# video_test_pattern_generator_flat

video_test_pattern_generator_flat/m1.png
Supply wires on this layer in gray.
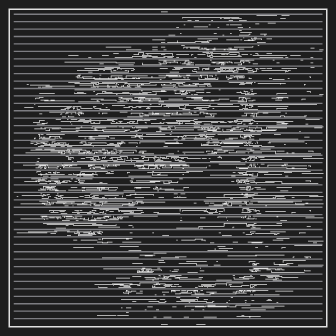
video_test_pattern_generator_flat/m2.png
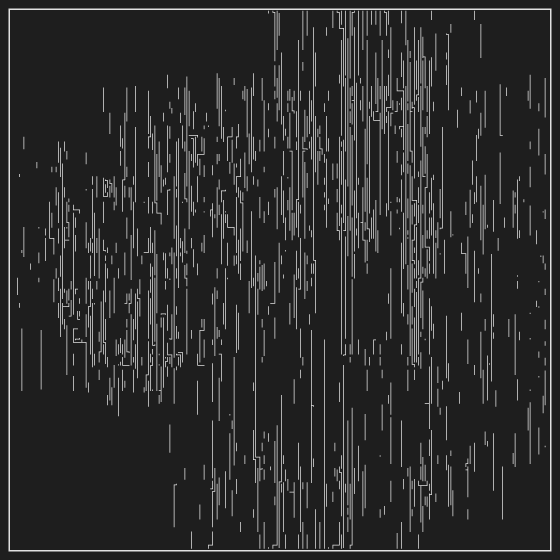
video_test_pattern_generator_flat/m3.png
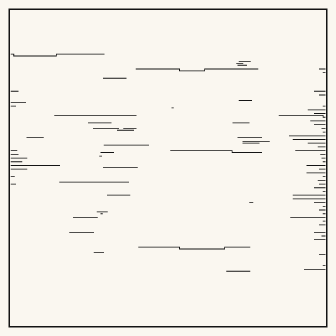
[config.mk]
export PLATFORM = sky130hd
export DESIGN_NAME = video_test_pattern_generator_flat
export DESIGN_NICKNAME = d
export VERILOG_FILES = /design/src/rtl/video_test_pattern_generator_if.sv /design/src/rtl/video_test_pattern_generator.sv /design/src/flat_wrapper.sv
export SDC_FILE = /design/constraint.sdc
export NUM_CORES = 1
export LEC_CHECK = 0
export ABC_AREA = 1
export ABC_CLOCK_PERIOD_IN_PS = 3400
export CAP_MARGIN = 15
export CORE_UTILIZATION = 40
export DETAILED_ROUTE_END_ITERATION = 10
export MAX_ROUTING_LAYER = met4
export PLACE_DENSITY = 0.75
export REMOVE_ABC_BUFFERS = 1
export SYNTH_ARGS = -nofsm -noshare
export SYNTH_HDL_FRONTEND = slang
export SYNTH_SLANG_ARGS = --single-unit
[constraint.sdc]
create_clock -name clk -period 3.4 [get_ports clk]
set_input_delay 0.34 -clock clk [delete_from_list [all_inputs] [get_ports clk]]
set_output_delay 0.34 -clock clk [all_outputs]
set_load 0.01 [all_outputs]
[src/rtl/video_test_pattern_generator_if.sv]
// rtl/video_test_pattern_generator_if.sv - raster timing into the pattern generator, RGB pixels with sync out
interface video_test_pattern_generator_if #(
    parameter int COLOR_BITS = 8,
    parameter int POS_BITS   = 11
);
    logic                  data_enable_in;
    logic                  h_sync_in;
    logic                  v_sync_in;
    logic [POS_BITS-1:0]   h_pos;
    logic [POS_BITS-1:0]   v_pos;
    logic                  data_enable;
    logic                  h_sync;
    logic                  v_sync;
    logic [COLOR_BITS-1:0] red;
    logic [COLOR_BITS-1:0] green;
    logic [COLOR_BITS-1:0] blue;

    modport master (
        output data_enable_in, h_sync_in, v_sync_in, h_pos, v_pos,
        input  data_enable, h_sync, v_sync, red, green, blue
    );

    modport slave (
        input  data_enable_in, h_sync_in, v_sync_in, h_pos, v_pos,
        output data_enable, h_sync, v_sync, red, green, blue
    );
endinterface

[src/rtl/video_test_pattern_generator.sv]
// rtl/video_test_pattern_generator.sv - run-time selectable test patterns, 2-clock latency, optional TEST_PATTERN_BORDER_EN frame border
module video_test_pattern_generator #(
    parameter int COLOR_BITS   = 8,
    parameter int POS_BITS     = 11,
    parameter int CHECKER_LOG2 = 5,
    parameter int MOVE_STEP    = 4,
    parameter int MOVE_WIDTH   = 16
) (
    input  logic                  clk,
    input  logic                  rst,
    video_test_pattern_generator_if.slave vid,
    input  logic [POS_BITS-1:0]   h_active,
    input  logic [POS_BITS-1:0]   v_active,
    input  logic [2:0]            mode,
    input  logic [COLOR_BITS-1:0] solid_red,
    input  logic [COLOR_BITS-1:0] solid_green,
    input  logic [COLOR_BITS-1:0] solid_blue,
    output logic [15:0]           frame_count
);
    localparam logic [COLOR_BITS-1:0] FULL = '1;

    // Stage-1 sync registers; vs_q also serves as the registered vsync for frame detection.
    logic                  de_q;
    logic                  hs_q;
    logic                  vs_q;
    logic [COLOR_BITS-1:0] r_q;
    logic [COLOR_BITS-1:0] g_q;
    logic [COLOR_BITS-1:0] b_q;

    logic [2:0]            active_mode;
    logic [POS_BITS-1:0]   move_pos;
    logic [POS_BITS-1:0]   bar_cnt;
    logic [2:0]            bar_idx;

    logic                  frame_event;
    logic                  line_start;
    logic [POS_BITS-1:0]   bar_last;
    logic [POS_BITS-1:0]   cnt_cur;
    logic [2:0]            idx_cur;
    logic [POS_BITS:0]     move_sum;
    logic [POS_BITS:0]     move_end;
    logic                  in_move_bar;
    logic                  checker_on;
    logic [COLOR_BITS-1:0] pix_r;
    logic [COLOR_BITS-1:0] pix_g;
    logic [COLOR_BITS-1:0] pix_b;

    assign frame_event = vid.v_sync_in & ~vs_q;
    assign line_start  = vid.data_enable_in & ~de_q;
    assign bar_last    = (h_active >> 3) - 1'b1;
    assign cnt_cur     = line_start ? '0 : bar_cnt;
    assign idx_cur     = line_start ? 3'd0 : bar_idx;
    assign move_sum    = {1'b0, move_pos} + (POS_BITS+1)'(MOVE_STEP);
    assign move_end    = {1'b0, move_pos} + (POS_BITS+1)'(MOVE_WIDTH);
    assign in_move_bar = (vid.h_pos >= move_pos) && ({1'b0, vid.h_pos} < move_end);
    assign checker_on  = vid.h_pos[CHECKER_LOG2] ^ vid.v_pos[CHECKER_LOG2];

    always_comb begin
        pix_r = '0;
        pix_g = '0;
        pix_b = '0;
        case (active_mode)
            3'd0: begin
                pix_r = solid_red;
                pix_g = solid_green;
                pix_b = solid_blue;
            end
            3'd1: begin
                // white, yellow, cyan, green, magenta, red, blue, black
                pix_r = {COLOR_BITS{~idx_cur[1]}};
                pix_g = {COLOR_BITS{~idx_cur[2]}};
                pix_b = {COLOR_BITS{~idx_cur[0]}};
            end
            3'd2: begin
                pix_r = {COLOR_BITS{checker_on}};
                pix_g = {COLOR_BITS{checker_on}};
                pix_b = {COLOR_BITS{checker_on}};
            end
            3'd3: begin
                pix_r = vid.h_pos[COLOR_BITS-1:0];
                pix_g = vid.h_pos[COLOR_BITS-1:0];
                pix_b = vid.h_pos[COLOR_BITS-1:0];
            end
            3'd4: begin
                pix_r = {COLOR_BITS{in_move_bar}};
                pix_g = {COLOR_BITS{in_move_bar}};
                pix_b = {COLOR_BITS{in_move_bar}};
            end
            default: ;
        endcase
`ifdef TEST_PATTERN_BORDER_EN
        if (vid.data_enable_in && (vid.h_pos == '0 || vid.h_pos == h_active - 1'b1 ||
                                   vid.v_pos == '0 || vid.v_pos == v_active - 1'b1)) begin
            pix_r = FULL;
            pix_g = FULL;
            pix_b = FULL;
        end
`endif
    end

`ifndef TEST_PATTERN_BORDER_EN
    logic unused_inputs;
    assign unused_inputs = ^{v_active, vid.v_pos, FULL};
`endif

    always_ff @(posedge clk or posedge rst) begin
        if (rst) begin
            de_q            <= 1'b0;
            hs_q            <= 1'b0;
            vs_q            <= 1'b0;
            r_q             <= '0;
            g_q             <= '0;
            b_q             <= '0;
            vid.data_enable <= 1'b0;
            vid.h_sync      <= 1'b0;
            vid.v_sync      <= 1'b0;
            vid.red         <= '0;
            vid.green       <= '0;
            vid.blue        <= '0;
            active_mode     <= 3'd0;
            move_pos        <= '0;
            bar_cnt         <= '0;
            bar_idx         <= 3'd0;
            frame_count     <= 16'd0;
        end else begin
            de_q            <= vid.data_enable_in;
            hs_q            <= vid.h_sync_in;
            vs_q            <= vid.v_sync_in;
            // Blanking is applied here; the second stage only delays it.
            r_q             <= vid.data_enable_in ? pix_r : '0;
            g_q             <= vid.data_enable_in ? pix_g : '0;
            b_q             <= vid.data_enable_in ? pix_b : '0;
            vid.data_enable <= de_q;
            vid.h_sync      <= hs_q;
            vid.v_sync      <= vs_q;
            vid.red         <= r_q;
            vid.green       <= g_q;
            vid.blue        <= b_q;

            if (vid.data_enable_in) begin
                if (cnt_cur == bar_last) begin
                    bar_cnt <= '0;
                    bar_idx <= (idx_cur == 3'd7) ? 3'd7 : idx_cur + 3'd1;
                end else begin
                    bar_cnt <= cnt_cur + 1'b1;
                    bar_idx <= idx_cur;
                end
            end

            if (frame_event) begin
                active_mode <= mode;
                frame_count <= frame_count + 16'd1;
                move_pos    <= (move_sum >= {1'b0, h_active}) ? '0 : move_sum[POS_BITS-1:0];
            end
        end
    end
endmodule

[src/flat_wrapper.sv]
// flat-port wrapper written by rule: the top's interface ports become plain ports
module video_test_pattern_generator_flat 
#(
    parameter int COLOR_BITS   = 8,
    parameter int POS_BITS     = 11,
    parameter int CHECKER_LOG2 = 5,
    parameter int MOVE_STEP    = 4,
    parameter int MOVE_WIDTH   = 16
)
  (clk, rst, h_active, v_active, mode, solid_red, solid_green, solid_blue, frame_count, vid_data_enable_in, vid_h_sync_in, vid_v_sync_in, vid_h_pos, vid_v_pos, vid_data_enable, vid_h_sync, vid_v_sync, vid_red, vid_green, vid_blue);
  video_test_pattern_generator_if #(.COLOR_BITS(COLOR_BITS), .POS_BITS(POS_BITS)) vid_i ();
  input  logic clk;
  input  logic rst;
  input  logic [POS_BITS-1:0] h_active;
  input  logic [POS_BITS-1:0] v_active;
  input  logic [2:0] mode;
  input  logic [COLOR_BITS-1:0] solid_red;
  input  logic [COLOR_BITS-1:0] solid_green;
  input  logic [COLOR_BITS-1:0] solid_blue;
  output logic [15:0] frame_count;
  input wire logic [$bits(vid_i.data_enable_in)-1:0] vid_data_enable_in;
  input wire logic [$bits(vid_i.h_sync_in)-1:0] vid_h_sync_in;
  input wire logic [$bits(vid_i.v_sync_in)-1:0] vid_v_sync_in;
  input wire logic [$bits(vid_i.h_pos)-1:0] vid_h_pos;
  input wire logic [$bits(vid_i.v_pos)-1:0] vid_v_pos;
  output wire logic [$bits(vid_i.data_enable)-1:0] vid_data_enable;
  output wire logic [$bits(vid_i.h_sync)-1:0] vid_h_sync;
  output wire logic [$bits(vid_i.v_sync)-1:0] vid_v_sync;
  output wire logic [$bits(vid_i.red)-1:0] vid_red;
  output wire logic [$bits(vid_i.green)-1:0] vid_green;
  output wire logic [$bits(vid_i.blue)-1:0] vid_blue;
  assign vid_i.data_enable_in = vid_data_enable_in;
  assign vid_i.h_sync_in = vid_h_sync_in;
  assign vid_i.v_sync_in = vid_v_sync_in;
  assign vid_i.h_pos = vid_h_pos;
  assign vid_i.v_pos = vid_v_pos;
  assign vid_data_enable = vid_i.data_enable;
  assign vid_h_sync = vid_i.h_sync;
  assign vid_v_sync = vid_i.v_sync;
  assign vid_red = vid_i.red;
  assign vid_green = vid_i.green;
  assign vid_blue = vid_i.blue;
  video_test_pattern_generator #(.COLOR_BITS(COLOR_BITS), .POS_BITS(POS_BITS), .CHECKER_LOG2(CHECKER_LOG2), .MOVE_STEP(MOVE_STEP), .MOVE_WIDTH(MOVE_WIDTH)) u_core (.clk(clk), .rst(rst), .vid(vid_i), .h_active(h_active), .v_active(v_active), .mode(mode), .solid_red(solid_red), .solid_green(solid_green), .solid_blue(solid_blue), .frame_count(frame_count));
endmodule
==> results.cfg <==
; synthesis and place-and-route metrics
[detailed_routing]
via_count = 4299
topRoutingLayerUsed = met4
wl_mm = 11.33
drcViolationCount = 0

[synth]
ys_seq_share_pct = 46.38
synth_warnings = 0
synthDominantCellAreaShare_pct = 46.38
top_area_cell = dfrtp_1
ff_type = dfrtp_1

[global_routing]
grt.met1_usage_pct = 24.75
grt_util_met2_pct = 28.49

[sta]
hold_viol = 0
fin_worst_skew_ns = 0.007749
worst_slack_ns = 0.7853
slew_headroom_pct = 41.99
maxClockFrequency_ghz = 0.3824

[worst_setup_path]
path_cells = ha_1 -> inv_1 -> nor2_1 -> nand3_1 -> xor2_1 -> ha_1 -> nand2_1 -> nor2_1 -> nor3_2 -> nand3_2 -> nand3_1 -> nand2_1 -> inv_1
critPathLaunch = u_core.move_pos[4]$_DFFE_PP0P_
cp_slowest_cell = dfrtp_1
r2r_end = u_core.g_q[0]$_DFF_PP0_

[placed_design]
hpwlAfterDp_mm = 8.428
portBuffers = 97

[pwr]
powerClk_mw = 1.18
ir_drop_uv = 261.6

[die]
die_w_um = 115.8

[min_path]
min_path_cells = 0

[cells_and_area]
fillers = 1172

[outcome]
status = finished clean
About video_test_pattern_generator_flat/m1.png:
longest straight run	47.4 um
wire length on this layer	5380 um
share of all routed wire	47%
nets with wire on the layer	739
main direction	horizontal

About video_test_pattern_generator_flat/m2.png:
share of all routed wire	46%
wire length on this layer	5170 um

About video_test_pattern_generator_flat/m3.png:
longest straight run	29.9 um
main direction	horizontal
nets with wire on the layer	79
wire length on this layer	613 um
share of all routed wire	5.4%

==> final cells by class <==
type                    instances  area (um2)  area share (%)
clock buffers                  10       239.0           3.573
clock inverters                 6       115.1           1.721
inverters                      90       340.3           5.088
well taps                     172       215.2           3.217
repair buffers                101        1013           15.15
flip-flops and latches         96        2402           35.91
multi-input cells             428        2364           35.33
==> cell families after synthesis <==
kind of cell             count (synthesis)  share of synthesized area [%]
AND/OR/NAND/NOR                        288                          24.52
buffers and inverters                  102                          7.995
flip-flops                              96                          46.38
AND-OR/OR-AND                           75                          7.875
XOR/XNOR                                34                          5.749
adder cells (fa/ha/maj)                 31                          7.488
==> state kept, by name, indices dropped and copies added, names as in the netlist <==
name	count
u_core.move_pos	9
u_core.active_mode	3
u_core.vid.v_sync	1
u_core.b_q	8
u_core.r_q	8
u_core.de_q	1
u_core.vid.red	8
u_core.vid.blue	8
u_core.bar_cnt	11
u_core.hs_q	1
u_core.vid.h_sync	1
u_core.vid.green	8
u_core.g_q	8
u_core.bar_idx	3
u_core.vid.data_enable	1
u_core.vs_q	1
u_core.frame_count	16

# rst_seq

rst_seq/m1.png
Supply wires on this layer in gray.
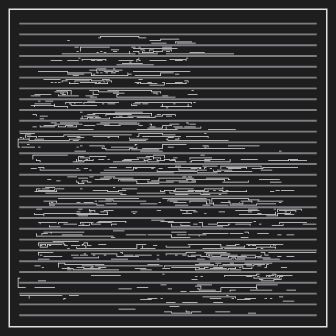
$ cat src/rtl/rst_seq_pkg.sv
// Purpose : shared state encoding and counter width for the power-up reset sequencer.
// Latency : n/a (types and constants only).
// Backpressure: n/a.
package rst_seq_pkg;

  localparam int CNT_W = 16;

  typedef enum logic [2:0] {
    HOLD  = 3'd0,
    PWR   = 3'd1,
    CFG   = 3'd2,
    LINK  = 3'd3,
    RUN   = 3'd4,
    FAULT = 3'd5
  } state_t;

endpackage

$ cat src/rtl/rst_sync.sv
// Purpose : async-assert / sync-deassert reset synchronizer, SYNC_STAGES flops deep.
// Latency : rst_sync_n rises SYNC_STAGES clk edges after rst_n rises; falls immediately with rst_n.
// Backpressure: none.
// Ports   : clk, rst_n (async active-low in), rst_sync_n (synchronized active-low out).
module rst_sync #(
  parameter int SYNC_STAGES = 2
) (
  input  logic clk,
  input  logic rst_n,
  output logic rst_sync_n
);

  logic [SYNC_STAGES-1:0] sync_q;

  always_ff @(posedge clk or negedge rst_n) begin
    if (!rst_n) begin
      sync_q <= '0;
    end else begin
      sync_q <= {sync_q[SYNC_STAGES-2:0], 1'b1};
    end
  end

  assign rst_sync_n = sync_q[SYNC_STAGES-1];

endmodule

$ cat src/rtl/rst_seq.sv
// Purpose : power-up reset sequencer: ADC power -> settle -> ADC reset release/config -> link release -> sys_ready.
// Latency : adc_pwr_en rises SYNC_STAGES+1 edges after rst_n; all outputs registered, one edge per transition.
// Backpressure: none; soft_rst_req restarts from PWR in any state but HOLD, adc_cfg_done is a level handshake.
// Ports   : clk, rst_n, soft_rst_req, adc_cfg_done in; adc_pwr_en, adc_rst_n, adc_cfg_start,
//           link_rst_n, sys_ready, cfg_err, seq_state[2:0] out.
module rst_seq
  import rst_seq_pkg::*;
#(
  parameter int               SYNC_STAGES = 2,
  parameter logic [CNT_W-1:0] PWR_WAIT    = 16'd2000,
  parameter logic [CNT_W-1:0] CFG_TIMEOUT = 16'd20000,
  parameter logic [CNT_W-1:0] LINK_WAIT   = 16'd64,
  parameter logic [1:0]       MAX_RETRY   = 2'd2
) (
  input  logic       clk,
  input  logic       rst_n,
  input  logic       soft_rst_req,
  input  logic       adc_cfg_done,
  output logic       adc_pwr_en,
  output logic       adc_rst_n,
  output logic       adc_cfg_start,
  output logic       link_rst_n,
  output logic       sys_ready,
  output logic       cfg_err,
  output logic [2:0] seq_state
);

  logic rst_sync_n;

  rst_sync #(
    .SYNC_STAGES (SYNC_STAGES)
  ) u_rst_sync (
    .clk        (clk),
    .rst_n      (rst_n),
    .rst_sync_n (rst_sync_n)
  );

  state_t           state_q, state_d;
  logic [CNT_W-1:0] cnt_q, cnt_d;
  logic [1:0]       retry_q, retry_d;
  logic             pwr_q, pwr_d;
  logic             arst_q, arst_d;
  logic             start_q, start_d;
  logic             link_q, link_d;
  logic             ready_q, ready_d;
  logic             err_q, err_d;

  always_ff @(posedge clk or negedge rst_sync_n) begin
    if (!rst_sync_n) begin
      state_q <= HOLD;
      cnt_q   <= '0;
      retry_q <= '0;
      pwr_q   <= 1'b0;
      arst_q  <= 1'b0;
      start_q <= 1'b0;
      link_q  <= 1'b0;
      ready_q <= 1'b0;
      err_q   <= 1'b0;
    end else begin
      state_q <= state_d;
      cnt_q   <= cnt_d;
      retry_q <= retry_d;
      pwr_q   <= pwr_d;
      arst_q  <= arst_d;
      start_q <= start_d;
      link_q  <= link_d;
      ready_q <= ready_d;
      err_q   <= err_d;
    end
  end

  always_comb begin
    state_d = state_q;
    cnt_d   = cnt_q;
    retry_d = retry_q;
    pwr_d   = pwr_q;
    arst_d  = arst_q;
    start_d = 1'b0;       // config-start is a single-cycle pulse
    link_d  = link_q;
    ready_d = ready_q;
    err_d   = err_q;

    // Soft restart overrides every other transition but is ignored while still in HOLD.
    if (soft_rst_req && (state_q inside {PWR, CFG, LINK, RUN, FAULT})) begin
      state_d = PWR;
      cnt_d   = '0;
      retry_d = '0;
      pwr_d   = 1'b1;
      arst_d  = 1'b0;
      link_d  = 1'b0;
      ready_d = 1'b0;
      err_d   = 1'b0;
    end else begin
      case (state_q)
        HOLD: begin
          state_d = PWR;
          pwr_d   = 1'b1;
          cnt_d   = '0;
        end
        PWR: begin
          if (cnt_q == PWR_WAIT - CNT_W'(1)) begin
            state_d = CFG;
            arst_d  = 1'b1;
            start_d = 1'b1;
            cnt_d   = '0;
          end else begin
            cnt_d = cnt_q + CNT_W'(1);
          end
        end
        CFG: begin
          // done is checked first so it wins a tie with the timeout
          if (adc_cfg_done) begin
            state_d = LINK;
            link_d  = 1'b1;
            cnt_d   = '0;
          end else if (cnt_q == CFG_TIMEOUT - CNT_W'(1)) begin
            cnt_d  = '0;
            arst_d = 1'b0;
            if (retry_q < MAX_RETRY) begin
              state_d = PWR;
              retry_d = retry_q + 2'd1;
            end else begin
              state_d = FAULT;
              err_d   = 1'b1;
              link_d  = 1'b0;
              ready_d = 1'b0;
              pwr_d   = 1'b1;
            end
          end else begin
            cnt_d = cnt_q + CNT_W'(1);
          end
        end
        LINK: begin
          if (cnt_q == LINK_WAIT - CNT_W'(1)) begin
            state_d = RUN;
            ready_d = 1'b1;
            cnt_d   = '0;
          end else begin
            cnt_d = cnt_q + CNT_W'(1);
          end
        end
        RUN: begin
          state_d = RUN;
        end
        FAULT: begin
          state_d = FAULT;
          err_d   = 1'b1;
          pwr_d   = 1'b1;
          arst_d  = 1'b0;
          link_d  = 1'b0;
          ready_d = 1'b0;
        end
        default: begin
          // unused encodings fall back to HOLD with everything deasserted
          state_d = HOLD;
          cnt_d   = '0;
          retry_d = '0;
          pwr_d   = 1'b0;
          arst_d  = 1'b0;
          link_d  = 1'b0;
          ready_d = 1'b0;
          err_d   = 1'b0;
        end
      endcase
    end
  end

  assign adc_pwr_en    = pwr_q;
  assign adc_rst_n     = arst_q;
  assign adc_cfg_start = start_q;
  assign link_rst_n    = link_q;
  assign sys_ready     = ready_q;
  assign cfg_err       = err_q;
  assign seq_state     = state_q;

endmodule

$ cat config.mk
export PLATFORM = sky130hd
export DESIGN_NAME = rst_seq
export DESIGN_NICKNAME = d
export VERILOG_FILES = /design/src/rtl/rst_seq_pkg.sv /design/src/rtl/rst_sync.sv /design/src/rtl/rst_seq.sv
export SDC_FILE = /design/constraint.sdc
export NUM_CORES = 1
export LEC_CHECK = 0
export CORE_MARGIN = 2
export CORE_UTILIZATION = 30
export CTS_BUF_LIST = sky130_fd_sc_hd__clkbuf_4 sky130_fd_sc_hd__clkbuf_8
export CTS_CLUSTER_SIZE = 20
export DETAILED_ROUTE_END_ITERATION = 10
export HOLD_SLACK_MARGIN = 0.05
export PLACE_DENSITY = 0.51
export RECOVER_POWER = 25
export SLEW_MARGIN = 20
export SYNTH_ARGS = -nofsm -noshare
export SYNTH_HDL_FRONTEND = slang
export SYNTH_SLANG_ARGS = --single-unit
$ cat constraint.sdc
create_clock -name clk -period 1 [get_ports clk]
set_input_delay 0.25 -clock clk [delete_from_list [all_inputs] [get_ports clk]]
set_output_delay 0.25 -clock clk [all_outputs]
set_load 0.01 [all_outputs]
==> results.cfg <==
; synthesis and place-and-route metrics
[outcome]
status = finished with violations
violations = setup timing

[synth]
ys_area_um2 = 1714
mux_share_pct = 0.6569
ys_seq_share_pct = 42.34
syn_area_um2 = 1714

[worst_setup_path]
crit_cells = 6
critPathRequiredTime_ns = 1.21
cp_top_family = simple AND/OR/NAND/NOR gates

[pwr]
ir_drop_uv = 631.6
power_mw = 2.402
p_seq_share_pct = 50.3

[detailed_routing]
drcViolationCount = 0
via_count = 1826
drt_iter0_markers = 52

[global_routing]
antenna_found_initial = 0
grt_pass1_vias = 1855

[sta]
worst_slack_ns = -1.251
min_period_ns = 2.251
setup_viol = 36

[clocking]
clk_path_buf_depth = 2

[die]
die_w_um = 79.59
## Picture notes: rst_seq/m1.png
longest straight run	20.2 um
wire length on this layer	2330 um
nets with wire on the layer	277
share of all routed wire	47%
main direction	horizontal

[routing by layer]
metal / up-vias / global-route usage, %
met5: - / 0
met4: 0 / 4.828
met3: 5 / 3.620
met2: 23 / 29.33
met1: 881 / 21.52
li1: 917 / -
[state kept, by name, summed over array words and instances, names as in the netlist]
| register | flops |
|---|---|
| link_rst_n | 1 |
| cnt_q | 16 |
| retry_q | 2 |
| adc_cfg_start | 1 |
| cfg_err | 1 |
| adc_rst_n | 1 |
| u_rst_sync.sync_q | 2 |
| adc_pwr_en | 1 |
| seq_state | 3 |
| sys_ready | 1 |
[metrics by stage]
stage / cells / setup TNS [ns] / setup WS, ns / util, %
after floorplan: 208 / -25.15 / -1.223 / -
after global placement: 349 / -28.25 / -1.171 / 44.04
after detailed placement: 349 / -28.90 / -1.210 / 44.04
after CTS: 368 / -29.21 / -1.193 / 49.13
after global routing: 370 / -33.41 / -1.329 / 50.01
final: 370 / -30.67 / -1.251 / 50.01
[timing repair]
| item | CTS | global route |
|---|---|---|
| pin swaps | 12 | 12 |
| setup buffers | 14 | 5 |
| endpoints found under the setup margin | 36 | 36 |
| endpoints found under the hold margin | 0 | 0 |
| gates resized | 61 | 10 |

# wca_write_multi_reg

wca_write_multi_reg/m1.png
Supply wires on this layer in gray.
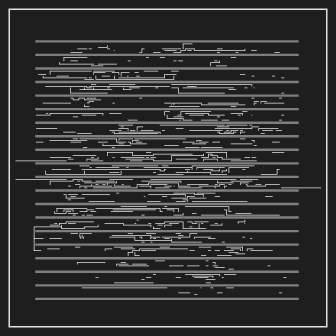
`src/rtl/wca_rbus_pkg.sv`:
```
// ---------------------------------------------------------------------------
// wca_rbus_pkg
// Shared definitions for cores sitting on the internal 8-bit register bus.
//   rbusCtrl layout : {addr[7:0], readEnable, writeEnable, dataStrobe, clkbus}
//   rbusData        : 8-bit tri-state data
// Also holds the state type used by the multi-byte write register FSM.
// ---------------------------------------------------------------------------
package wca_rbus_pkg;

    localparam int RBUS_CLK      = 0;
    localparam int RBUS_STROBE   = 1;
    localparam int RBUS_WE       = 2;
    localparam int RBUS_RE       = 3;
    localparam int RBUS_ADDR_LSB = 4;
    localparam int RBUS_ADDR_MSB = 11;

    localparam int RBUS_DATA_W   = 8;
    localparam int RBUS_CTRL_W   = 12;

    typedef logic [RBUS_CTRL_W-1:0] rbus_ctrl_t;

    // Write FSM state. It is a view of the byte index: IDLE means the next
    // accepted byte is byte 0, FILL means a partial word is in the shadow.
    typedef enum logic {
        WR_IDLE = 1'b0,
        WR_FILL = 1'b1
    } wr_state_e;

endpackage

```
`src/rtl/wca_rbus_decode.sv`:
```
// ---------------------------------------------------------------------------
// wca_rbus_decode
// Address/strobe decode shared by rbus register cores.
// Parameters:
//   MY_ADDR  : address matched against rbusCtrl[11:4]
// Ports:
//   rbus_ctrl in  12  raw rbus control word
//   sel       out 1   address matches
//   wr_beat   out 1   sel & writeEnable & dataStrobe
//   rd_beat   out 1   sel & readEnable & dataStrobe
// ---------------------------------------------------------------------------
module wca_rbus_decode
    import wca_rbus_pkg::*;
#(
    parameter logic [7:0] MY_ADDR = 8'h00
) (
    input  logic [11:0] rbus_ctrl,
    output logic        sel,
    output logic        wr_beat,
    output logic        rd_beat
);

    // The bus clock bit is carried on the control word but the cores run on
    // the dedicated clock input, so it is intentionally ignored here.
    logic unused_clkbus;
    assign unused_clkbus = rbus_ctrl[RBUS_CLK];

    assign sel     = (rbus_ctrl[RBUS_ADDR_MSB:RBUS_ADDR_LSB] == MY_ADDR);
    assign wr_beat = sel & rbus_ctrl[RBUS_WE] & rbus_ctrl[RBUS_STROBE];
    assign rd_beat = sel & rbus_ctrl[RBUS_RE] & rbus_ctrl[RBUS_STROBE];

endmodule

```
`src/rtl/wca_write_multi_reg.sv`:
```
// ---------------------------------------------------------------------------
// wca_write_multi_reg
// Multi-byte rbus write register. Bytes arrive LSB first on rbusData, are
// gathered in a shadow register, and are committed to `out` all at once when
// the last byte is written; `nd` pulses for one cycle together with the
// update. Dropping the address select mid-word discards the partial word.
//
// Parameters:
//   MY_ADDR      rbus address decoded from rbusCtrl[11:4]
//   WIDTH_BYTES  bytes per register, 1..8
//   RESET_VALUE  reset value of out and shadow
// Ports:
//   clock     in     1        core clock (rbus clock at integration)
//   reset     in     1        synchronous, active-high
//   rbusCtrl  in     12       {addr, readEnable, writeEnable, dataStrobe, clkbus}
//   rbusData  inout  8        bus data; only driven when readback is built
//   out       out    8*WB     committed value
//   nd        out    1        new-data pulse, same cycle as the out update
//
// Build option: define WCA_WRITE_REG_READBACK_EN to add coherent byte-wise
// readback of `out` on rbusData. Without it rbusData is never driven.
// ---------------------------------------------------------------------------
module wca_write_multi_reg
    import wca_rbus_pkg::*;
#(
    parameter logic [7:0]               MY_ADDR     = 8'h00,
    parameter int                       WIDTH_BYTES = 2,
    parameter logic [8*WIDTH_BYTES-1:0] RESET_VALUE = '0
) (
    input  logic                       clock,
    input  logic                       reset,
    input  logic [11:0]                rbusCtrl,
    inout  wire  [7:0]                 rbusData,
    output logic [8*WIDTH_BYTES-1:0]   out,
    output logic                       nd
);

    localparam int         W    = 8 * WIDTH_BYTES;
    localparam logic [2:0] LAST = 3'(WIDTH_BYTES - 1);

    logic sel;
    logic wr_beat;
    logic rd_beat;

    wca_rbus_decode #(
        .MY_ADDR (MY_ADDR)
    ) u_decode (
        .rbus_ctrl (rbusCtrl),
        .sel       (sel),
        .wr_beat   (wr_beat),
        .rd_beat   (rd_beat)
    );

    logic [7:0]   rbus_in;
    assign rbus_in = rbusData;

    // -----------------------------------------------------------------------
    // Write FSM: the byte index is the state; `state` is its decoded view.
    // -----------------------------------------------------------------------
    logic [2:0]   widx, widx_n;
    logic [W-1:0] shadow, shadow_n;
    logic [W-1:0] out_n;
    logic         nd_n;
    wr_state_e    state;

    assign state = (widx == 3'd0) ? WR_IDLE : WR_FILL;

    always_ff @(posedge clock) begin
        if (reset) begin
            widx   <= 3'd0;
            shadow <= RESET_VALUE;
            out    <= RESET_VALUE;
            nd     <= 1'b0;
        end else begin
            widx   <= widx_n;
            shadow <= shadow_n;
            out    <= out_n;
            nd     <= nd_n;
        end
    end

    always_comb begin
        widx_n   = widx;
        shadow_n = shadow;
        out_n    = out;
        nd_n     = 1'b0;

        if (!sel) begin
            // Deselect abandons any partial word; the shadow bytes are simply
            // overwritten by the next transfer, which restarts at byte 0.
            widx_n = 3'd0;
        end else if (wr_beat) begin
            case (state)
                WR_IDLE: begin
                    shadow_n[7:0] = rbus_in;
                    widx_n        = (LAST == 3'd0) ? 3'd0 : 3'd1;
                end
                WR_FILL: begin
                    shadow_n[{widx, 3'b000} +: 8] = rbus_in;
                    widx_n                        = widx + 3'd1;
                end
                default: widx_n = 3'd0;
            endcase

            // The commit takes the freshly written top byte together with the
            // already gathered lower bytes, so out changes in a single edge.
            if (widx == LAST) begin
                out_n  = shadow_n;
                nd_n   = 1'b1;
                widx_n = 3'd0;
            end
        end
    end

`ifdef WCA_WRITE_REG_READBACK_EN
    // -----------------------------------------------------------------------
    // Readback: byte 0 comes straight from out, and the same edge that
    // accepts it snapshots out, so later bytes belong to the same word even
    // if a commit lands mid-sequence.
    // -----------------------------------------------------------------------
    logic [2:0]   ridx;
    logic [W-1:0] rsnap;
    logic [7:0]   rd_byte;
    logic         rd_drive;

    always_ff @(posedge clock) begin
        if (reset) begin
            ridx  <= 3'd0;
            rsnap <= RESET_VALUE;
        end else if (!sel) begin
            ridx  <= 3'd0;
        end else if (rd_beat && !wr_beat) begin
            // A write beat in the same cycle wins; ridx then holds.
            if (ridx == 3'd0) begin
                rsnap <= out;
            end
            ridx <= (ridx == LAST) ? 3'd0 : ridx + 3'd1;
        end
    end

    always_comb begin
        rd_byte = rsnap[{ridx, 3'b000} +: 8];
        if (ridx == 3'd0) begin
            rd_byte = out[7:0];
        end
    end

    assign rd_drive = sel & rbusCtrl[RBUS_RE];
    assign rbusData = rd_drive ? rd_byte : 8'hzz;
`else
    logic unused_rd_beat;
    assign unused_rd_beat = rd_beat;
    assign rbusData       = 8'hzz;
`endif

endmodule
```
`config.mk`:
```
export PLATFORM = sky130hd
export DESIGN_NAME = wca_write_multi_reg
export DESIGN_NICKNAME = d
export VERILOG_FILES = /design/src/rtl/wca_rbus_pkg.sv /design/src/rtl/wca_rbus_decode.sv /design/src/rtl/wca_write_multi_reg.sv
export SDC_FILE = /design/constraint.sdc
export NUM_CORES = 1
export LEC_CHECK = 0
export CAP_MARGIN = 20
export CORE_MARGIN = 5
export CORE_UTILIZATION = 51
export CTS_BUF_LIST = sky130_fd_sc_hd__clkbuf_16
export DETAILED_ROUTE_END_ITERATION = 12
export GPL_TIMING_DRIVEN = 0
export PLACE_DENSITY = 0.84
export SYNTH_ARGS = -nofsm -noshare
export SYNTH_HDL_FRONTEND = slang
export SYNTH_HIERARCHICAL = 1
export SYNTH_SLANG_ARGS = --single-unit
```
`constraint.sdc`:
```
create_clock -name clock -period 5.89 [get_ports clock]
set_input_delay 0.8835 -clock clock [delete_from_list [all_inputs] [get_ports clock]]
set_output_delay 0.8835 -clock clock [all_outputs]
set_load 0.02 [all_outputs]
```
==> results.cfg <==
; synthesis and place-and-route metrics
[outcome]
status = finished clean

[placed_design]
hpwlAfterDp_mm = 2.245
post-place-ws_ns = 2.131
place_area_um2 = 1790

[global_routing]
grt_max_degree = 11
busiest_layer = met2
overflow = 0

[cells_and_area]
regArea_um2 = 720.7
final_core_util_pct = 70.34
layout.cells.non_filler = 225
diodes = 0
nonClkBufAreaFrac_pct = 18.74

[die]
taps = 31
die_w_um = 63.42
core.rowCount = 19
core_util_floorplan_pct = 53.23

[clocking]
htreeDepth = 2

[detailed_routing]
topRoutingLayerUsed = met4
wl_met1_mm = 1.331
wl_mm = 3.244

[min_path]
hold_path.class = reg -> reg

[pwr]
swShare_pct = 20.07
p_seq_share_pct = 48.0
power_mw = 0.5078

[job]
cap_violations = 0

[worst_setup_path]
endpoint = out[8]$_SDFFE_PP0P_

[sta]
hold_viol = 0
About wca_write_multi_reg/m1.png:
main direction	horizontal
longest straight run	17.0 um
wire length on this layer	1330 um

cells in the final DEF, fill, tap and decap left out, types with 2 or more instances in the layout:
| cell | n |
|---|---|
| clkbuf_1 | 8 |
| clkbuf_16 | 5 |
| nand2b_1 | 2 |
| o32ai_1 | 16 |
| nor3_1 | 4 |
| clkinv_1 | 2 |
| ha_1 | 5 |
| or4_4 | 2 |
| and2_1 | 17 |
| clkdlybuf4s50_1 | 27 |
| conb_1 | 8 |
| nand2_1 | 5 |
| o41a_1 | 2 |
| dfxtp_1 | 36 |
| nand3_1 | 16 |
| inv_1 | 21 |
| buf_4 | 8 |
critical path: stages:
cell,delay (ns)
clkdlybuf4s50_1,0.40
or4_4,0.53
nor3_1,0.64
and4b_1,0.31
clkbuf_1,0.22
clkbuf_1,0.40
nand3_1,0.16
o32ai_1,0.18
power groups by stage:
stage          clock network [mW]  logic (mW)  registers (mW)
2_1_floorplan                   0      0.0139           0.249
3_3_place_gp                    0      0.0223           0.249
3_5_place_dp                    0      0.0226           0.249
4_1_cts                     0.241      0.0228           0.244
5_1_grt                     0.253      0.0249           0.244
6_report                    0.241      0.0232           0.244
registers in the layout (all words and copies together), names as in the netlist:
register  flops
widx          3
shadow       16
out          16
nd            1

# captura_operandos_ula

captura_operandos_ula/m1.png
Supply wires on this layer in gray.
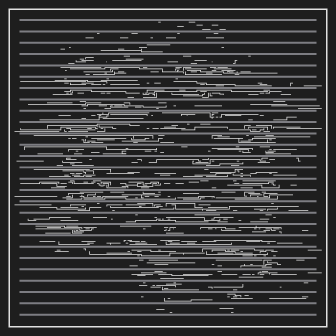
captura_operandos_ula/route_heat.png
Bar = 20 um. 15 x 15 tiles, from dark purple (low) to yellow (high), scaled to the fullest tile. Values are wire area over tile area, all layers added.
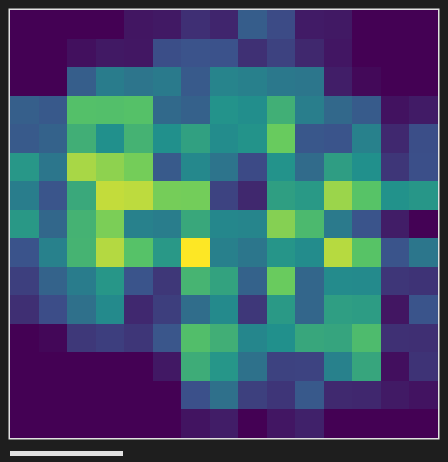
## src/rtl/ula_pkg.sv

```systemverilog
// Shared definitions for the 8-bit bitwise ALU datapath: FSM state codes and default width.
// The display/LED decoder imports the same state codes.
package ula_pkg;

    localparam int unsigned WIDTH_DEF = 8;

    typedef enum logic [1:0] {
        S_A    = 2'b00,
        S_B    = 2'b01,
        S_EXEC = 2'b10,
        S_SHOW = 2'b11
    } estado_t;

endpackage

```

## src/rtl/detector_borda.sv

```systemverilog
// Push-button front end: polarity normalisation, 2-flop synchroniser and rising-edge detector.
// Emits a single-cycle pulse per press; holding the button produces no repeats.
module detector_borda #(
    parameter bit BTN_ACT_LOW = 1'b1
) (
    input  logic clk,
    input  logic reset,
    input  logic btn,
    output logic pulse
);

    logic w_nivel;
    logic r_sinc1;
    logic r_sinc2;
    logic r_ant;

    assign w_nivel = BTN_ACT_LOW ? ~btn : btn;

    // Reset to 0 is the released level after normalisation, so no spurious pulse leaves reset.
    always_ff @(posedge clk) begin
        if (reset) begin
            r_sinc1 <= 1'b0;
            r_sinc2 <= 1'b0;
            r_ant   <= 1'b0;
        end else begin
            r_sinc1 <= w_nivel;
            r_sinc2 <= r_sinc1;
            r_ant   <= r_sinc2;
        end
    end

    assign pulse = r_sinc2 & ~r_ant;

endmodule

```

## src/rtl/captura_operandos_ula.sv

```systemverilog
// Operand-capture stage: captures A then B from the switches on confirm presses, registers the
// operation unit's result, raises done and counts completed operations. Cancel aborts to S_A.
module captura_operandos_ula
    import ula_pkg::*;
#(
    parameter int unsigned WIDTH       = WIDTH_DEF,
    parameter bit          BTN_ACT_LOW = 1'b1,
    parameter int unsigned CNT_W       = 8
) (
    input  logic             clk,
    input  logic             reset,
    input  logic [WIDTH-1:0] sw,
    input  logic             btn_confirm,
    input  logic             btn_cancel,
    input  logic [WIDTH-1:0] y_in,
    output logic [WIDTH-1:0] op_a,
    output logic [WIDTH-1:0] op_b,
    output logic [WIDTH-1:0] result,
    output logic             done,
    output logic [1:0]       state_led,
    output logic [CNT_W-1:0] op_count
);

    logic w_confirma;
    logic w_cancela;

    estado_t          r_estado;
    logic [WIDTH-1:0] r_op_a;
    logic [WIDTH-1:0] r_op_b;
    logic [WIDTH-1:0] r_result;
    logic             r_done;
    logic [CNT_W-1:0] r_cont;

    detector_borda #(.BTN_ACT_LOW(BTN_ACT_LOW)) u_det_confirma (
        .clk   (clk),
        .reset (reset),
        .btn   (btn_confirm),
        .pulse (w_confirma)
    );

    detector_borda #(.BTN_ACT_LOW(BTN_ACT_LOW)) u_det_cancela (
        .clk   (clk),
        .reset (reset),
        .btn   (btn_cancel),
        .pulse (w_cancela)
    );

    // Cancel is checked ahead of the state case so it overrides confirm and blocks the
    // S_EXEC result/done/count update.
    always_ff @(posedge clk) begin
        if (reset) begin
            r_estado <= S_A;
            r_op_a   <= '0;
            r_op_b   <= '0;
            r_result <= '0;
            r_done   <= 1'b0;
            r_cont   <= '0;
        end else if (w_cancela) begin
            r_estado <= S_A;
            r_done   <= 1'b0;
        end else begin
            case (r_estado)
                S_A: begin
                    if (w_confirma) begin
                        r_op_a   <= sw;
                        r_estado <= S_B;
                    end
                end
                S_B: begin
                    if (w_confirma) begin
                        r_op_b   <= sw;
                        r_estado <= S_EXEC;
                    end
                end
                S_EXEC: begin
                    r_result <= y_in;
                    r_done   <= 1'b1;
                    r_cont   <= r_cont + CNT_W'(1);
                    r_estado <= S_SHOW;
                end
                S_SHOW: begin
                    if (w_confirma) begin
                        r_done   <= 1'b0;
                        r_estado <= S_A;
                    end
                end
                default: r_estado <= S_A;
            endcase
        end
    end

    assign op_a      = r_op_a;
    assign op_b      = r_op_b;
    assign result    = r_result;
    assign done      = r_done;
    assign state_led = r_estado;
    assign op_count  = r_cont;

endmodule

```

## config.mk

```make
export PLATFORM = sky130hd
export DESIGN_NAME = captura_operandos_ula
export DESIGN_NICKNAME = d
export VERILOG_FILES = /design/src/rtl/ula_pkg.sv /design/src/rtl/detector_borda.sv /design/src/rtl/captura_operandos_ula.sv
export SDC_FILE = /design/constraint.sdc
export NUM_CORES = 1
export LEC_CHECK = 0
export CAP_MARGIN = 20
export CORE_MARGIN = 2
export CORE_UTILIZATION = 33
export CTS_BUF_LIST = sky130_fd_sc_hd__clkbuf_16
export DETAILED_ROUTE_END_ITERATION = 8
export HOLD_SLACK_MARGIN = 0.15
export PLACE_DENSITY = 0.61
export SLEW_MARGIN = 20
export SYNTH_ARGS = -nofsm -noshare
export SYNTH_HDL_FRONTEND = slang
export SYNTH_SLANG_ARGS = --single-unit
```

## constraint.sdc

```tcl
create_clock -name clk -period 1.7 [get_ports clk]
set_clock_uncertainty 0.2 [all_clocks]
set_input_delay 0.51 -clock clk [delete_from_list [all_inputs] [get_ports clk]]
set_output_delay 0.51 -clock clk [all_outputs]
set_load 0.005 [all_outputs]
```

==> results.cfg <==
; synthesis and place-and-route metrics
[synth]
ys_ff = 41
synthDominantCellAreaShare_pct = 48.16
edf_count = 0
syn_area_per_cell_um2 = 8.695
ff_type = dfxtp_1
mux_share_pct = 1.322
ys_area_um2 = 1704
top_cells_by_count = dfxtp_1, a21oi_1, o21ai_0, nand3_1, clkbuf_1

[min_path]
hp-start = u_det_confirma.r_sinc1$_SDFF_PP0_
min_path_cells = 1

[sta]
setup_viol = 1
slew_headroom_pct = 66.26
hold_viol = 0
worst_slack_ns = -0.04442

[worst_setup_path]
critical_path.max_fanout = 3
cp.buffers_inverters = 2
cp-end-kind = flip-flop
crit_top_cell = buf_6
critPathKind = reg -> reg

[detailed_routing]
drcViolationCount = 0
topRoutingLayerUsed = met4
wl_met1_mm = 2.141

[global_routing]
grt_max_degree = 26
use_met3_pct = 5.159
grt_util_met2_pct = 27.78

[pwr]
p_seq_share_pct = 41.6
leakagePower_nw = 1.125
powerClk_mw = 1.04
power_leader = clock

[clocking]
cts_tree = done
insertion_delay_ns = 0.28
clk_pin_slew_ns = 0.06

[cells_and_area]
final_core_util_pct = 55.38
final_cell_area_um2 = 2793
drive_gt1_share_pct = 31.11

[placed_design]
post-place-ws_ns = -0.1173
portBuffers = 54

[outcome]
violations = setup timing
status = finished with violations

[die]
chipArea_um2 = 5755
About captura_operandos_ula/m1.png:
nets with wire on the layer	252
longest straight run	28.5 um
main direction	horizontal
GRT met1 Usage: 22.00%
drt total wl: 4.756 mm
vias: 1721

About captura_operandos_ula/route_heat.png:
fullest tile	0.42
emptiest ninth of the die	south-west
densest ninth of the die	west
tiles over half the peak	25%
nearly empty tiles	18%
mean over tiles	0.13
wire length per cell: 13.99 um
Total GRT Usage: 17.21%

worst max path at each step:
| stage | start | end | cells past startpoint |
|---|---|---|---|
| global route | state_led[1]$_SDFFE_PP0P_ | state_led[0]$_SDFFE_PP0P_ | 6 |
| global placement | reset | done$_SDFFE_PP0P_ | 3 |
| finish | state_led[1]$_SDFFE_PP0P_ | state_led[0]$_SDFFE_PP0P_ | 6 |
| floorplan | state_led[0]$_SDFFE_PP0P_ | op_count[6]$_SDFFE_PP0P_ | 5 |
| CTS | state_led[0]$_SDFFE_PP0P_ | op_count[4]$_SDFFE_PP0P_ | 6 |
| detailed placement | reset | done$_SDFFE_PP0P_ | 3 |
kinds of logic (layout without fill, tap and decap cells):
kind of cell | Yosys count | after routing
compound gates | 64 | 64
simple gates | 63 | 63
flops | 41 | 41
buf+inv | 20 | 94
fa+ha+maj | 6 | 6
mux | 2 | 2
cell type report:
class	instances	area (um2)	share of cell area (%)
Inverter	4	15.01	0.5376
Timing Repair Buffer	82	735.7	26.34
Sequential cell	41	839.6	30.06
Clock inverter	3	37.54	1.344
Tap cell	70	87.58	3.136
Clock buffer	5	125.1	4.480
Multi-Input combinational cell	135	952.2	34.09

# hazard_stall_controller

[src/rtl/mips_hazard_pkg.sv]
// Shared types and stall-length constants for the ID-stage hazard controller.
package mips_hazard_pkg;

    typedef enum logic {
        RUN  = 1'b0,
        HOLD = 1'b1
    } state_e;

    localparam logic [1:0] STALL_BR_LOAD    = 2'd2;
    localparam logic [1:0] STALL_BR_ALU     = 2'd1;
    localparam logic [1:0] STALL_BR_MEMLOAD = 2'd1;
    localparam logic [1:0] STALL_LOAD_USE   = 2'd1;

endpackage

[src/rtl/hazard_match.sv]
// Compares one producer destination against the ID instruction's source registers.
module hazard_match (
    input  logic [4:0] dest_i,
    input  logic [4:0] rs_i,
    input  logic [4:0] rt_i,
    input  logic       uses_rt_i,
    output logic       match_o
);

    // $zero is never a real producer, so it can never create a hazard.
    assign match_o = (dest_i != 5'd0) &&
                     ((rs_i == dest_i) || (uses_rt_i && (rt_i == dest_i)));

endmodule

[src/rtl/hazard_stall_controller.sv]
// ID-stage stall/flush sequencer: commits a 1- or 2-cycle stall once and counts it down.
module hazard_stall_controller
    import mips_hazard_pkg::*;
#(
    parameter int STALL_CNT_W = 16
) (
    input  logic                   clk,
    input  logic                   reset,
    input  logic                   ext_stall,
    input  logic [4:0]             Rs_id,
    input  logic [4:0]             Rt_id,
    input  logic                   UsesRt_id,
    input  logic                   Branch_id,
    input  logic                   Jump_id,
    input  logic                   BranchTaken_id,
    input  logic                   RegWrite_ex,
    input  logic                   MemRead_ex,
    input  logic [4:0]             writeRegOut_ex,
    input  logic                   MemRead_mem,
    input  logic [4:0]             writeRegOut_mem,
    output logic                   PCWrite,
    output logic                   IFIDWrite,
    output logic                   IDEX_Bubble,
    output logic                   IF_Flush,
    output logic                   pipe_freeze,
    output logic [STALL_CNT_W-1:0] stall_cycles
);

    logic                   m_ex;
    logic                   m_mem;
    logic [1:0]             need;
    logic                   stall_now;
    state_e                 state_q, state_d;
    logic [1:0]             cnt_q, cnt_d;
    logic [STALL_CNT_W-1:0] stall_cycles_q, stall_cycles_d;

    hazard_match u_match_ex (
        .dest_i    (writeRegOut_ex),
        .rs_i      (Rs_id),
        .rt_i      (Rt_id),
        .uses_rt_i (UsesRt_id),
        .match_o   (m_ex)
    );

    hazard_match u_match_mem (
        .dest_i    (writeRegOut_mem),
        .rs_i      (Rs_id),
        .rt_i      (Rt_id),
        .uses_rt_i (UsesRt_id),
        .match_o   (m_mem)
    );

    always_comb begin
        need = 2'd0;
        if (Branch_id && MemRead_ex && m_ex)
            need = STALL_BR_LOAD;
        else if (Branch_id && RegWrite_ex && m_ex)
            need = STALL_BR_ALU;
        else if (Branch_id && MemRead_mem && m_mem)
            need = STALL_BR_MEMLOAD;
        else if (MemRead_ex && m_ex)
            need = STALL_LOAD_USE;
    end

    // In HOLD the committed sequence runs out regardless of what ID now shows.
    assign stall_now = !ext_stall && ((state_q == HOLD) || (need != 2'd0));

    always_ff @(posedge clk) begin
        if (reset) begin
            state_q        <= RUN;
            cnt_q          <= 2'd0;
            stall_cycles_q <= '0;
        end else begin
            state_q        <= state_d;
            cnt_q          <= cnt_d;
            stall_cycles_q <= stall_cycles_d;
        end
    end

    always_comb begin
        state_d        = state_q;
        cnt_d          = cnt_q;
        stall_cycles_d = stall_cycles_q;
        if (!ext_stall) begin
            if (state_q == HOLD)
                cnt_d = cnt_q - 2'd1;
            else if (need != 2'd0)
                cnt_d = need - 2'd1;
            state_d = (cnt_d == 2'd0) ? RUN : HOLD;
        end
        if (stall_now && (stall_cycles_q != '1))
            stall_cycles_d = stall_cycles_q + STALL_CNT_W'(1);
    end

    always_comb begin
        PCWrite     = 1'b1;
        IFIDWrite   = 1'b1;
        IDEX_Bubble = 1'b0;
        IF_Flush    = 1'b0;
        pipe_freeze = 1'b0;
        if (reset) begin
            PCWrite     = 1'b0;
            IFIDWrite   = 1'b0;
            IDEX_Bubble = 1'b1;
            IF_Flush    = 1'b1;
        end else if (ext_stall) begin
            PCWrite     = 1'b0;
            IFIDWrite   = 1'b0;
            pipe_freeze = 1'b1;
        end else if (stall_now) begin
            PCWrite     = 1'b0;
            IFIDWrite   = 1'b0;
            IDEX_Bubble = 1'b1;
        end else begin
            IF_Flush = Jump_id || (Branch_id && BranchTaken_id);
        end
    end

    assign stall_cycles = stall_cycles_q;

endmodule

[config.mk]
export PLATFORM = sky130hd
export DESIGN_NAME = hazard_stall_controller
export DESIGN_NICKNAME = d
export VERILOG_FILES = /design/src/rtl/mips_hazard_pkg.sv /design/src/rtl/hazard_match.sv /design/src/rtl/hazard_stall_controller.sv
export SDC_FILE = /design/constraint.sdc
export NUM_CORES = 1
export LEC_CHECK = 0
export CORE_UTILIZATION = 48
export DETAILED_ROUTE_END_ITERATION = 6
export PLACE_DENSITY = 0.81
export SYNTH_ARGS = -nofsm -noshare
export SYNTH_HDL_FRONTEND = slang
export SYNTH_SLANG_ARGS = --single-unit
[constraint.sdc]
create_clock -name clk -period 6.35 [get_ports clk]
set_clock_uncertainty 0.2 [all_clocks]
set_input_delay 1.27 -clock clk [delete_from_list [all_inputs] [get_ports clk]]
set_output_delay 1.27 -clock clk [all_outputs]
set_load 0.02 [all_outputs]
==> results.cfg <==
; synthesis and place-and-route metrics
[outcome]
status = finished clean

[global_routing]
grt_max_degree = 33

[die]
chipArea_um2 = 3120
die_w_um = 55.86

[detailed_routing]
viasPerCell = 5.789
dr.pass1.iters = 4

[synth]
top_cells_by_area = dfxtp_1, xor2_1, nor2_1
syn_area_per_cell_um2 = 8.289
ff_type = dfxtp_1
top_logic_kind = simple AND/OR/NAND/NOR gates

[min_path]
worstHoldEndpoint = state_q$_SDFFE_PP0N_
min_path_cells = 2

[cells_and_area]
layout.cells.non_filler = 247

[worst_setup_path]
endpoint = IF_Flush
crit_top_cell = clkdlybuf4s50_1
critical_path.max_fanout = 22

[sta]
rsz0062_at_grt = false

[job]
cap_violations = 0

[clocking]
clk_pin_slew_ns = 0.11

[placed_design]
place_area_um2 = 1893
==> final cells by class <==
class	count	area (um2)
clock buffer	3	22.52
fill	223	837.1
tap	31	38.79
timing repair buffer	51	508.0
sequential	19	380.4
clock inverter	1	5.005
multi-input combinational	139	954.7
inverter	3	11.26
==> logic make-up after synthesis <==
logic type,count (synthesis)
buffers and inverters,10
muxes,8
xor gates and xnor gates,20
DFF,19
AOI/OAI and AO/OA,35
and+or+nand+nor,75
adders and majority gates,1
==> worst min-delay path, stage by stage (launching register included) <==
cell,delay (ns)
dfxtp_1,0.35
nand2b_1,0.08
o22ai_1,0.06
==> routing by layer <==
| layer | vias up | routed length, um |
|---|---|---|
| li1 | 723 | - |
| met1 | 675 | 1516 |
| met2 | 27 | 1733 |
| met3 | 5 | 143 |
| met4 | 0 | 25 |
| met5 | - | 0 |
==> where the power goes <==
| group | total [mW] | internal [mW] | switching [mW] | leakage (nW) |
|---|---|---|---|---|
| combinational | 0.0645 | 0.0324 | 0.0321 | 0.493 |
| sequential | 0.121 | 0.120 | 0.00124 | 0.153 |
| clock | 0.0625 | 0.0235 | 0.0390 | 0.0177 |
| total | 0.248 | 0.176 | 0.0723 | 0.664 |
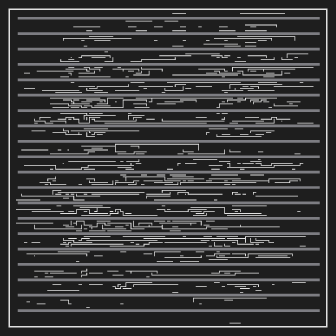
hazard_stall_controller/m1.png
Supply wires on this layer in gray.
main direction	horizontal
share of all routed wire	44%
longest straight run	17.9 um
wire length on this layer	1520 um
nets with wire on the layer	215

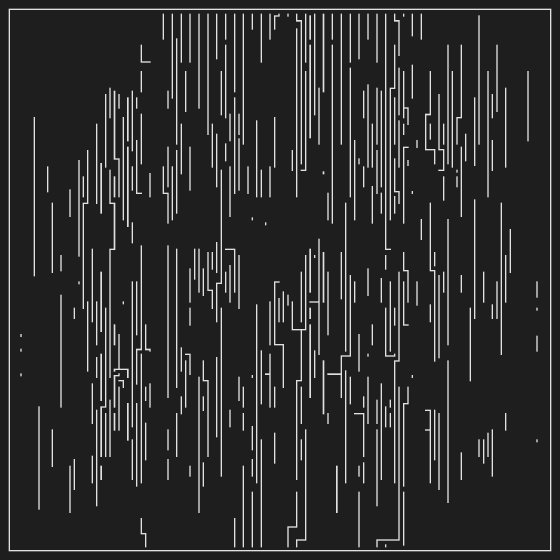
hazard_stall_controller/m2.png
longest straight run	24.3 um
wire length on this layer	1730 um
nets with wire on the layer	217
share of all routed wire	51%
main direction	vertical


# array_bit_serializer

array_bit_serializer/route_heat.png
Bar = 10 um. 8 x 8 tiles, from dark purple (low) to yellow (high), scaled to the fullest tile. Values are wire area over tile area, all layers added.
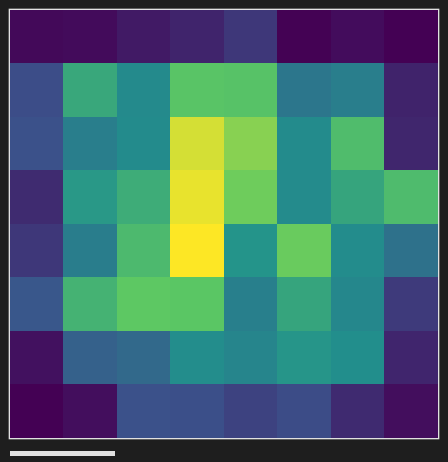
array_bit_serializer/m2.png
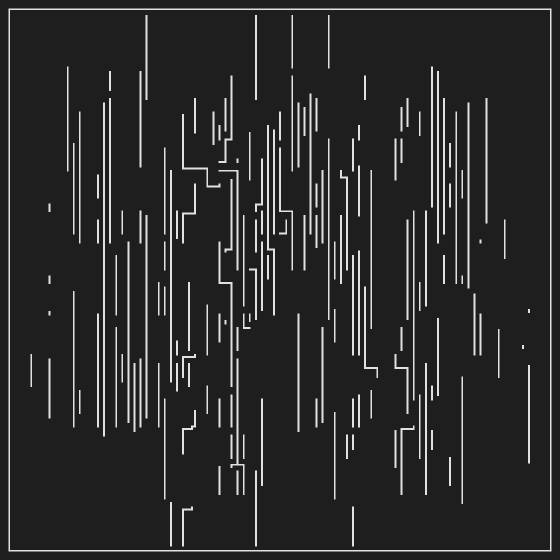
--- config.mk ---
export PLATFORM = sky130hd
export DESIGN_NAME = array_bit_serializer
export DESIGN_NICKNAME = d
export VERILOG_FILES = /design/src/rtl/array_bit_pkg.sv /design/src/rtl/bit_idx_counter.sv /design/src/rtl/array_bit_serializer.sv
export SDC_FILE = /design/constraint.sdc
export NUM_CORES = 1
export LEC_CHECK = 0
export ABC_AREA = 1
export CAP_MARGIN = 20
export CORE_UTILIZATION = 48
export CTS_BUF_LIST = sky130_fd_sc_hd__clkbuf_4
export CTS_CLUSTER_SIZE = 14
export DETAILED_ROUTE_END_ITERATION = 7
export PLACE_DENSITY = 0.82
export REMOVE_ABC_BUFFERS = 1
export SLEW_MARGIN = 10
export SYNTH_ARGS = -nofsm -noshare
export SYNTH_HDL_FRONTEND = slang
export SYNTH_SLANG_ARGS = --single-unit
--- constraint.sdc ---
create_clock -name i_clk -period 2.1 [get_ports i_clk]
set_clock_uncertainty 0.1 [all_clocks]
set_input_delay 0.315 -clock i_clk [delete_from_list [all_inputs] [get_ports i_clk]]
set_output_delay 0.315 -clock i_clk [all_outputs]
set_load 0.02 [all_outputs]
--- src/rtl/array_bit_pkg.sv ---
// Shared types and helpers for the array bit serializer / collector path.
//   DEFAULT_WIDTH : default word width (bits per word)
//   ser_state_t   : serializer FSM states
//   idx_width()   : index width for a given word width (min 1 bit)
package array_bit_pkg;
  localparam int DEFAULT_WIDTH = 8;

  typedef enum logic {IDLE, SHIFT} ser_state_t;

  function automatic int idx_width(input int w);
    return (w < 2) ? 1 : $clog2(w);
  endfunction
endpackage

--- src/rtl/bit_idx_counter.sv ---
// Wrap-at-MAX bit index counter, shared with the collector side.
//   i_clk, i_arst_n : clock, async active-low reset
//   i_inc           : advance index (wraps MAX -> 0)
//   i_clr           : force index to 0 (wins over i_inc)
//   o_idx           : current index
//   o_last          : o_idx == MAX
module bit_idx_counter #(
  parameter int MAX = 7,
  parameter int W   = 3
) (
  input  logic         i_clk,
  input  logic         i_arst_n,
  input  logic         i_inc,
  input  logic         i_clr,
  output logic [W-1:0] o_idx,
  output logic         o_last
);
  assign o_last = (o_idx == W'(MAX));

  // Explicit wrap at MAX so non-power-of-2 word widths work.
  always_ff @(posedge i_clk or negedge i_arst_n) begin
    if (!i_arst_n)  o_idx <= '0;
    else if (i_clr) o_idx <= '0;
    else if (i_inc) o_idx <= o_last ? '0 : o_idx + 1'b1;
  end
endmodule

--- src/rtl/array_bit_serializer.sv ---
// Parallel-to-serial word serializer, LSB (index 0) first.
//   i_clk, i_arst_n   : clock, async active-low reset
//   i_en              : global enable, gates both handshakes
//   i_data/i_valid    : word input; o_ready accepts it
//   o_bit/o_valid     : serial bit output; i_ready accepts it
//   o_idx             : array index of the current bit
//   o_last            : current bit is index WIDTH-1
//   o_busy            : a word is being shifted out
module array_bit_serializer
  import array_bit_pkg::*;
#(
  parameter int WIDTH = DEFAULT_WIDTH
) (
  input  logic                        i_clk,
  input  logic                        i_arst_n,
  input  logic                        i_en,
  input  logic [WIDTH-1:0]            i_data,
  input  logic                        i_valid,
  output logic                        o_ready,
  output logic                        o_bit,
  output logic                        o_valid,
  input  logic                        i_ready,
  output logic [idx_width(WIDTH)-1:0] o_idx,
  output logic                        o_last
  ,output logic                       o_busy
);
  localparam int IDX_W = idx_width(WIDTH);

  ser_state_t       state, nstate;
  logic [WIDTH-1:0] shreg;
  logic             cnt_last;
  logic             bit_xfer;
  logic             load;

  bit_idx_counter #(.MAX(WIDTH-1), .W(IDX_W)) u_idx (
    .i_clk    (i_clk),
    .i_arst_n (i_arst_n),
    .i_inc    (bit_xfer),
    .i_clr    (load),
    .o_idx    (o_idx),
    .o_last   (cnt_last)
  );

  // State register
  always_ff @(posedge i_clk or negedge i_arst_n) begin
    if (!i_arst_n) state <= IDLE;
    else           state <= nstate;
  end

  // Next state: a load coinciding with the final bit keeps us in SHIFT
  // so consecutive words stream without a bubble.
  always_comb begin
    nstate = state;
    case (state)
      IDLE:    if (load) nstate = SHIFT;
      SHIFT:   if (bit_xfer && cnt_last && !load) nstate = IDLE;
      default: nstate = IDLE;
    endcase
  end

  // Outputs / handshakes. In SHIFT o_ready is combinational on i_ready
  // and i_en: a new word is taken only as the final bit leaves.
  always_comb begin
    o_busy   = (state == SHIFT);
    o_valid  = o_busy;
    o_last   = o_busy & cnt_last;
    o_bit    = o_busy & shreg[0];
    o_ready  = o_busy ? (i_en & i_ready & cnt_last) : i_en;
    bit_xfer = o_valid & i_ready & i_en;
    load     = i_valid & o_ready & i_en;
  end

  // Captured copy only; i_data is ignored while shifting.
  always_ff @(posedge i_clk or negedge i_arst_n) begin
    if (!i_arst_n)     shreg <= '0;
    else if (load)     shreg <= i_data;
    else if (bit_xfer) shreg <= cnt_last ? '0 : (shreg >> 1);
  end
endmodule
==> results.cfg <==
; synthesis and place-and-route metrics
[clocking]
cts_sinks = 12
insertion_delay_ns = 0.28
cts_tree = done

[cells_and_area]
comb-cell-share_pct = 37.42
nonClkBufAreaFrac_pct = 23.08
seq_area_share_pct = 31.29
nNonClkInverters = 10
comb_area_um2 = 359.1
nets = 135
nNonClkBuffers = 23
drive_gt1_share_pct = 11.02
logic_gates = 70
dominant_cells = combinational gates

[sta]
period_used_pct = 94.75
whs_ns = 0.2999
min_period_ns = 1.990

[global_routing]
busiest_layer = met2
use_met3_pct = 3.261
grt_pass1_wl_mm = 2.297
grt_pass1_vias = 544

[detailed_routing]
dr_wl_met3_um = 70
wl_met1_um = 684

[outcome]
status = finished clean

[worst_setup_path]
cp-end-kind = output port
r2r_slack_ns = 0.37
cp_slowest_cell = dfrtp_1

[synth]
ys_ff = 12
most_common_cell = nand2_1
top_cells_by_count = nand2_1, nand3_1, dfrtp_1, inv_1, nand3b_1

[die]
io_pins = 21
taps = 15
Notes on array_bit_serializer/route_heat.png above:
fullest tile	0.37
densest ninth of the die	center
nearly empty tiles	4.7%
mean over tiles	0.15
tiles over half the peak	33%
drt total wl: 1.530 mm
wire length per cell: 11.50 um
vias: 707
Total GRT Usage: 20.93%

Notes on array_bit_serializer/m2.png above:
nets with wire on the layer	101
wire length on this layer	757 um
main direction	vertical
met2 Use GR: 34.77%

[cell families (layout without fill, tap and decap cells)]
kind of cell	Yosys count	after routing	share of synthesized area, %
flip-flops	12	12	41.31
AND-OR/OR-AND	1	1	0.6878
adder cells (fa/ha/maj)	2	2	3.442
buffers and inverters	13	36	9.295
AND/OR/NAND/NOR	67	67	45.27
[power breakdown]
group	switching [mW]	internal, mW	leakage (nW)	total (mW)
clock network	0.0773	0.0665	0.0138	0.144
registers	0.0570	0.313	0.155	0.370
logic	0.192	0.170	0.364	0.362
[cells in the final DEF (no fill, tap or decap), drive strengths merged]
cell / Yosys / layout
inv: 10 / 10
nand3b: 7 / 7
nor2: 4 / 4
clkbuf: 0 / 3
dfrtp: 12 / 12
a21oi: 1 / 1
ha: 2 / 2
buf: 3 / 3
clkdlybuf4s15: 0 / 1
clkdlybuf4s50: 0 / 18
nand3: 17 / 17
dlygate4sd2: 0 / 1
nand2: 39 / 39
[state kept, by name (all words and copies together), names as in the netlist]
register     cells
shreg            8
u_idx.o_idx      3
o_busy           1
[repair_timing]
action	in CTS	in global routing
gates resized	2	1
endpoints found under the hold margin	0	0
endpoints found under the setup margin	2	1
pin swaps	0	0
cloned	0	0

# supercar_key_conditioner

**config.mk**
```make
export PLATFORM = sky130hd
export DESIGN_NAME = supercar_key_conditioner
export DESIGN_NICKNAME = d
export VERILOG_FILES = /design/src/rtl/supercar_key_conditioner.sv
export SDC_FILE = /design/constraint.sdc
export NUM_CORES = 1
export LEC_CHECK = 0
export ABC_AREA = 0
export CORE_MARGIN = 3
export CORE_UTILIZATION = 45
export DETAILED_ROUTE_END_ITERATION = 16
export GPL_TIMING_DRIVEN = 0
export PLACE_DENSITY_LB_ADDON = 0.1
export SLEW_MARGIN = 15
export SYNTH_ARGS = -nofsm -noshare
export SYNTH_HDL_FRONTEND = slang
export SYNTH_SLANG_ARGS = --single-unit
```
**constraint.sdc**
```tcl
create_clock -name CLOCK_50 -period 2.6 [get_ports CLOCK_50]
set_input_delay 0.52 -clock CLOCK_50 [delete_from_list [all_inputs] [get_ports CLOCK_50]]
set_output_delay 0.52 -clock CLOCK_50 [all_outputs]
set_load 0.1 [all_outputs]
```
**src/rtl/supercar_key_conditioner.sv**
```systemverilog
// Button front end for the Supercar scanner: synchronises, debounces and
// edge-detects the three active-low mode keys and registers the selected scan mode.
//
// state     | meaning
// ----------+-------------------------------------------------------------
// REL       | key released and stable
// PRESS_CHK | synced level went high; counting stable cycles before accepting the press
// PRS       | key pressed and stable (key_held=1)
// REL_CHK   | synced level went low; counting stable cycles before accepting the release
module supercar_key_conditioner #(
  parameter int DEBOUNCE_CYCLES = 4,
  parameter int CNT_W           = 20
) (
  input  logic       CLOCK_50,
  input  logic       rst,
  input  logic [2:0] KEY_n,
  output logic [2:0] key_held,
  output logic [2:0] key_press,
  output logic [1:0] mode,
  output logic       mode_change
);

  typedef enum logic [1:0] {
    REL,
    PRESS_CHK,
    PRS,
    REL_CHK
  } key_state_t;

  localparam logic [CNT_W-1:0] CNT_LAST = CNT_W'(DEBOUNCE_CYCLES - 1);
  localparam logic [CNT_W-1:0] CNT_ONE  = CNT_W'(1);

  logic [2:0]       sync_a;
  logic [2:0]       sync_b;
  logic [2:0]       s;
  key_state_t       state [3];
  logic [CNT_W-1:0] cnt   [3];
  logic [1:0]       press_mode;

  // Synchronisers reset to the released (high) raw level so a key held
  // through reset is seen as a fresh press afterwards.
  always_ff @(posedge CLOCK_50) begin
    if (rst) begin
      sync_a <= 3'b111;
      sync_b <= 3'b111;
    end else begin
      sync_a <= KEY_n;
      sync_b <= sync_a;
    end
  end

  assign s = ~sync_b;

  always_ff @(posedge CLOCK_50) begin
    if (rst) begin
      for (int i = 0; i < 3; i++) begin
        state[i] <= REL;
        cnt[i]   <= '0;
      end
      key_held  <= '0;
      key_press <= '0;
    end else begin
      key_press <= '0;
      for (int i = 0; i < 3; i++) begin
        case (state[i])
          REL: begin
            if (s[i]) begin
              state[i] <= PRESS_CHK;
              cnt[i]   <= CNT_ONE;
            end
          end
          PRESS_CHK: begin
            if (!s[i]) begin
              state[i] <= REL;
              cnt[i]   <= '0;
            end else if (cnt[i] == CNT_LAST) begin
              state[i]     <= PRS;
              cnt[i]       <= '0;
              key_held[i]  <= 1'b1;
              key_press[i] <= 1'b1;
            end else begin
              cnt[i] <= cnt[i] + CNT_ONE;
            end
          end
          PRS: begin
            if (!s[i]) begin
              state[i] <= REL_CHK;
              cnt[i]   <= CNT_ONE;
            end
          end
          REL_CHK: begin
            if (s[i]) begin
              state[i] <= PRS;
              cnt[i]   <= '0;
            end else if (cnt[i] == CNT_LAST) begin
              state[i]    <= REL;
              cnt[i]      <= '0;
              key_held[i] <= 1'b0;
            end else begin
              cnt[i] <= cnt[i] + CNT_ONE;
            end
          end
          default: begin
            state[i]    <= REL;
            cnt[i]      <= '0;
            key_held[i] <= 1'b0;
          end
        endcase
      end
    end
  end

  // Lowest pressed key wins on simultaneous presses.
  always_comb begin
    press_mode = 2'd0;
    if (key_press[0])      press_mode = 2'd1;
    else if (key_press[1]) press_mode = 2'd2;
    else if (key_press[2]) press_mode = 2'd3;
  end

  always_ff @(posedge CLOCK_50) begin
    if (rst) begin
      mode        <= 2'd0;
      mode_change <= 1'b0;
    end else begin
      mode_change <= 1'b0;
      if (key_press != 3'b000) begin
        mode        <= press_mode;
        mode_change <= (press_mode != mode);
      end
    end
  end

endmodule

```
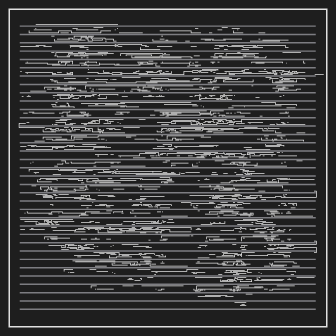
supercar_key_conditioner/m1.png
Supply wires on this layer in gray.
share of all routed wire	50%
nets with wire on the layer	428
longest straight run	26.7 um
main direction	horizontal
wire length on this layer	4000 um

==> results.cfg <==
; synthesis and place-and-route metrics
[sta]
slew_violations = 0
hold_viol = 0
worst_pin_slew_ns = 0.9666

[pwr]
swShare_pct = 35.59
leakagePower_nw = 1.617
p_per_area_nw_per_um2 = 994.3
powerClk_mw = 1.04

[clocking]
clk_pin_slew_ns = 0.09
cts_buffers = 9
htreeDepth = 3

[cells_and_area]
logic_gates = 308
fillers = 825
dominant_cells = sequential cells
nets = 454
comb-cell-share_pct = 39.56
nNonClkInverters = 14
regArea_um2 = 2282
layout.cells.non_filler = 559
largest_reg_flops = 60

[min_path]
min_path_cells = 1

[synth]
ys_sh_aoi_pct = 5.593
synthDominantCellAreaShare_pct = 46.63
ys_area_um2 = 4250
syn-num-nets = 423
mux_share_pct = 0.2355
ff_type = edfxtp_1
most_common_cell = nor2_1
edf_count = 66

[die]
taps = 108
io_pins = 14
die_w_um = 103.2

[detailed_routing]
via_count = 3000
viasPerCell = 5.367

[worst_setup_path]
endpoint = state[2][0]$_DFFE_PP_
crit_cells = 5
slowest_delay_ns = 0.52
r2r_start = cnt[2][5]$_SDFFCE_PN0P_
arrival_ns = 2.57

[outcome]
status = finished clean

[job]
warning_count = 26

[placed_design]
portBuffers = 13

[global_routing]
globalRouteTotalUtil_pct = 16.18
[layer usage]
| metal | global-route usage, % | part of all wire, % | vias to the layer above |
|---|---|---|---|
| li1 | - | - | 1554 |
| met1 | 23.08 | 50 | 1405 |
| met2 | 24.96 | 46 | 33 |
| met3 | 2.549 | 2.5 | 8 |
| met4 | 6.076 | 1.0 | 0 |
| met5 | 0 | 0 | - |
[layout by cell type (no fill, tap or decap), types with 4 or more instances in the layout]
| cell type | count |
|---|---|
| a21oi_1 | 10 |
| o31ai_1 | 4 |
| clkbuf_8 | 9 |
| nor2_1 | 75 |
| nand2b_1 | 5 |
| dfxtp_1 | 15 |
| o21ai_0 | 4 |
| nor4_1 | 12 |
| nand2_1 | 24 |
| nand4_1 | 12 |
| buf_4 | 7 |
| clkbuf_1 | 9 |
| nand3_1 | 25 |
| and4_1 | 8 |
| or3_1 | 5 |
| edfxtp_1 | 66 |
| or2_2 | 7 |
| nor3_1 | 16 |
| clkdlybuf4s50_1 | 13 |
| xor2_1 | 31 |
| xnor2_1 | 29 |
| inv_1 | 14 |

# iod_delay_line_sequencer

iod_delay_line_sequencer/m1.png
Supply wires on this layer in gray.
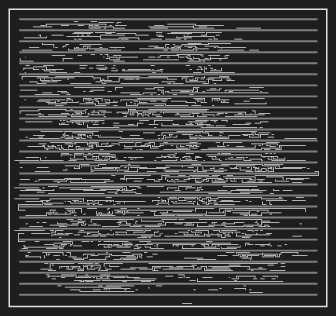
iod_delay_line_sequencer/m2.png
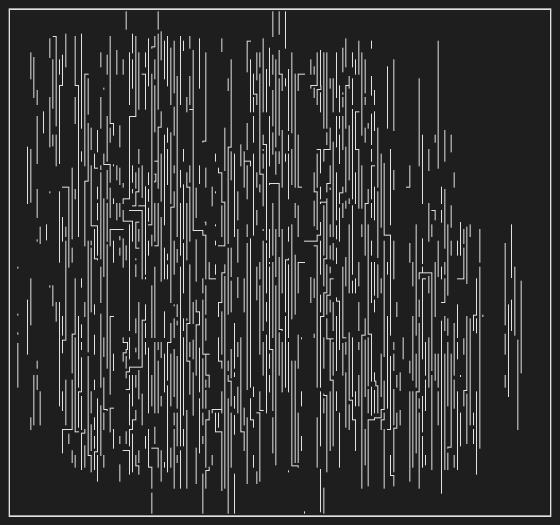
==> src/rtl/iod_delay_line_sequencer.sv <==
// iod_delay_line_sequencer
// Drives one IOD lane's dynamic delay line. It takes tap-adjust commands over
// a valid/ready handshake and turns them into spaced LOAD / MOVE / DIRECTION
// strobes. It tracks the current tap and aborts a command on OUT_OF_RANGE.
//
// state    | meaning
// ---------+-------------------------------------------------------------
// RST_LOAD | issue the single LOAD pulse (after reset or a LOAD command)
// LOAD_GAP | quiet cycles after LOAD
// IDLE     | ready for a command
// SETUP    | DIRECTION settles one cycle before the first MOVE
// PULSE    | MOVE high for one cycle
// GAP      | quiet cycles after MOVE; OUT_OF_RANGE is watched here
// FIN      | DONE/ERR pulse
//
// Ports:
//   FAB_CLK, SYNC_RST_N          clock, synchronous active-low reset
//   REQ_VALID/REQ_READY          command handshake
//   REQ_CMD[1:0], REQ_ARG[7:0]   00 LOAD, 01 INC, 10 DEC, 11 GOTO
//   DONE, ERR                    completion pulse; ERR=1 means aborted
//   BUSY, CUR_TAP[7:0]           status
//   DELAY_LINE_LOAD/MOVE/DIRECTION, DELAY_LINE_OUT_OF_RANGE   IOD side
module iod_delay_line_sequencer #(
    parameter int TAP_MAX   = 255,
    parameter int RESET_TAP = 1,
    parameter int STEP_GAP  = 4
) (
    input  logic       FAB_CLK,
    input  logic       SYNC_RST_N,
    input  logic       REQ_VALID,
    output logic       REQ_READY,
    input  logic [1:0] REQ_CMD,
    input  logic [7:0] REQ_ARG,
    output logic       DONE,
    output logic       ERR,
    output logic       BUSY,
    output logic [7:0] CUR_TAP,
    output logic       DELAY_LINE_LOAD,
    output logic       DELAY_LINE_MOVE,
    output logic       DELAY_LINE_DIRECTION,
    input  logic       DELAY_LINE_OUT_OF_RANGE
);

    localparam logic [7:0] TAP_MAX_V   = 8'(TAP_MAX);
    localparam logic [7:0] RESET_TAP_V = 8'(RESET_TAP);
    localparam logic [3:0] GAP_INIT    = 4'(STEP_GAP - 1);

    typedef enum logic [2:0] {
        RST_LOAD, LOAD_GAP, IDLE, SETUP, PULSE, GAP, FIN
    } state_t;

    state_t     state_q, state_d;
    logic [3:0] gap_q, gap_d;
    logic [7:0] count_q, count_d;
    logic [7:0] tap_q, tap_d;
    logic       dir_q, dir_d;
    logic       oor_q, oor_d;
    logic       from_cmd_q, from_cmd_d;
    logic       err_d;
    logic       ready_q, done_q, err_q, busy_q, load_q, move_q;

    logic [8:0] diff9;
    logic [7:0] step_cnt;
    logic       oor_now;
    logic [7:0] tap_step;

    function automatic logic at_limit(input logic [7:0] tap, input logic dir);
        return dir ? (tap == TAP_MAX_V) : (tap == 8'd0);
    endfunction

    always_comb begin
        state_d    = state_q;
        gap_d      = gap_q;
        count_d    = count_q;
        tap_d      = tap_q;
        dir_d      = dir_q;
        oor_d      = oor_q;
        from_cmd_d = from_cmd_q;
        err_d      = 1'b0;
        diff9      = {1'b0, REQ_ARG} - {1'b0, tap_q};
        step_cnt   = 8'd0;
        oor_now    = oor_q | DELAY_LINE_OUT_OF_RANGE;
        tap_step   = dir_q ? (tap_q + 8'd1) : (tap_q - 8'd1);

        case (state_q)
            RST_LOAD: begin
                // load_q marks the LOAD pulse as already issued; coming out of
                // reset it is still low, so one more cycle here emits it.
                if (load_q) begin
                    state_d = LOAD_GAP;
                    gap_d   = GAP_INIT;
                end
            end
            LOAD_GAP: begin
                if (gap_q == 4'd0) begin
                    state_d    = from_cmd_q ? FIN : IDLE;
                    from_cmd_d = 1'b0;
                end else begin
                    gap_d = gap_q - 4'd1;
                end
            end
            IDLE: begin
                if (REQ_VALID && ready_q) begin
                    case (REQ_CMD)
                        2'b00: begin
                            state_d    = RST_LOAD;
                            tap_d      = RESET_TAP_V;
                            from_cmd_d = 1'b1;
                        end
                        2'b01: begin
                            dir_d    = 1'b1;
                            step_cnt = REQ_ARG;
                        end
                        2'b10: begin
                            dir_d    = 1'b0;
                            step_cnt = REQ_ARG;
                        end
                        default: begin
                            dir_d    = !diff9[8] && (diff9 != 9'd0);
                            step_cnt = diff9[8] ? 8'(-diff9) : diff9[7:0];
                        end
                    endcase
                    if (REQ_CMD != 2'b00) begin
                        count_d = step_cnt;
                        state_d = (step_cnt == 8'd0) ? FIN : SETUP;
                    end
                end
            end
            SETUP: begin
                if (at_limit(tap_q, dir_q)) begin
                    state_d = FIN;
                    err_d   = 1'b1;
                end else begin
                    state_d = PULSE;
                end
            end
            PULSE: begin
                state_d = GAP;
                gap_d   = GAP_INIT;
                oor_d   = 1'b0;
            end
            GAP: begin
                oor_d = oor_now;
                if (gap_q != 4'd0) begin
                    gap_d = gap_q - 4'd1;
                end else if (oor_now) begin
                    state_d = FIN;
                    err_d   = 1'b1;
                end else begin
                    tap_d   = tap_step;
                    count_d = count_q - 8'd1;
                    if (count_q == 8'd1) begin
                        state_d = FIN;
                    end else if (at_limit(tap_step, dir_q)) begin
                        // range pre-check for the next pulse, taken in its slot
                        state_d = FIN;
                        err_d   = 1'b1;
                    end else begin
                        state_d = PULSE;
                    end
                end
            end
            FIN: state_d = IDLE;
            default: state_d = RST_LOAD;
        endcase
    end

    // Outputs are registered from the next state so they line up with it.
    always_ff @(posedge FAB_CLK) begin
        if (!SYNC_RST_N) begin
            state_q    <= RST_LOAD;
            gap_q      <= 4'd0;
            count_q    <= 8'd0;
            tap_q      <= RESET_TAP_V;
            dir_q      <= 1'b0;
            oor_q      <= 1'b0;
            from_cmd_q <= 1'b0;
            ready_q    <= 1'b0;
            done_q     <= 1'b0;
            err_q      <= 1'b0;
            busy_q     <= 1'b1;
            load_q     <= 1'b0;
            move_q     <= 1'b0;
        end else begin
            state_q    <= state_d;
            gap_q      <= gap_d;
            count_q    <= count_d;
            tap_q      <= tap_d;
            dir_q      <= dir_d;
            oor_q      <= oor_d;
            from_cmd_q <= from_cmd_d;
            ready_q    <= (state_d == IDLE);
            done_q     <= (state_d == FIN);
            err_q      <= err_d;
            busy_q     <= (state_d != IDLE);
            load_q     <= (state_d == RST_LOAD);
            move_q     <= (state_d == PULSE);
        end
    end

    assign REQ_READY            = ready_q;
    assign DONE                 = done_q;
    assign ERR                  = err_q;
    assign BUSY                 = busy_q;
    assign CUR_TAP              = tap_q;
    assign DELAY_LINE_LOAD      = load_q;
    assign DELAY_LINE_MOVE      = move_q;
    assign DELAY_LINE_DIRECTION = dir_q;

endmodule

==> config.mk <==
export PLATFORM = sky130hd
export DESIGN_NAME = iod_delay_line_sequencer
export DESIGN_NICKNAME = d
export VERILOG_FILES = /design/src/rtl/iod_delay_line_sequencer.sv
export SDC_FILE = /design/constraint.sdc
export NUM_CORES = 1
export LEC_CHECK = 0
export ABC_AREA = 1
export ABC_CLOCK_PERIOD_IN_PS = 2900
export CORE_AREA = 2 2 76 71
export CTS_BUF_LIST = sky130_fd_sc_hd__clkbuf_2 sky130_fd_sc_hd__clkbuf_4 sky130_fd_sc_hd__clkbuf_8
export CTS_CLUSTER_DIAMETER = 100
export DETAILED_ROUTE_END_ITERATION = 7
export DIE_AREA = 0 0 78 73
export GPL_ROUTABILITY_DRIVEN = 1
export PLACE_DENSITY = 0.89
export SLEW_MARGIN = 30
export SYNTH_ARGS = -nofsm -noshare
export SYNTH_HDL_FRONTEND = slang
export SYNTH_SLANG_ARGS = --single-unit
==> constraint.sdc <==
create_clock -name FAB_CLK -period 2.9 [get_ports FAB_CLK]
set_clock_uncertainty 0.15 [all_clocks]
set_input_delay 0.435 -clock FAB_CLK [delete_from_list [all_inputs] [get_ports FAB_CLK]]
set_output_delay 0.435 -clock FAB_CLK [all_outputs]
set_load 0.01 [all_outputs]
==> results.cfg <==
; synthesis and place-and-route metrics
[detailed_routing]
topRoutingLayerUsed = met4
viasPerCell = 5.471
wl_met2_mm = 3.996

[synth]
synth_warnings = 0
ys_sh_aoi_pct = 12.06
synthCells = 447
synthArstFlopShare_pct = 0
synthSimpleGateAreaFrac_pct = 39.82
ys_seq_share_pct = 22.71

[cells_and_area]
nNonClkInverters = 76
clk_share_pct = 2.974
regArea_um2 = 641.9
final_cell_mix = nand2_1, inv_1, nand3_1
comb_area_um2 = 2039
drive_gt1_share_pct = 20.89

[global_routing]
grt.met1_usage_pct = 35.97
use_met3_pct = 4.579
busiest_layer = met2

[pwr]
leakagePower_nw = 1.874
p_per_area_nw_per_um2 = 436.0
p_seq_share_pct = 32.6
p_sw_mw = 0.6076
power_mw = 1.633
ir_drop_uv = 562.3
power_leader = combinational cells

[job]
cap_violations = 0

[sta]
hold_viol = 0
min_period_ns = 2.732
worst_slack_ns = 0.1681

[clocking]
htreeDepth = 2

[die]
chipArea_um2 = 5694
core_um2 = 5005

[worst_setup_path]
cp-end-kind = flip-flop

[outcome]
status = finished clean

[placed_design]
hpwlAfterDp_mm = 5.936
## Picture notes: iod_delay_line_sequencer/m1.png
wire length on this layer	3470 um
main direction	horizontal
longest straight run	31.7 um
nets with wire on the layer	508

## Picture notes: iod_delay_line_sequencer/m2.png
longest straight run	30.6 um
wire length on this layer	4000 um
nets with wire on the layer	475
main direction	vertical
drt total wl: 8.082 mm
met2 Use GR: 48.47%
vias: 3195

worst max path at each step:
stage | from | endpoint | slack [ns]
6_report | REQ_ARG[2] | DELAY_LINE_MOVE$_SDFF_PN0_ | 0.17
4_1_cts | REQ_ARG[1] | DELAY_LINE_LOAD$_SDFF_PN0_ | 0.11
2_1_floorplan | CUR_TAP[0]$_SDFFE_PN1P_ | DELAY_LINE_LOAD$_SDFF_PN0_ | 0.31
3_3_place_gp | REQ_ARG[0] | DELAY_LINE_LOAD$_SDFF_PN0_ | -0.38
5_1_grt | REQ_ARG[2] | DELAY_LINE_MOVE$_SDFF_PN0_ | -0.05
3_5_place_dp | REQ_ARG[0] | DELAY_LINE_LOAD$_SDFF_PN0_ | -0.40
critical path, stage by stage:
cell and delay (ns):
clkdlybuf4s50_1 0.48, ha_4 0.35, nand2_2 0.06, nand2_2 0.10, buf_4 0.12, nand3_2 0.05, nand2_2 0.10, inv_2 0.06
nor2_4 0.14, nand3_2 0.09, nand2_1 0.06, nand2_1 0.06, nand3_2 0.08, nand2_2 0.05, nor2_2 0.12, nand2_1 0.06
nand2_1 0.05, nand2_1 0.05, nand2_2 0.11, nand3_2 0.08, nor2_1 0.10

# fir_tap_sequencer

fir_tap_sequencer/m1.png
Supply wires on this layer in gray.
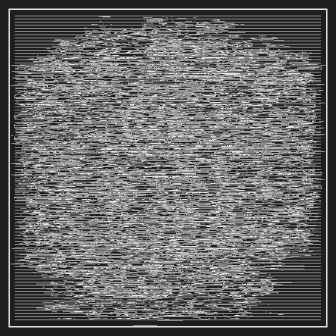
`src/rtl/fir_tap_sequencer.sv`:
```
// Front-end sequencer for the 4-lane direct-form FIR: sample strobe, 4*TAPS delay line, MAC lane stepping.
// Optional FIR_ZERO_FLUSH_EN: dropping iEnable also clears the delay line and fill counter.
module fir_tap_sequencer #(
  parameter int DIV  = 20,
  parameter int TAPS = 10,
  parameter int DW   = 16
) (
  input  logic                 iClk_12M,
  input  logic                 iRst,
  input  logic                 iEnable,
  input  logic signed [DW-1:0] iFirIn,
  output logic                 oEnSample_600k,
  output logic                 oMacClr,
  output logic                 oMacEn,
  output logic [3:0]           oTapIdx,
  output logic signed [DW-1:0] oTap1,
  output logic signed [DW-1:0] oTap2,
  output logic signed [DW-1:0] oTap3,
  output logic signed [DW-1:0] oTap4,
  output logic                 oEnDelay
);

  localparam int NENT = 4 * TAPS;
  localparam int FW   = $clog2(NENT + 1);
  localparam int AW   = $clog2(NENT);
  localparam int CW   = $clog2(DIV);

  localparam logic [3:0]    LAST_TAP  = 4'(TAPS - 1);
  localparam logic [CW-1:0] LAST_WAIT = CW'(DIV - TAPS - 3);
  localparam logic [FW-1:0] FULL      = FW'(NENT);

  typedef enum logic [2:0] {IDLE, STROBE, CLEAR, ACCUM, WAIT} state_t;

  state_t               state;
  logic [CW-1:0]        waitCnt;
  logic [FW-1:0]        fill;
  logic signed [DW-1:0] dly [NENT];
  logic [3:0]           nextIdx;
  logic                 tapLoad;

  function automatic logic [AW-1:0] tapAddr(input int lane, input logic [3:0] idx);
    return AW'(lane * TAPS) + AW'(idx);
  endfunction

  // Tap registers are loaded one cycle ahead so they line up with oMacEn/oTapIdx.
  assign nextIdx = (state == CLEAR) ? 4'd0 : oTapIdx + 4'd1;
  assign tapLoad = iEnable && ((state == CLEAR) || ((state == ACCUM) && (oTapIdx != LAST_TAP)));

  always_ff @(posedge iClk_12M or posedge iRst) begin
    if (iRst) begin
      state          <= IDLE;
      waitCnt        <= '0;
      oEnSample_600k <= 1'b0;
      oMacClr        <= 1'b0;
      oMacEn         <= 1'b0;
      oTapIdx        <= '0;
      oEnDelay       <= 1'b0;
    end else if (!iEnable) begin
      // An aborted accumulation must never be reported as valid.
      state          <= IDLE;
      waitCnt        <= '0;
      oEnSample_600k <= 1'b0;
      oMacClr        <= 1'b0;
      oMacEn         <= 1'b0;
      oTapIdx        <= '0;
      oEnDelay       <= 1'b0;
    end else begin
      oEnSample_600k <= 1'b0;
      oMacClr        <= 1'b0;
      case (state)
        IDLE: begin
          state          <= STROBE;
          oEnSample_600k <= 1'b1;
        end
        STROBE: begin
          state   <= CLEAR;
          oMacClr <= 1'b1;
        end
        CLEAR: begin
          state   <= ACCUM;
          oMacEn  <= 1'b1;
          oTapIdx <= '0;
        end
        ACCUM: begin
          if (oTapIdx == LAST_TAP) begin
            state   <= WAIT;
            oMacEn  <= 1'b0;
            oTapIdx <= '0;
            waitCnt <= '0;
            if (fill == FULL) oEnDelay <= 1'b1;
          end else begin
            oTapIdx <= oTapIdx + 4'd1;
          end
        end
        WAIT: begin
          if (waitCnt == LAST_WAIT) begin
            state          <= STROBE;
            oEnSample_600k <= 1'b1;
          end else begin
            waitCnt <= waitCnt + CW'(1);
          end
        end
        default: state <= IDLE;
      endcase
    end
  end

  // Delay line shifts once per period, at the end of the strobe cycle.
  always_ff @(posedge iClk_12M or posedge iRst) begin
    if (iRst) begin
      for (int k = 0; k < NENT; k++) dly[k] <= '0;
      fill <= '0;
    end else if (!iEnable) begin
`ifdef FIR_ZERO_FLUSH_EN
      for (int k = 0; k < NENT; k++) dly[k] <= '0;
      fill <= '0;
`endif
    end else if (state == STROBE) begin
      dly[0] <= iFirIn;
      for (int k = 1; k < NENT; k++) dly[k] <= dly[k-1];
      if (fill != FULL) fill <= fill + FW'(1);
    end
  end

  always_ff @(posedge iClk_12M or posedge iRst) begin
    if (iRst) begin
      oTap1 <= '0;
      oTap2 <= '0;
      oTap3 <= '0;
      oTap4 <= '0;
    end else if (tapLoad) begin
      oTap1 <= dly[tapAddr(0, nextIdx)];
      oTap2 <= dly[tapAddr(1, nextIdx)];
      oTap3 <= dly[tapAddr(2, nextIdx)];
      oTap4 <= dly[tapAddr(3, nextIdx)];
    end
  end

endmodule

```
`config.mk`:
```
export PLATFORM = sky130hd
export DESIGN_NAME = fir_tap_sequencer
export DESIGN_NICKNAME = d
export VERILOG_FILES = /design/src/rtl/fir_tap_sequencer.sv
export SDC_FILE = /design/constraint.sdc
export NUM_CORES = 2
export LEC_CHECK = 0
export CAP_MARGIN = 20
export CORE_MARGIN = 4
export CORE_UTILIZATION = 57
export CTS_CLUSTER_DIAMETER = 50
export CTS_CLUSTER_SIZE = 8
export DETAILED_ROUTE_END_ITERATION = 10
export PLACE_DENSITY = 0.74
export SETUP_SLACK_MARGIN = 0.2
export SYNTH_ARGS = -nofsm -noshare
export SYNTH_HDL_FRONTEND = slang
export SYNTH_SLANG_ARGS = --single-unit
```
`constraint.sdc`:
```
create_clock -name iClk_12M -period 31.7 [get_ports iClk_12M]
set_clock_uncertainty 0.05 [all_clocks]
set_input_delay 9.51 -clock iClk_12M [delete_from_list [all_inputs] [get_ports iClk_12M]]
set_output_delay 9.51 -clock iClk_12M [all_outputs]
set_load 0.02 [all_outputs]
```
==> results.cfg <==
; synthesis and place-and-route metrics
[pwr]
swShare_pct = 34.00
power_leader = sequential cells
p_comb_share_pct = 24.8
seq_power_mw = 1.17
p_int_mw = 2.022
power_mw = 3.063

[cells_and_area]
nonClkBufAreaFrac_pct = 3.342
clk_share_pct = 7.373
mostFrequentLayoutCell = nand2_1
final_cell_area_um2 = 44850
layout.cells.non_filler = 5896

[worst_setup_path]
cp_top_family = buffers and inverters
cp.buffers_inverters = 4
slowest_delay_ns = 0.90
crit_cells = 7
r2r_slack_ns = 24.93
worstRegToRegCells = 11
critPathLaunch = iEnable

[clocking]
insertion_delay_ns = 0.68
cts_hold_buffers = 0
cts.repair.resized = 0
cts_root_buffer = clkbuf_16

[sta]
setup_viol = 0
period_used_pct = 40.60
maxClockFrequency_ghz = 0.07770
min_period_ns = 12.87

[die]
core.rowCount = 97
io_pins = 91

[global_routing]
grt_util_met2_pct = 49.88
antenna_found_initial = 6
use_met3_pct = 9.328

[synth]
ys_area_um2 = 40470
syn_area_per_cell_um2 = 8.023
synthArstFlopShare_pct = 100.0
top_area_cell = dfrtp_1
syn-num-nets = 5074
synthDominantCellAreaShare_pct = 44.89

[outcome]
status = finished clean

[detailed_routing]
dr_wl_met3_mm = 14.55
Notes on fir_tap_sequencer/m1.png above:
wire length on this layer	53.0 mm
longest straight run	75.0 um
nets with wire on the layer	4563
share of all routed wire	41%
main direction	horizontal

==> kinds of logic (layout without fill, tap and decap cells) <==
kind of cell / Yosys count / count (layout) / share of synthesized area [%]
AOI/OAI and AO/OA: 813 / 813 / 13.53
xor gates and xnor gates: 11 / 11 / 0.3277
adders and majority gates: 11 / 11 / 0.3401
buffers and inverters: 406 / 317 / 4.505
DFF: 726 / 726 / 44.89
muxes: 388 / 388 / 10.38
other: 0 / 1 / 0
and+or+nand+nor: 2689 / 2689 / 26.02
==> flip-flops by register name, summed over array words and instances, names as in the netlist <==
signal	cells
state	3
oEnDelay	1
fill	6
oTap4	16
oTap1	16
waitCnt	5
oTap3	16
dly	640
oEnSample_600k	1
oTapIdx	4
oMacClr	1
oTap2	16
oMacEn	1
==> metrics by stage <==
stage          hold slack (ns)  setup WS (ns)  util (%)
2_1_floorplan           0.3954          1.773         -
3_3_place_gp            0.4090          18.29     59.14
3_5_place_dp            0.4123          18.20     59.17
4_1_cts                 0.4245          18.89     63.88
5_1_grt                 0.4400          18.61     63.93
6_report                0.4215          18.83     63.93

# toggle_strobe_array

toggle_strobe_array/m1.png
Supply wires on this layer in gray.
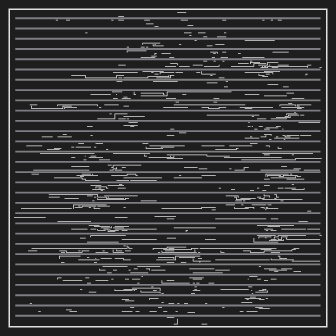
toggle_strobe_array/m2.png
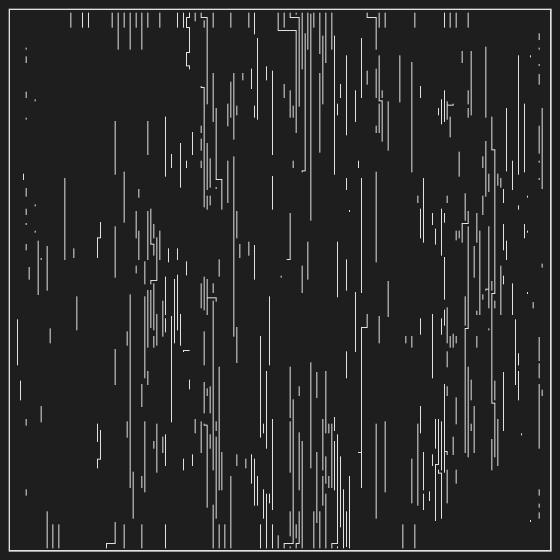
$ cat src/rtl/toggle_strobe_array.sv
// Multi-channel toggle-to-strobe converter with synchronisers, priming, and sticky pending/overrun flags.
// Optional saturating per-channel event counters are built when TOGGLE_STROBE_ARRAY_COUNT_EN is defined.
module toggle_strobe_array #(
    parameter int CHANNELS    = 8,
    parameter int SYNC_STAGES = 2,
    parameter int CNT_W       = 8
) (
    input  logic                      i_clk,
    input  logic                      i_rst_n,
    input  logic [CHANNELS-1:0]       i_toggle,
    input  logic [2*CHANNELS-1:0]     i_mode,
    input  logic [CHANNELS-1:0]       i_ack,
    input  logic                      i_cnt_clr,
    output logic [CHANNELS-1:0]       o_strobe,
    output logic [CHANNELS-1:0]       o_pending,
    output logic [CHANNELS-1:0]       o_overrun,
    output logic [CNT_W*CHANNELS-1:0] o_count
);

    logic [SYNC_STAGES-1:0][CHANNELS-1:0] sync_r;
    logic [CHANNELS-1:0] last_r;
    logic [2:0]          prime_cnt_r;
    logic                armed_r;
    logic [CHANNELS-1:0] sync_s;
    logic [CHANNELS-1:0] rise_s;
    logic [CHANNELS-1:0] fall_s;
    logic [CHANNELS-1:0] sel_s;
    logic [CHANNELS-1:0] event_s;
    logic [CHANNELS-1:0] pending_nxt_s;
    logic [CHANNELS-1:0] overrun_nxt_s;

    // Synchroniser chain and last-sample register.
    always_ff @(posedge i_clk or negedge i_rst_n) begin
        if (!i_rst_n) begin
            sync_r <= '0;
            last_r <= '0;
        end else begin
            sync_r[0] <= i_toggle;
            for (int k = 1; k < SYNC_STAGES; k++) begin
                sync_r[k] <= sync_r[k-1];
            end
            last_r <= sync_s;
        end
    end

    // Priming: events stay masked until the chain and last-sample hold post-reset data.
    always_ff @(posedge i_clk or negedge i_rst_n) begin
        if (!i_rst_n) begin
            prime_cnt_r <= 3'd0;
            armed_r     <= 1'b0;
        end else if (!armed_r) begin
            if (prime_cnt_r == 3'(SYNC_STAGES)) begin
                armed_r <= 1'b1;
            end else begin
                prime_cnt_r <= prime_cnt_r + 3'd1;
            end
        end else begin
            armed_r <= 1'b1;
        end
    end

    // Edge detection, mode selection and pending/overrun next-state.
    always_comb begin
        sync_s        = sync_r[SYNC_STAGES-1];
        rise_s        = sync_s & ~last_r;
        fall_s        = ~sync_s & last_r;
        sel_s         = '0;
        pending_nxt_s = o_pending;
        overrun_nxt_s = o_overrun;
        for (int n = 0; n < CHANNELS; n++) begin
            case (i_mode[2*n +: 2])
                2'b00:   sel_s[n] = rise_s[n] | fall_s[n];
                2'b01:   sel_s[n] = rise_s[n];
                2'b10:   sel_s[n] = fall_s[n];
                default: sel_s[n] = 1'b0;
            endcase
        end
        event_s = sel_s & {CHANNELS{armed_r}};
        for (int n = 0; n < CHANNELS; n++) begin
            // An ack coincident with a new event keeps the new event pending.
            if (i_ack[n]) begin
                if (event_s[n]) begin
                    pending_nxt_s[n] = 1'b1;
                end else begin
                    pending_nxt_s[n] = 1'b0;
                    overrun_nxt_s[n] = 1'b0;
                end
            end else if (event_s[n]) begin
                if (o_pending[n]) begin
                    overrun_nxt_s[n] = 1'b1;
                end else begin
                    overrun_nxt_s[n] = o_overrun[n];
                end
                pending_nxt_s[n] = 1'b1;
            end else begin
                pending_nxt_s[n] = o_pending[n];
            end
        end
    end

    // Registered strobe and sticky flags.
    always_ff @(posedge i_clk or negedge i_rst_n) begin
        if (!i_rst_n) begin
            o_strobe  <= '0;
            o_pending <= '0;
            o_overrun <= '0;
        end else begin
            o_strobe  <= event_s;
            o_pending <= pending_nxt_s;
            o_overrun <= overrun_nxt_s;
        end
    end

`ifdef TOGGLE_STROBE_ARRAY_COUNT_EN
    logic [CHANNELS-1:0][CNT_W-1:0] count_r;

    // Saturating event counters; clear wins over a same-cycle increment.
    always_ff @(posedge i_clk or negedge i_rst_n) begin
        if (!i_rst_n) begin
            count_r <= '0;
        end else if (i_cnt_clr) begin
            count_r <= '0;
        end else begin
            for (int n = 0; n < CHANNELS; n++) begin
                if (event_s[n] && (count_r[n] != {CNT_W{1'b1}})) begin
                    count_r[n] <= count_r[n] + {{(CNT_W-1){1'b0}}, 1'b1};
                end
            end
        end
    end

    assign o_count = count_r;
`else
    logic cnt_clr_unused_s;
    assign cnt_clr_unused_s = i_cnt_clr;
    assign o_count          = '0;
`endif

endmodule

$ cat config.mk
export PLATFORM = sky130hd
export DESIGN_NAME = toggle_strobe_array
export DESIGN_NICKNAME = d
export VERILOG_FILES = /design/src/rtl/toggle_strobe_array.sv
export SDC_FILE = /design/constraint.sdc
export NUM_CORES = 1
export LEC_CHECK = 0
export CORE_UTILIZATION = 40
export CTS_BUF_LIST = sky130_fd_sc_hd__clkbuf_8
export CTS_CLUSTER_DIAMETER = 120
export DETAILED_ROUTE_END_ITERATION = 8
export GPL_ROUTABILITY_DRIVEN = 1
export PLACE_DENSITY = 0.78
export SLEW_MARGIN = 20
export SYNTH_ARGS = -nofsm -noshare
export SYNTH_HDL_FRONTEND = slang
export SYNTH_SLANG_ARGS = --single-unit
$ cat constraint.sdc
create_clock -name i_clk -period 1.8 [get_ports i_clk]
set_input_delay 0.27 -clock i_clk [delete_from_list [all_inputs] [get_ports i_clk]]
set_output_delay 0.27 -clock i_clk [all_outputs]
set_load 0.01 [all_outputs]
==> results.cfg <==
; synthesis and place-and-route metrics
[outcome]
status = finished clean

[cells_and_area]
layout.cells.non_filler = 389
logic_gates = 155
nets = 364
regArea_um2 = 1301
mostFrequentLayoutCell = conb_1
drive_gt1_share_pct = 5.769

[min_path]
worstHoldEndpoint = sync_s[6]$_DFF_PN0_
min_path_cells = 0

[global_routing]
antenna_found_initial = 0
grt_pass1_vias = 1459
grt_max_degree = 33
overflow = 0

[pwr]
power_mw = 2.582
ir_drop_uv = 351.5

[die]
core.rowCount = 29
chipArea_um2 = 7019

[sta]
worst_slack_ns = 0.2862
worst_pin_slew_ns = 0.5014
fin_worst_skew_ns = 0.005341
period_used_pct = 84.10

[worst_setup_path]
critical_path.startpoint_type = flip-flop
crit_cells = 1

[clocking]
clk_pin_slew_ns = 0.09
cts_buffers = 5
cts_hold_buffers = 1
insertion_delay_ns = 0.30

[synth]
synthCells = 247
ys_cells = 247
syn_area_per_cell_um2 = 10.83

[detailed_routing]
dr.pass1.iters = 4
drt_iter0_markers = 75

[placed_design]
portBuffers = 57
place_area_um2 = 3108
post-place-ws_ns = 0.2922

[job]
cap_violations = 0
warning_count = 36
About toggle_strobe_array/m1.png:
longest straight run	25.3 um
main direction	horizontal
nets with wire on the layer	269
share of all routed wire	40%
wire length on this layer	1620 um
drt total wl: 4.072 mm
vias: 1607
GRT met1 Usage: 13.63%

About toggle_strobe_array/m2.png:
wire length on this layer	2110 um
longest straight run	32.0 um
main direction	vertical
met2 Use GR: 20.92%

[flip-flops by register name (all words and copies together), names as in the netlist]
name         cells
last_r           8
o_overrun        8
o_pending        8
o_strobe         8
sync_r           8
sync_s           8
prime_cnt_r      3
armed_r          1
[metal layers]
metal / global-route usage (%) / vias up / part of all wire [%]
li1: - / 773 / -
met1: 13.63 / 766 / 40
met2: 20.92 / 61 / 52
met3: 4.253 / 7 / 7.4
met4: 3.236 / 0 / 1.0
met5: 0 / - / 0
[where the power goes]
| group | internal, mW | switching, mW |
|---|---|---|
| clock | 0.407 | 0.364 |
| combinational | 0.261 | 0.234 |
| sequential | 1.26 | 0.0552 |
| total | 1.93 | 0.654 |
[logic make-up (layout without fill, tap and decap cells)]
kind of cell / after synthesis / after routing / synth area share, %
AND-OR/OR-AND: 32 / 32 / 8.138
XOR/XNOR: 2 / 2 / 0.6549
adder cells (fa/ha/maj): 18 / 18 / 8.419
buffers and inverters: 103 / 105 / 23.48
flip-flops: 52 / 52 / 48.64
other: 1 / 64 / 0.1402
AND/OR/NAND/NOR: 39 / 39 / 10.52

# stream_mux_rr

## src/rtl/stream_mux_rr.sv

```systemverilog
// N-channel registered stream multiplexer with valid/ready handshakes.
// Channel chosen by external select (MODE=0) or round-robin arbitration (MODE=1).
module stream_mux_rr #(
    parameter int N_CH   = 4,
    parameter int DATA_W = 8,
    parameter int MODE   = 0,
    localparam int SEL_W = (N_CH > 1) ? $clog2(N_CH) : 1
) (
    input  logic                     clk,
    input  logic                     rst_n,
    input  logic [N_CH*DATA_W-1:0]   in_data,
    input  logic [N_CH-1:0]          in_valid,
    output logic [N_CH-1:0]          in_ready,
    input  logic [SEL_W-1:0]         sel,
    output logic [DATA_W-1:0]        out_data,
    output logic                     out_valid,
    input  logic                     out_ready,
    output logic [SEL_W-1:0]         out_ch
);

    localparam logic [SEL_W-1:0] LP_LAST = SEL_W'(N_CH - 1);
    localparam logic [SEL_W:0]   LP_NCH  = (SEL_W + 1)'(N_CH);

    logic [DATA_W-1:0] r_data;
    logic              r_valid;
    logic [SEL_W-1:0]  r_ch;
    logic [SEL_W-1:0]  r_ptr;

    logic [DATA_W-1:0] w_ch_data [N_CH];
    logic              w_load_ok;
    logic              w_grant_vld;
    logic [SEL_W-1:0]  w_grant;
    logic              w_in_xfer;

    for (genvar i = 0; i < N_CH; i++) begin : g_split
        assign w_ch_data[i] = in_data[i*DATA_W +: DATA_W];
    end

    // The output register can take a new beat when empty or draining this cycle.
    assign w_load_ok = !r_valid || out_ready;

    always_comb begin
        logic [SEL_W-1:0] v_idx;
        w_grant_vld = 1'b0;
        w_grant     = '0;
        v_idx       = r_ptr;
        if (N_CH == 1) begin
            w_grant_vld = (MODE == 0) ? 1'b1 : in_valid[0];
        end else if (MODE == 0) begin
            w_grant_vld = ({1'b0, sel} < LP_NCH);
            w_grant     = sel;
        end else begin
            // Scan from the pointer with wrap; first valid channel wins.
            for (int k = 0; k < N_CH; k++) begin
                if (!w_grant_vld && in_valid[v_idx]) begin
                    w_grant_vld = 1'b1;
                    w_grant     = v_idx;
                end
                v_idx = (v_idx == LP_LAST) ? '0 : v_idx + 1'b1;
            end
        end
    end

    always_comb begin
        in_ready = '0;
        if (w_grant_vld && w_load_ok) begin
            in_ready[w_grant] = 1'b1;
        end
    end

    assign w_in_xfer = |(in_ready & in_valid);

    always_ff @(posedge clk) begin
        if (!rst_n) begin
            r_data  <= '0;
            r_valid <= 1'b0;
            r_ch    <= '0;
            r_ptr   <= '0;
        end else begin
            if (w_in_xfer) begin
                r_data  <= w_ch_data[w_grant];
                r_ch    <= w_grant;
                r_valid <= 1'b1;
                if (MODE == 1) begin
                    r_ptr <= (w_grant == LP_LAST) ? '0 : w_grant + 1'b1;
                end
            end else if (out_ready) begin
                r_valid <= 1'b0;
            end
        end
    end

    assign out_data  = r_data;
    assign out_valid = r_valid;
    assign out_ch    = r_ch;

endmodule

```

## config.mk

```make
export PLATFORM = sky130hd
export DESIGN_NAME = stream_mux_rr
export DESIGN_NICKNAME = d
export VERILOG_FILES = /design/src/rtl/stream_mux_rr.sv
export SDC_FILE = /design/constraint.sdc
export NUM_CORES = 1
export LEC_CHECK = 0
export ABC_AREA = 0
export CAP_MARGIN = 20
export CORE_ASPECT_RATIO = 1.1
export CORE_MARGIN = 2
export CORE_UTILIZATION = 32
export DETAILED_ROUTE_END_ITERATION = 12
export PLACE_DENSITY = 0.81
export SETUP_SLACK_MARGIN = 0.02
export SKIP_LAST_GASP = 1
export SYNTH_ARGS = -nofsm -noshare
export SYNTH_HDL_FRONTEND = slang
export SYNTH_SLANG_ARGS = --single-unit
```

## constraint.sdc

```tcl
create_clock -name clk -period 1.55 [get_ports clk]
set_input_delay 0.155 -clock clk [delete_from_list [all_inputs] [get_ports clk]]
set_output_delay 0.155 -clock clk [all_outputs]
set_load 0.02 [all_outputs]
```

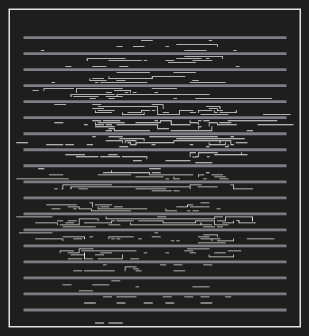
stream_mux_rr/m1.png
Supply wires on this layer in gray.
share of all routed wire	38%
nets with wire on the layer	142
wire length on this layer	817 um
longest straight run	20.2 um
main direction	horizontal

==> results.cfg <==
; synthesis and place-and-route metrics
[global_routing]
busiest_layer = met2

[die]
die_w_um = 49.13

[cells_and_area]
comb-cell-share_pct = 33.67

[worst_setup_path]
critPathKind = reg -> out
r2r_end = out_data[1]$_SDFFE_PN0P_
arrival_ns = 1.28

[clocking]
clk_path_buf_depth = 2
cts_sinks = 11

[outcome]
status = finished clean

[synth]
yosys.cell_types.count = 24

[sta]
rsz0062_at_grt = false
fin_worst_skew_ns = 0.0008563

[pwr]
power_mw = 0.8653

[detailed_routing]
topRoutingLayerUsed = met4

[min_path]
min_path_cells = 2
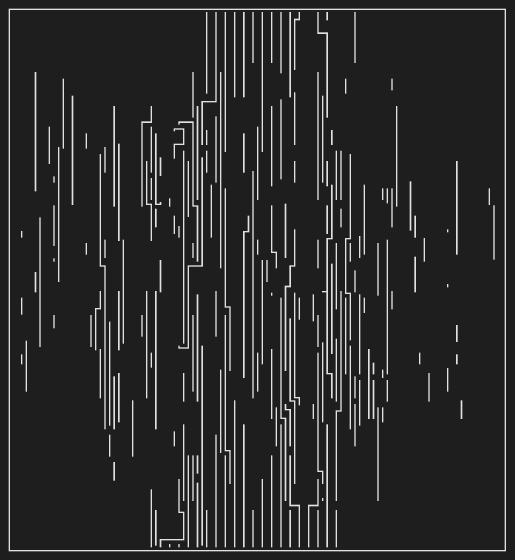
stream_mux_rr/m2.png
share of all routed wire	57%
main direction	vertical
longest straight run	22.4 um
nets with wire on the layer	155
wire length on this layer	1230 um
drt total wl: 2.162 mm
met2 Use GR: 34.46%
vias: 794

Yosys cell counts (all sizes together):
cell / count / share of area (%)
o211a: 1 / 1.4
o21ai: 9 / 6.3
mux2: 1 / 2.1
o31a: 1 / 1.2
nand2b: 1 / 0.87
nor2: 1 / 0.52
a21boi: 9 / 9.4
nor3: 2 / 2.1
clkbuf: 1 / 0.52
nor3b: 1 / 1.0
buf: 5 / 5.6
nand3: 10 / 7.0
mux2i: 1 / 1.4
and3: 2 / 2.4
dfxtp: 11 / 31
mux4: 8 / 25
nor2b: 1 / 0.87
or3: 1 / 0.87
nand2: 1 / 0.52
worst register-to-register path: cells and delay by family, from the launching register on:
kind / cells / cell delay, ns
flops: 1 / 0.33
buf+inv: 1 / 0.15
simple gates: 2 / 0.50
compound gates: 2 / 0.32
registers in the layout, indices dropped and copies added (netlist names):
register,cells
out_ch,2
out_data,8
out_valid,1
report_power, final:
group          internal [mW]  switching, mW  total (mW)
registers              0.307         0.0128       0.320
clock network         0.0993         0.0949       0.194
logic                  0.217          0.134       0.352
total                  0.623          0.242       0.865
timing repair:
action                                  CTS  global route
gates resized                             6             1
endpoints found under the setup margin   11             9
hold endpoints to repair                  0             0
hold buffers                              0             0

# imem_loader_flat

imem_loader_flat/m1.png
Supply wires on this layer in gray.
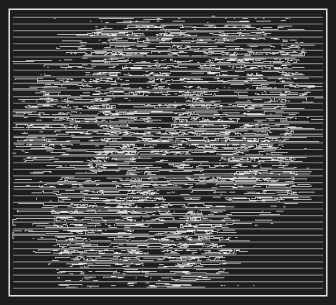
imem_loader_flat/m2.png
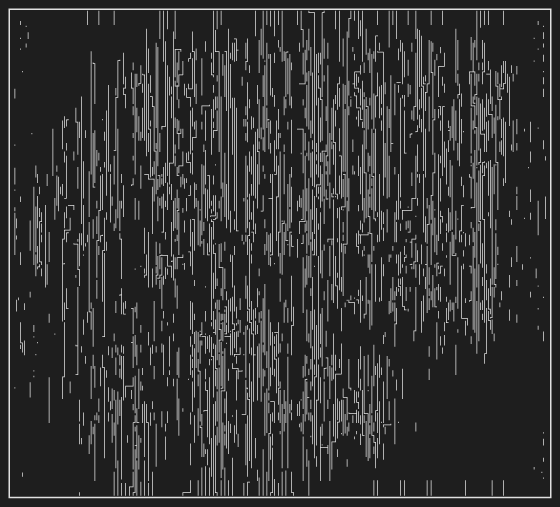
imem_loader_flat/m3.png
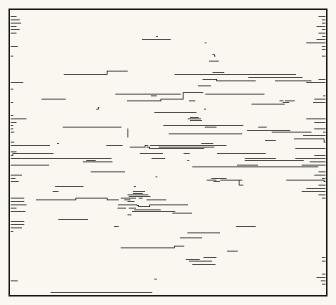
--- config.mk ---
export PLATFORM = sky130hd
export DESIGN_NAME = imem_loader_flat
export DESIGN_NICKNAME = d
export VERILOG_FILES = /design/src/rtl/tiny_pkg.sv /design/src/rtl/imem_loader_if.sv /design/src/rtl/byte_packer.sv /design/src/rtl/imem_loader.sv /design/src/flat_wrapper.sv
export SDC_FILE = /design/constraint.sdc
export NUM_CORES = 1
export LEC_CHECK = 0
export CAP_MARGIN = 30
export CORE_ASPECT_RATIO = 0.9
export CORE_UTILIZATION = 52
export DETAILED_ROUTE_END_ITERATION = 10
export PLACE_DENSITY = 0.81
export REMOVE_ABC_BUFFERS = 1
export SETUP_SLACK_MARGIN = 0.1
export SYNTH_ARGS = -nofsm -noshare
export SYNTH_HDL_FRONTEND = slang
export SYNTH_SLANG_ARGS = --single-unit
--- constraint.sdc ---
create_clock -name clk -period 4.65 [get_ports clk]
set_input_delay 0.6975 -clock clk [delete_from_list [all_inputs] [get_ports clk]]
set_output_delay 0.6975 -clock clk [all_outputs]
set_load 0.005 [all_outputs]
--- src/rtl/tiny_pkg.sv ---
// Shared TINY RISC definitions: word/byte geometry, default memory depth and
// the loader state encoding.
package tiny_pkg;

    localparam int WORD_W         = 32;
    localparam int BYTE_W         = 8;
    localparam int IMEM_DEPTH     = 256;
    localparam int BYTES_PER_WORD = WORD_W / BYTE_W;
    localparam int BIDX_W         = $clog2(BYTES_PER_WORD);

    typedef enum logic [2:0] {
        S_IDLE  = 3'd0,
        S_RECV  = 3'd1,
        S_WRITE = 3'd2,
        S_RD    = 3'd3,
        S_CMP   = 3'd4,
        S_DONE  = 3'd5,
        S_ERROR = 3'd6
    } state_e;

    // A load is in flight from start acceptance until a final status is held.
    function automatic logic is_busy(input state_e s);
        return s inside {S_RECV, S_WRITE, S_RD, S_CMP};
    endfunction

    function automatic logic accepts_start(input state_e s);
        return s inside {S_IDLE, S_DONE, S_ERROR};
    endfunction

endpackage

--- src/rtl/imem_loader_if.sv ---
// Byte-stream, memory-port and status bundle of the instruction-memory loader.
// The master side is the loader; the slave side is the host plus the memory.
interface imem_loader_if
    import tiny_pkg::*;
#(
    parameter int CNT_W = 9
);
    logic                start;
    logic [CNT_W-1:0]    word_count;
    logic [BYTE_W-1:0]   byte_in;
    logic                byte_valid;
    logic                byte_ready;
    logic [WORD_W-1:0]   writeAddr;
    logic [WORD_W-1:0]   writeData;
    logic                wr;
    logic [WORD_W-1:0]   readAddr;
    logic [WORD_W-1:0]   readData;
    logic                busy;
    logic                done;
    logic                error;
    logic [CNT_W-1:0]    word_ptr;

    modport master (
        input  start, word_count, byte_in, byte_valid, readData,
        output byte_ready, writeAddr, writeData, wr, readAddr,
               busy, done, error, word_ptr
    );

    modport slave (
        output start, word_count, byte_in, byte_valid, readData,
        input  byte_ready, writeAddr, writeData, wr, readAddr,
               busy, done, error, word_ptr
    );

endinterface

--- src/rtl/byte_packer.sv ---
// Big-endian word assembler: shifts accepted bytes in from the bottom so the
// first byte of a word ends up in the most significant lane.
module byte_packer
    import tiny_pkg::*;
(
    input  logic              clk,
    input  logic              rst,
    input  logic              i_clear,
    input  logic              i_accept,
    input  logic [BYTE_W-1:0] i_byte,
    output logic [WORD_W-1:0] o_word,
    output logic              o_word_ready
);

    localparam logic [BIDX_W-1:0] LAST_IDX = BIDX_W'(BYTES_PER_WORD - 1);

    logic [WORD_W-1:0] r_word;
    logic [BIDX_W-1:0] r_idx;

    // NOTE: sequential state uses non-blocking assignments so every register
    // samples pre-edge values, independent of block evaluation order.
    always_ff @(posedge clk or posedge rst) begin
        if (rst) begin
            r_word <= '0;
            r_idx  <= '0;
        end else if (i_clear) begin
            r_word <= '0;
            r_idx  <= '0;
        end else if (i_accept) begin
            r_word <= {r_word[WORD_W-BYTE_W-1:0], i_byte};
            r_idx  <= r_idx + BIDX_W'(1);
        end
    end

    // The index wraps back to zero on the fourth byte, ready for the next word.
    assign o_word_ready = i_accept && (r_idx == LAST_IDX);
    assign o_word       = r_word;

endmodule

--- src/rtl/imem_loader.sv ---
// Run-time program loader: packs a byte stream into words, writes them to the
// instruction memory from address 0, then verifies them by XOR readback.
module imem_loader
    import tiny_pkg::*;
#(
    parameter int DEPTH = IMEM_DEPTH,
    parameter int CNT_W = 9
)(
    input  logic          clk,
    input  logic          reset,
    imem_loader_if.master bus
);

    localparam logic [CNT_W-1:0] DEPTH_C = CNT_W'(DEPTH);

    state_e            r_state;
    logic [CNT_W-1:0]  r_word_count;
    logic [CNT_W-1:0]  r_word_ptr;
    logic [CNT_W-1:0]  r_rd_idx;
    logic [WORD_W-1:0] r_wr_sum;
    logic [WORD_W-1:0] r_rd_sum;
    logic              r_rd_pending;

    logic              w_start_ok;
    logic              w_load_go;
    logic              w_accept;
    logic              w_word_ready;
    logic [WORD_W-1:0] w_word;
    logic [WORD_W-1:0] w_rd_final;

    assign w_start_ok = bus.start && accepts_start(r_state);
    assign w_load_go  = w_start_ok && (bus.word_count != '0) &&
                        (bus.word_count <= DEPTH_C);
    assign w_accept   = (r_state == S_RECV) && bus.byte_valid;

    // The word read in the last RD cycle arrives during CMP, so the final
    // comparison folds it in combinationally.
    assign w_rd_final = r_rd_pending ? (r_rd_sum ^ bus.readData) : r_rd_sum;

    byte_packer u_packer (
        .clk          (clk),
        .rst          (reset),
        .i_clear      (w_load_go),
        .i_accept     (w_accept),
        .i_byte       (bus.byte_in),
        .o_word       (w_word),
        .o_word_ready (w_word_ready)
    );

    always_ff @(posedge clk or posedge reset) begin
        if (reset) begin
            r_state      <= S_IDLE;
            r_word_count <= '0;
            r_word_ptr   <= '0;
            r_rd_idx     <= '0;
            r_wr_sum     <= '0;
            r_rd_sum     <= '0;
            r_rd_pending <= 1'b0;
        end else begin
            r_rd_pending <= (r_state == S_RD);
            case (r_state)
                S_IDLE, S_DONE, S_ERROR: begin
                    if (w_start_ok) begin
                        if (bus.word_count == '0) begin
                            r_state <= S_DONE;
                        end else if (bus.word_count > DEPTH_C) begin
                            r_state <= S_ERROR;
                        end else begin
                            r_state      <= S_RECV;
                            r_word_count <= bus.word_count;
                            r_word_ptr   <= '0;
                            r_rd_idx     <= '0;
                            r_wr_sum     <= '0;
                            r_rd_sum     <= '0;
                        end
                    end
                end
                S_RECV: begin
                    if (w_word_ready) begin
                        r_state <= S_WRITE;
                    end
                end
                S_WRITE: begin
                    r_wr_sum   <= r_wr_sum ^ w_word;
                    r_word_ptr <= r_word_ptr + CNT_W'(1);
                    if (r_word_ptr + CNT_W'(1) == r_word_count) begin
                        r_state  <= S_RD;
                        r_rd_idx <= '0;
                    end else begin
                        r_state <= S_RECV;
                    end
                end
                S_RD: begin
                    // Data for the previous RD address is on readData now.
                    if (r_rd_pending) begin
                        r_rd_sum <= r_rd_sum ^ bus.readData;
                    end
                    r_rd_idx <= r_rd_idx + CNT_W'(1);
                    if (r_rd_idx + CNT_W'(1) == r_word_count) begin
                        r_state <= S_CMP;
                    end
                end
                S_CMP: begin
                    r_rd_sum <= w_rd_final;
                    r_state  <= (w_rd_final == r_wr_sum) ? S_DONE : S_ERROR;
                end
                default: begin
                    r_state <= S_IDLE;
                end
            endcase
        end
    end

    // Strobes decode straight from the state register so an asynchronous
    // reset drops them without waiting for a clock edge.
    assign bus.byte_ready = (r_state == S_RECV);
    assign bus.wr         = (r_state == S_WRITE);
    assign bus.writeAddr  = WORD_W'(r_word_ptr);
    assign bus.writeData  = w_word;
    assign bus.readAddr   = WORD_W'(r_rd_idx);
    assign bus.busy       = is_busy(r_state);
    assign bus.done       = (r_state == S_DONE);
    assign bus.error      = (r_state == S_ERROR);
    assign bus.word_ptr   = r_word_ptr;

endmodule

--- src/flat_wrapper.sv ---
// flat-port wrapper written by rule: the top's interface ports become plain ports
module imem_loader_flat import tiny_pkg::*;
#(
    parameter int DEPTH = IMEM_DEPTH,
    parameter int CNT_W = 9
)
  (clk, reset, bus_start, bus_word_count, bus_byte_in, bus_byte_valid, bus_readData, bus_byte_ready, bus_writeAddr, bus_writeData, bus_wr, bus_readAddr, bus_busy, bus_done, bus_error, bus_word_ptr);
  imem_loader_if #(.CNT_W(CNT_W)) bus_i ();
  input  logic clk;
  input  logic reset;
  input wire logic [$bits(bus_i.start)-1:0] bus_start;
  input wire logic [$bits(bus_i.word_count)-1:0] bus_word_count;
  input wire logic [$bits(bus_i.byte_in)-1:0] bus_byte_in;
  input wire logic [$bits(bus_i.byte_valid)-1:0] bus_byte_valid;
  input wire logic [$bits(bus_i.readData)-1:0] bus_readData;
  output wire logic [$bits(bus_i.byte_ready)-1:0] bus_byte_ready;
  output wire logic [$bits(bus_i.writeAddr)-1:0] bus_writeAddr;
  output wire logic [$bits(bus_i.writeData)-1:0] bus_writeData;
  output wire logic [$bits(bus_i.wr)-1:0] bus_wr;
  output wire logic [$bits(bus_i.readAddr)-1:0] bus_readAddr;
  output wire logic [$bits(bus_i.busy)-1:0] bus_busy;
  output wire logic [$bits(bus_i.done)-1:0] bus_done;
  output wire logic [$bits(bus_i.error)-1:0] bus_error;
  output wire logic [$bits(bus_i.word_ptr)-1:0] bus_word_ptr;
  assign bus_i.start = bus_start;
  assign bus_i.word_count = bus_word_count;
  assign bus_i.byte_in = bus_byte_in;
  assign bus_i.byte_valid = bus_byte_valid;
  assign bus_i.readData = bus_readData;
  assign bus_byte_ready = bus_i.byte_ready;
  assign bus_writeAddr = bus_i.writeAddr;
  assign bus_writeData = bus_i.writeData;
  assign bus_wr = bus_i.wr;
  assign bus_readAddr = bus_i.readAddr;
  assign bus_busy = bus_i.busy;
  assign bus_done = bus_i.done;
  assign bus_error = bus_i.error;
  assign bus_word_ptr = bus_i.word_ptr;
  imem_loader #(.DEPTH(DEPTH), .CNT_W(CNT_W)) u_core (.clk(clk), .reset(reset), .bus(bus_i));
endmodule
==> results.cfg <==
; synthesis and place-and-route metrics
[outcome]
status = finished clean

[worst_setup_path]
critical_path.max_fanout = 24
arrival_ns = 3.74
critPathKind = in -> reg

[cells_and_area]
flop-count = 129
final_core_util_pct = 65.92
final_cell_area_um2 = 9366
mostFrequentLayoutCell = nand2_1
logic_gates = 704
nNonClkInverters = 14

[sta]
period_used_pct = 74.61
worst_pin_slew_ns = 0.9077
setup_viol = 0

[min_path]
min_path_cells = 1
hp-start = u_core.r_rd_sum[10]$_DFFE_PP0P_

[clocking]
cts.repair.resized = 0
cts_root_buffer = clkbuf_16
cts_hold_buffers = 0
htreeDepth = 4
cts_buffers = 17

[detailed_routing]
wl_met1_mm = 8.657
final_antenna_net_count = 0

[synth]
synthArstFlopShare_pct = 100.0
ff_type = dfrtp_1
ys_seq_share_pct = 42.05

[job]
warning_count = 26

[placed_design]
gp_congestion = 0.8406
portBuffers = 116

[pwr]
power_leader = combinational cells
power_mw = 6.361
p_seq_share_pct = 34.5
leakagePower_nw = 3.911
power_frac_clock_pct = 21.7

[die]
io_pins = 163
fp.dieH_um = 117.3

[global_routing]
grt_pass1_wl_mm = 30.63
globalRouteTotalUtil_pct = 26.03
grt_pass1_vias = 6084
grt_max_degree = 77
About imem_loader_flat/m1.png:
main direction	horizontal
nets with wire on the layer	903
share of all routed wire	46%
longest straight run	26.2 um
wire length on this layer	8660 um
GRT met1 Usage: 37.25%
drt total wl: 18.81 mm
vias: 6654

About imem_loader_flat/m2.png:
nets with wire on the layer	867
longest straight run	45.9 um
wire length on this layer	8480 um
met2 Use GR: 39.26%

About imem_loader_flat/m3.png:
longest straight run	51.5 um
nets with wire on the layer	147
main direction	horizontal
share of all routed wire	7.5%
met3 Use GR: 5.909%

==> per-stage QoR <==
stage                     setup WS [ns]  std cells
after global placement           0.9242       1165
after CTS                         1.229       1197
final                             1.180       1197
after detailed placement         0.8129       1165
after floorplan                  0.1311        847
after global routing             0.9084       1197
==> worst max-delay path, stage by stage <==
cell and delay [ns]:
clkdlybuf4s50_1 0.42, nor4_1 0.31, nand2_1 0.14, ha_1 0.27, nor2_1 0.11, nand2_1 0.16
maj3_1 0.43, o22ai_4 0.44, buf_4 0.40, nand2_1 0.12, xor2_1 0.17, nor2_1 0.06
==> Yosys cell counts, types with 10 or more instances <==
| library cell | number | area share (%) |
|---|---|---|
| nor2_1 | 55 | 2.7 |
| xnor2_1 | 48 | 5.5 |
| buf_4 | 58 | 5.7 |
| buf_2 | 14 | 0.91 |
| o31ai_1 | 11 | 1.1 |
| o21ai_0 | 94 | 6.1 |
| nand3_1 | 21 | 1.4 |
| a21oi_1 | 78 | 5.1 |
| inv_1 | 11 | 0.54 |
| clkbuf_1 | 28 | 1.4 |
| xor2_1 | 50 | 5.7 |
| and3_1 | 10 | 0.81 |
| dfrtp_1 | 129 | 42 |
| nand2_1 | 168 | 8.2 |


==> layout pictures side by side <==
Wiring heat map.
panel A
Bar = 20 um. 16 x 16 tiles, from dark purple (low) to yellow (high), scaled to the fullest tile. Values are wire area over tile area, all layers added.
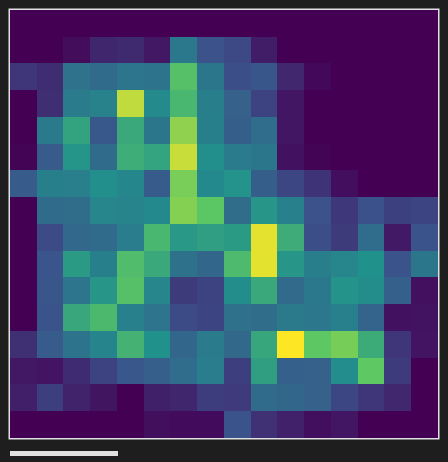
panel B
Bar = 20 um. 11 x 11 tiles, from dark purple (low) to yellow (high), scaled to the fullest tile. Values are wire area over tile area, all layers added.
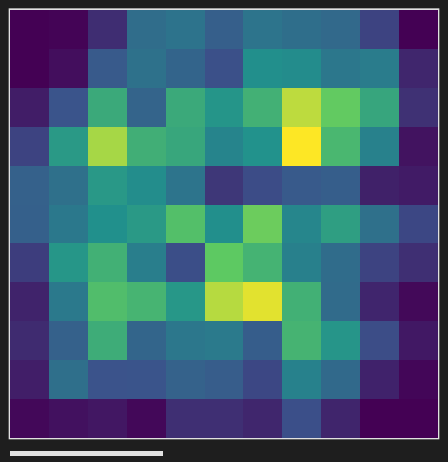
panel C
Bar = 20 um. 21 x 21 tiles, from dark purple (low) to yellow (high), scaled to the fullest tile. Values are wire area over tile area, all layers added.
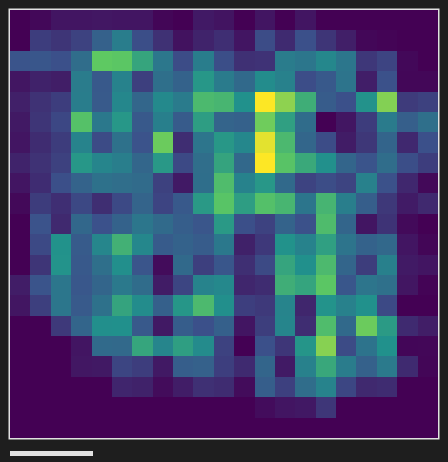
panel D
Bar = 10 um. 10 x 11 tiles, from dark purple (low) to yellow (high), scaled to the fullest tile. Values are wire area over tile area, all layers added.
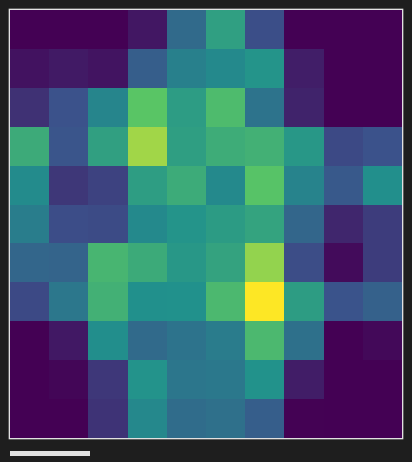
panel E
Bar = 20 um. 17 x 17 tiles, from dark purple (low) to yellow (high), scaled to the fullest tile. Values are wire area over tile area, all layers added.
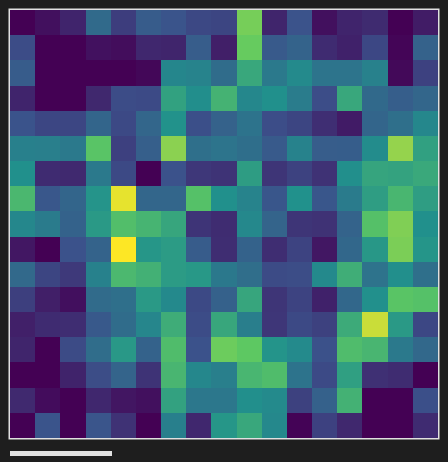
panel F
Bar = 20 um. 13 x 13 tiles, from dark purple (low) to yellow (high), scaled to the fullest tile. Values are wire area over tile area, all layers added.
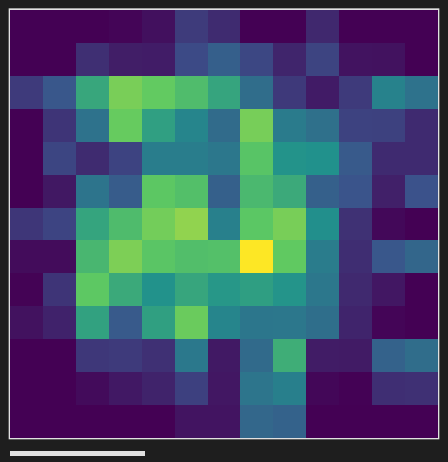
Panel C is supercar_key_conditioner.
Panel A is rst_seq.
Panel D is stream_mux_rr.
Panel E is toggle_strobe_array.
Panel F is wca_write_multi_reg.
Panel B is hazard_stall_controller.


==> gallery <==
Clock nets.
Plate I
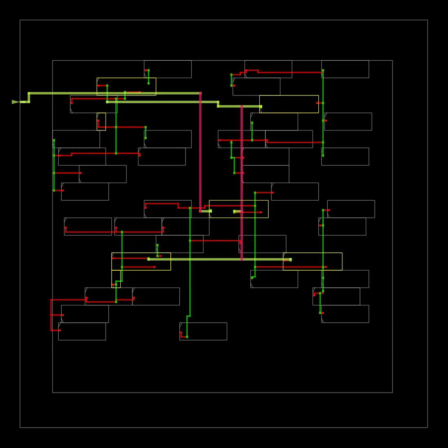
Plate II
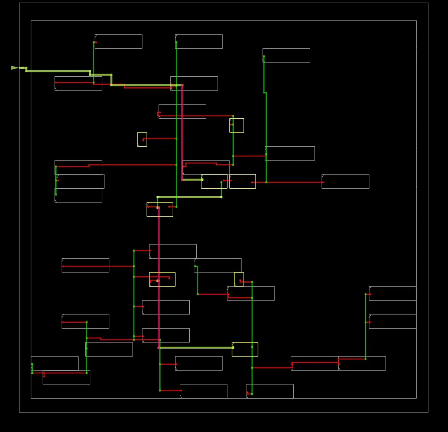
Plate III
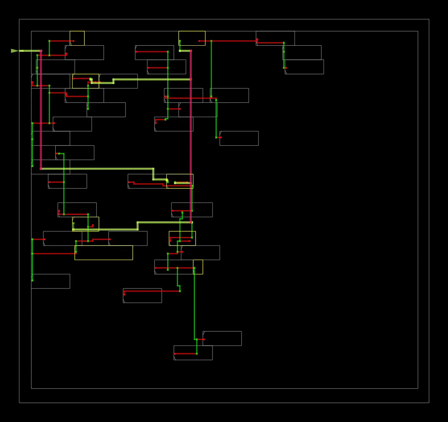
Plate IV
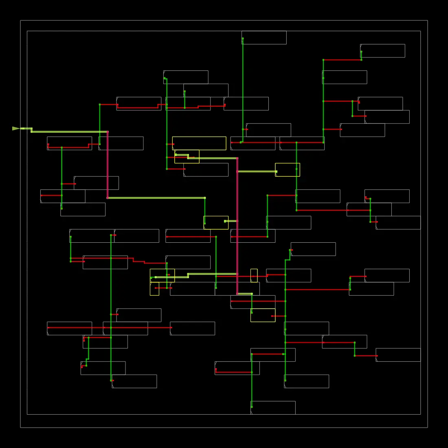
Plate V
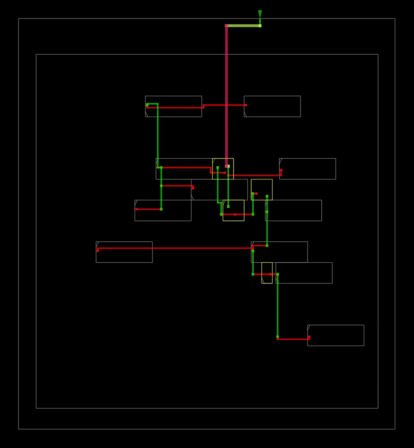
Plate VI
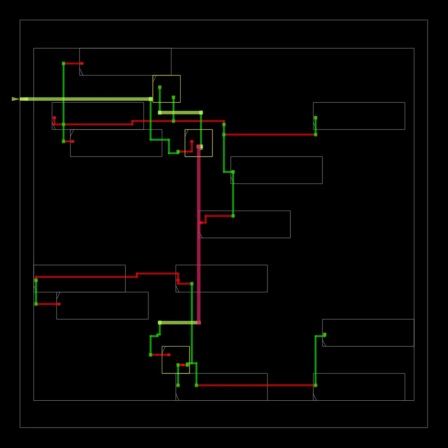
The one with the most sequential cells is Plate IV.
array_bit_serializer: Plate VI
wca_write_multi_reg: Plate I
toggle_strobe_array: Plate IV
iod_delay_line_sequencer: Plate III
rst_seq: Plate II
stream_mux_rr: Plate V

Power and IR drop assume default switching activity.
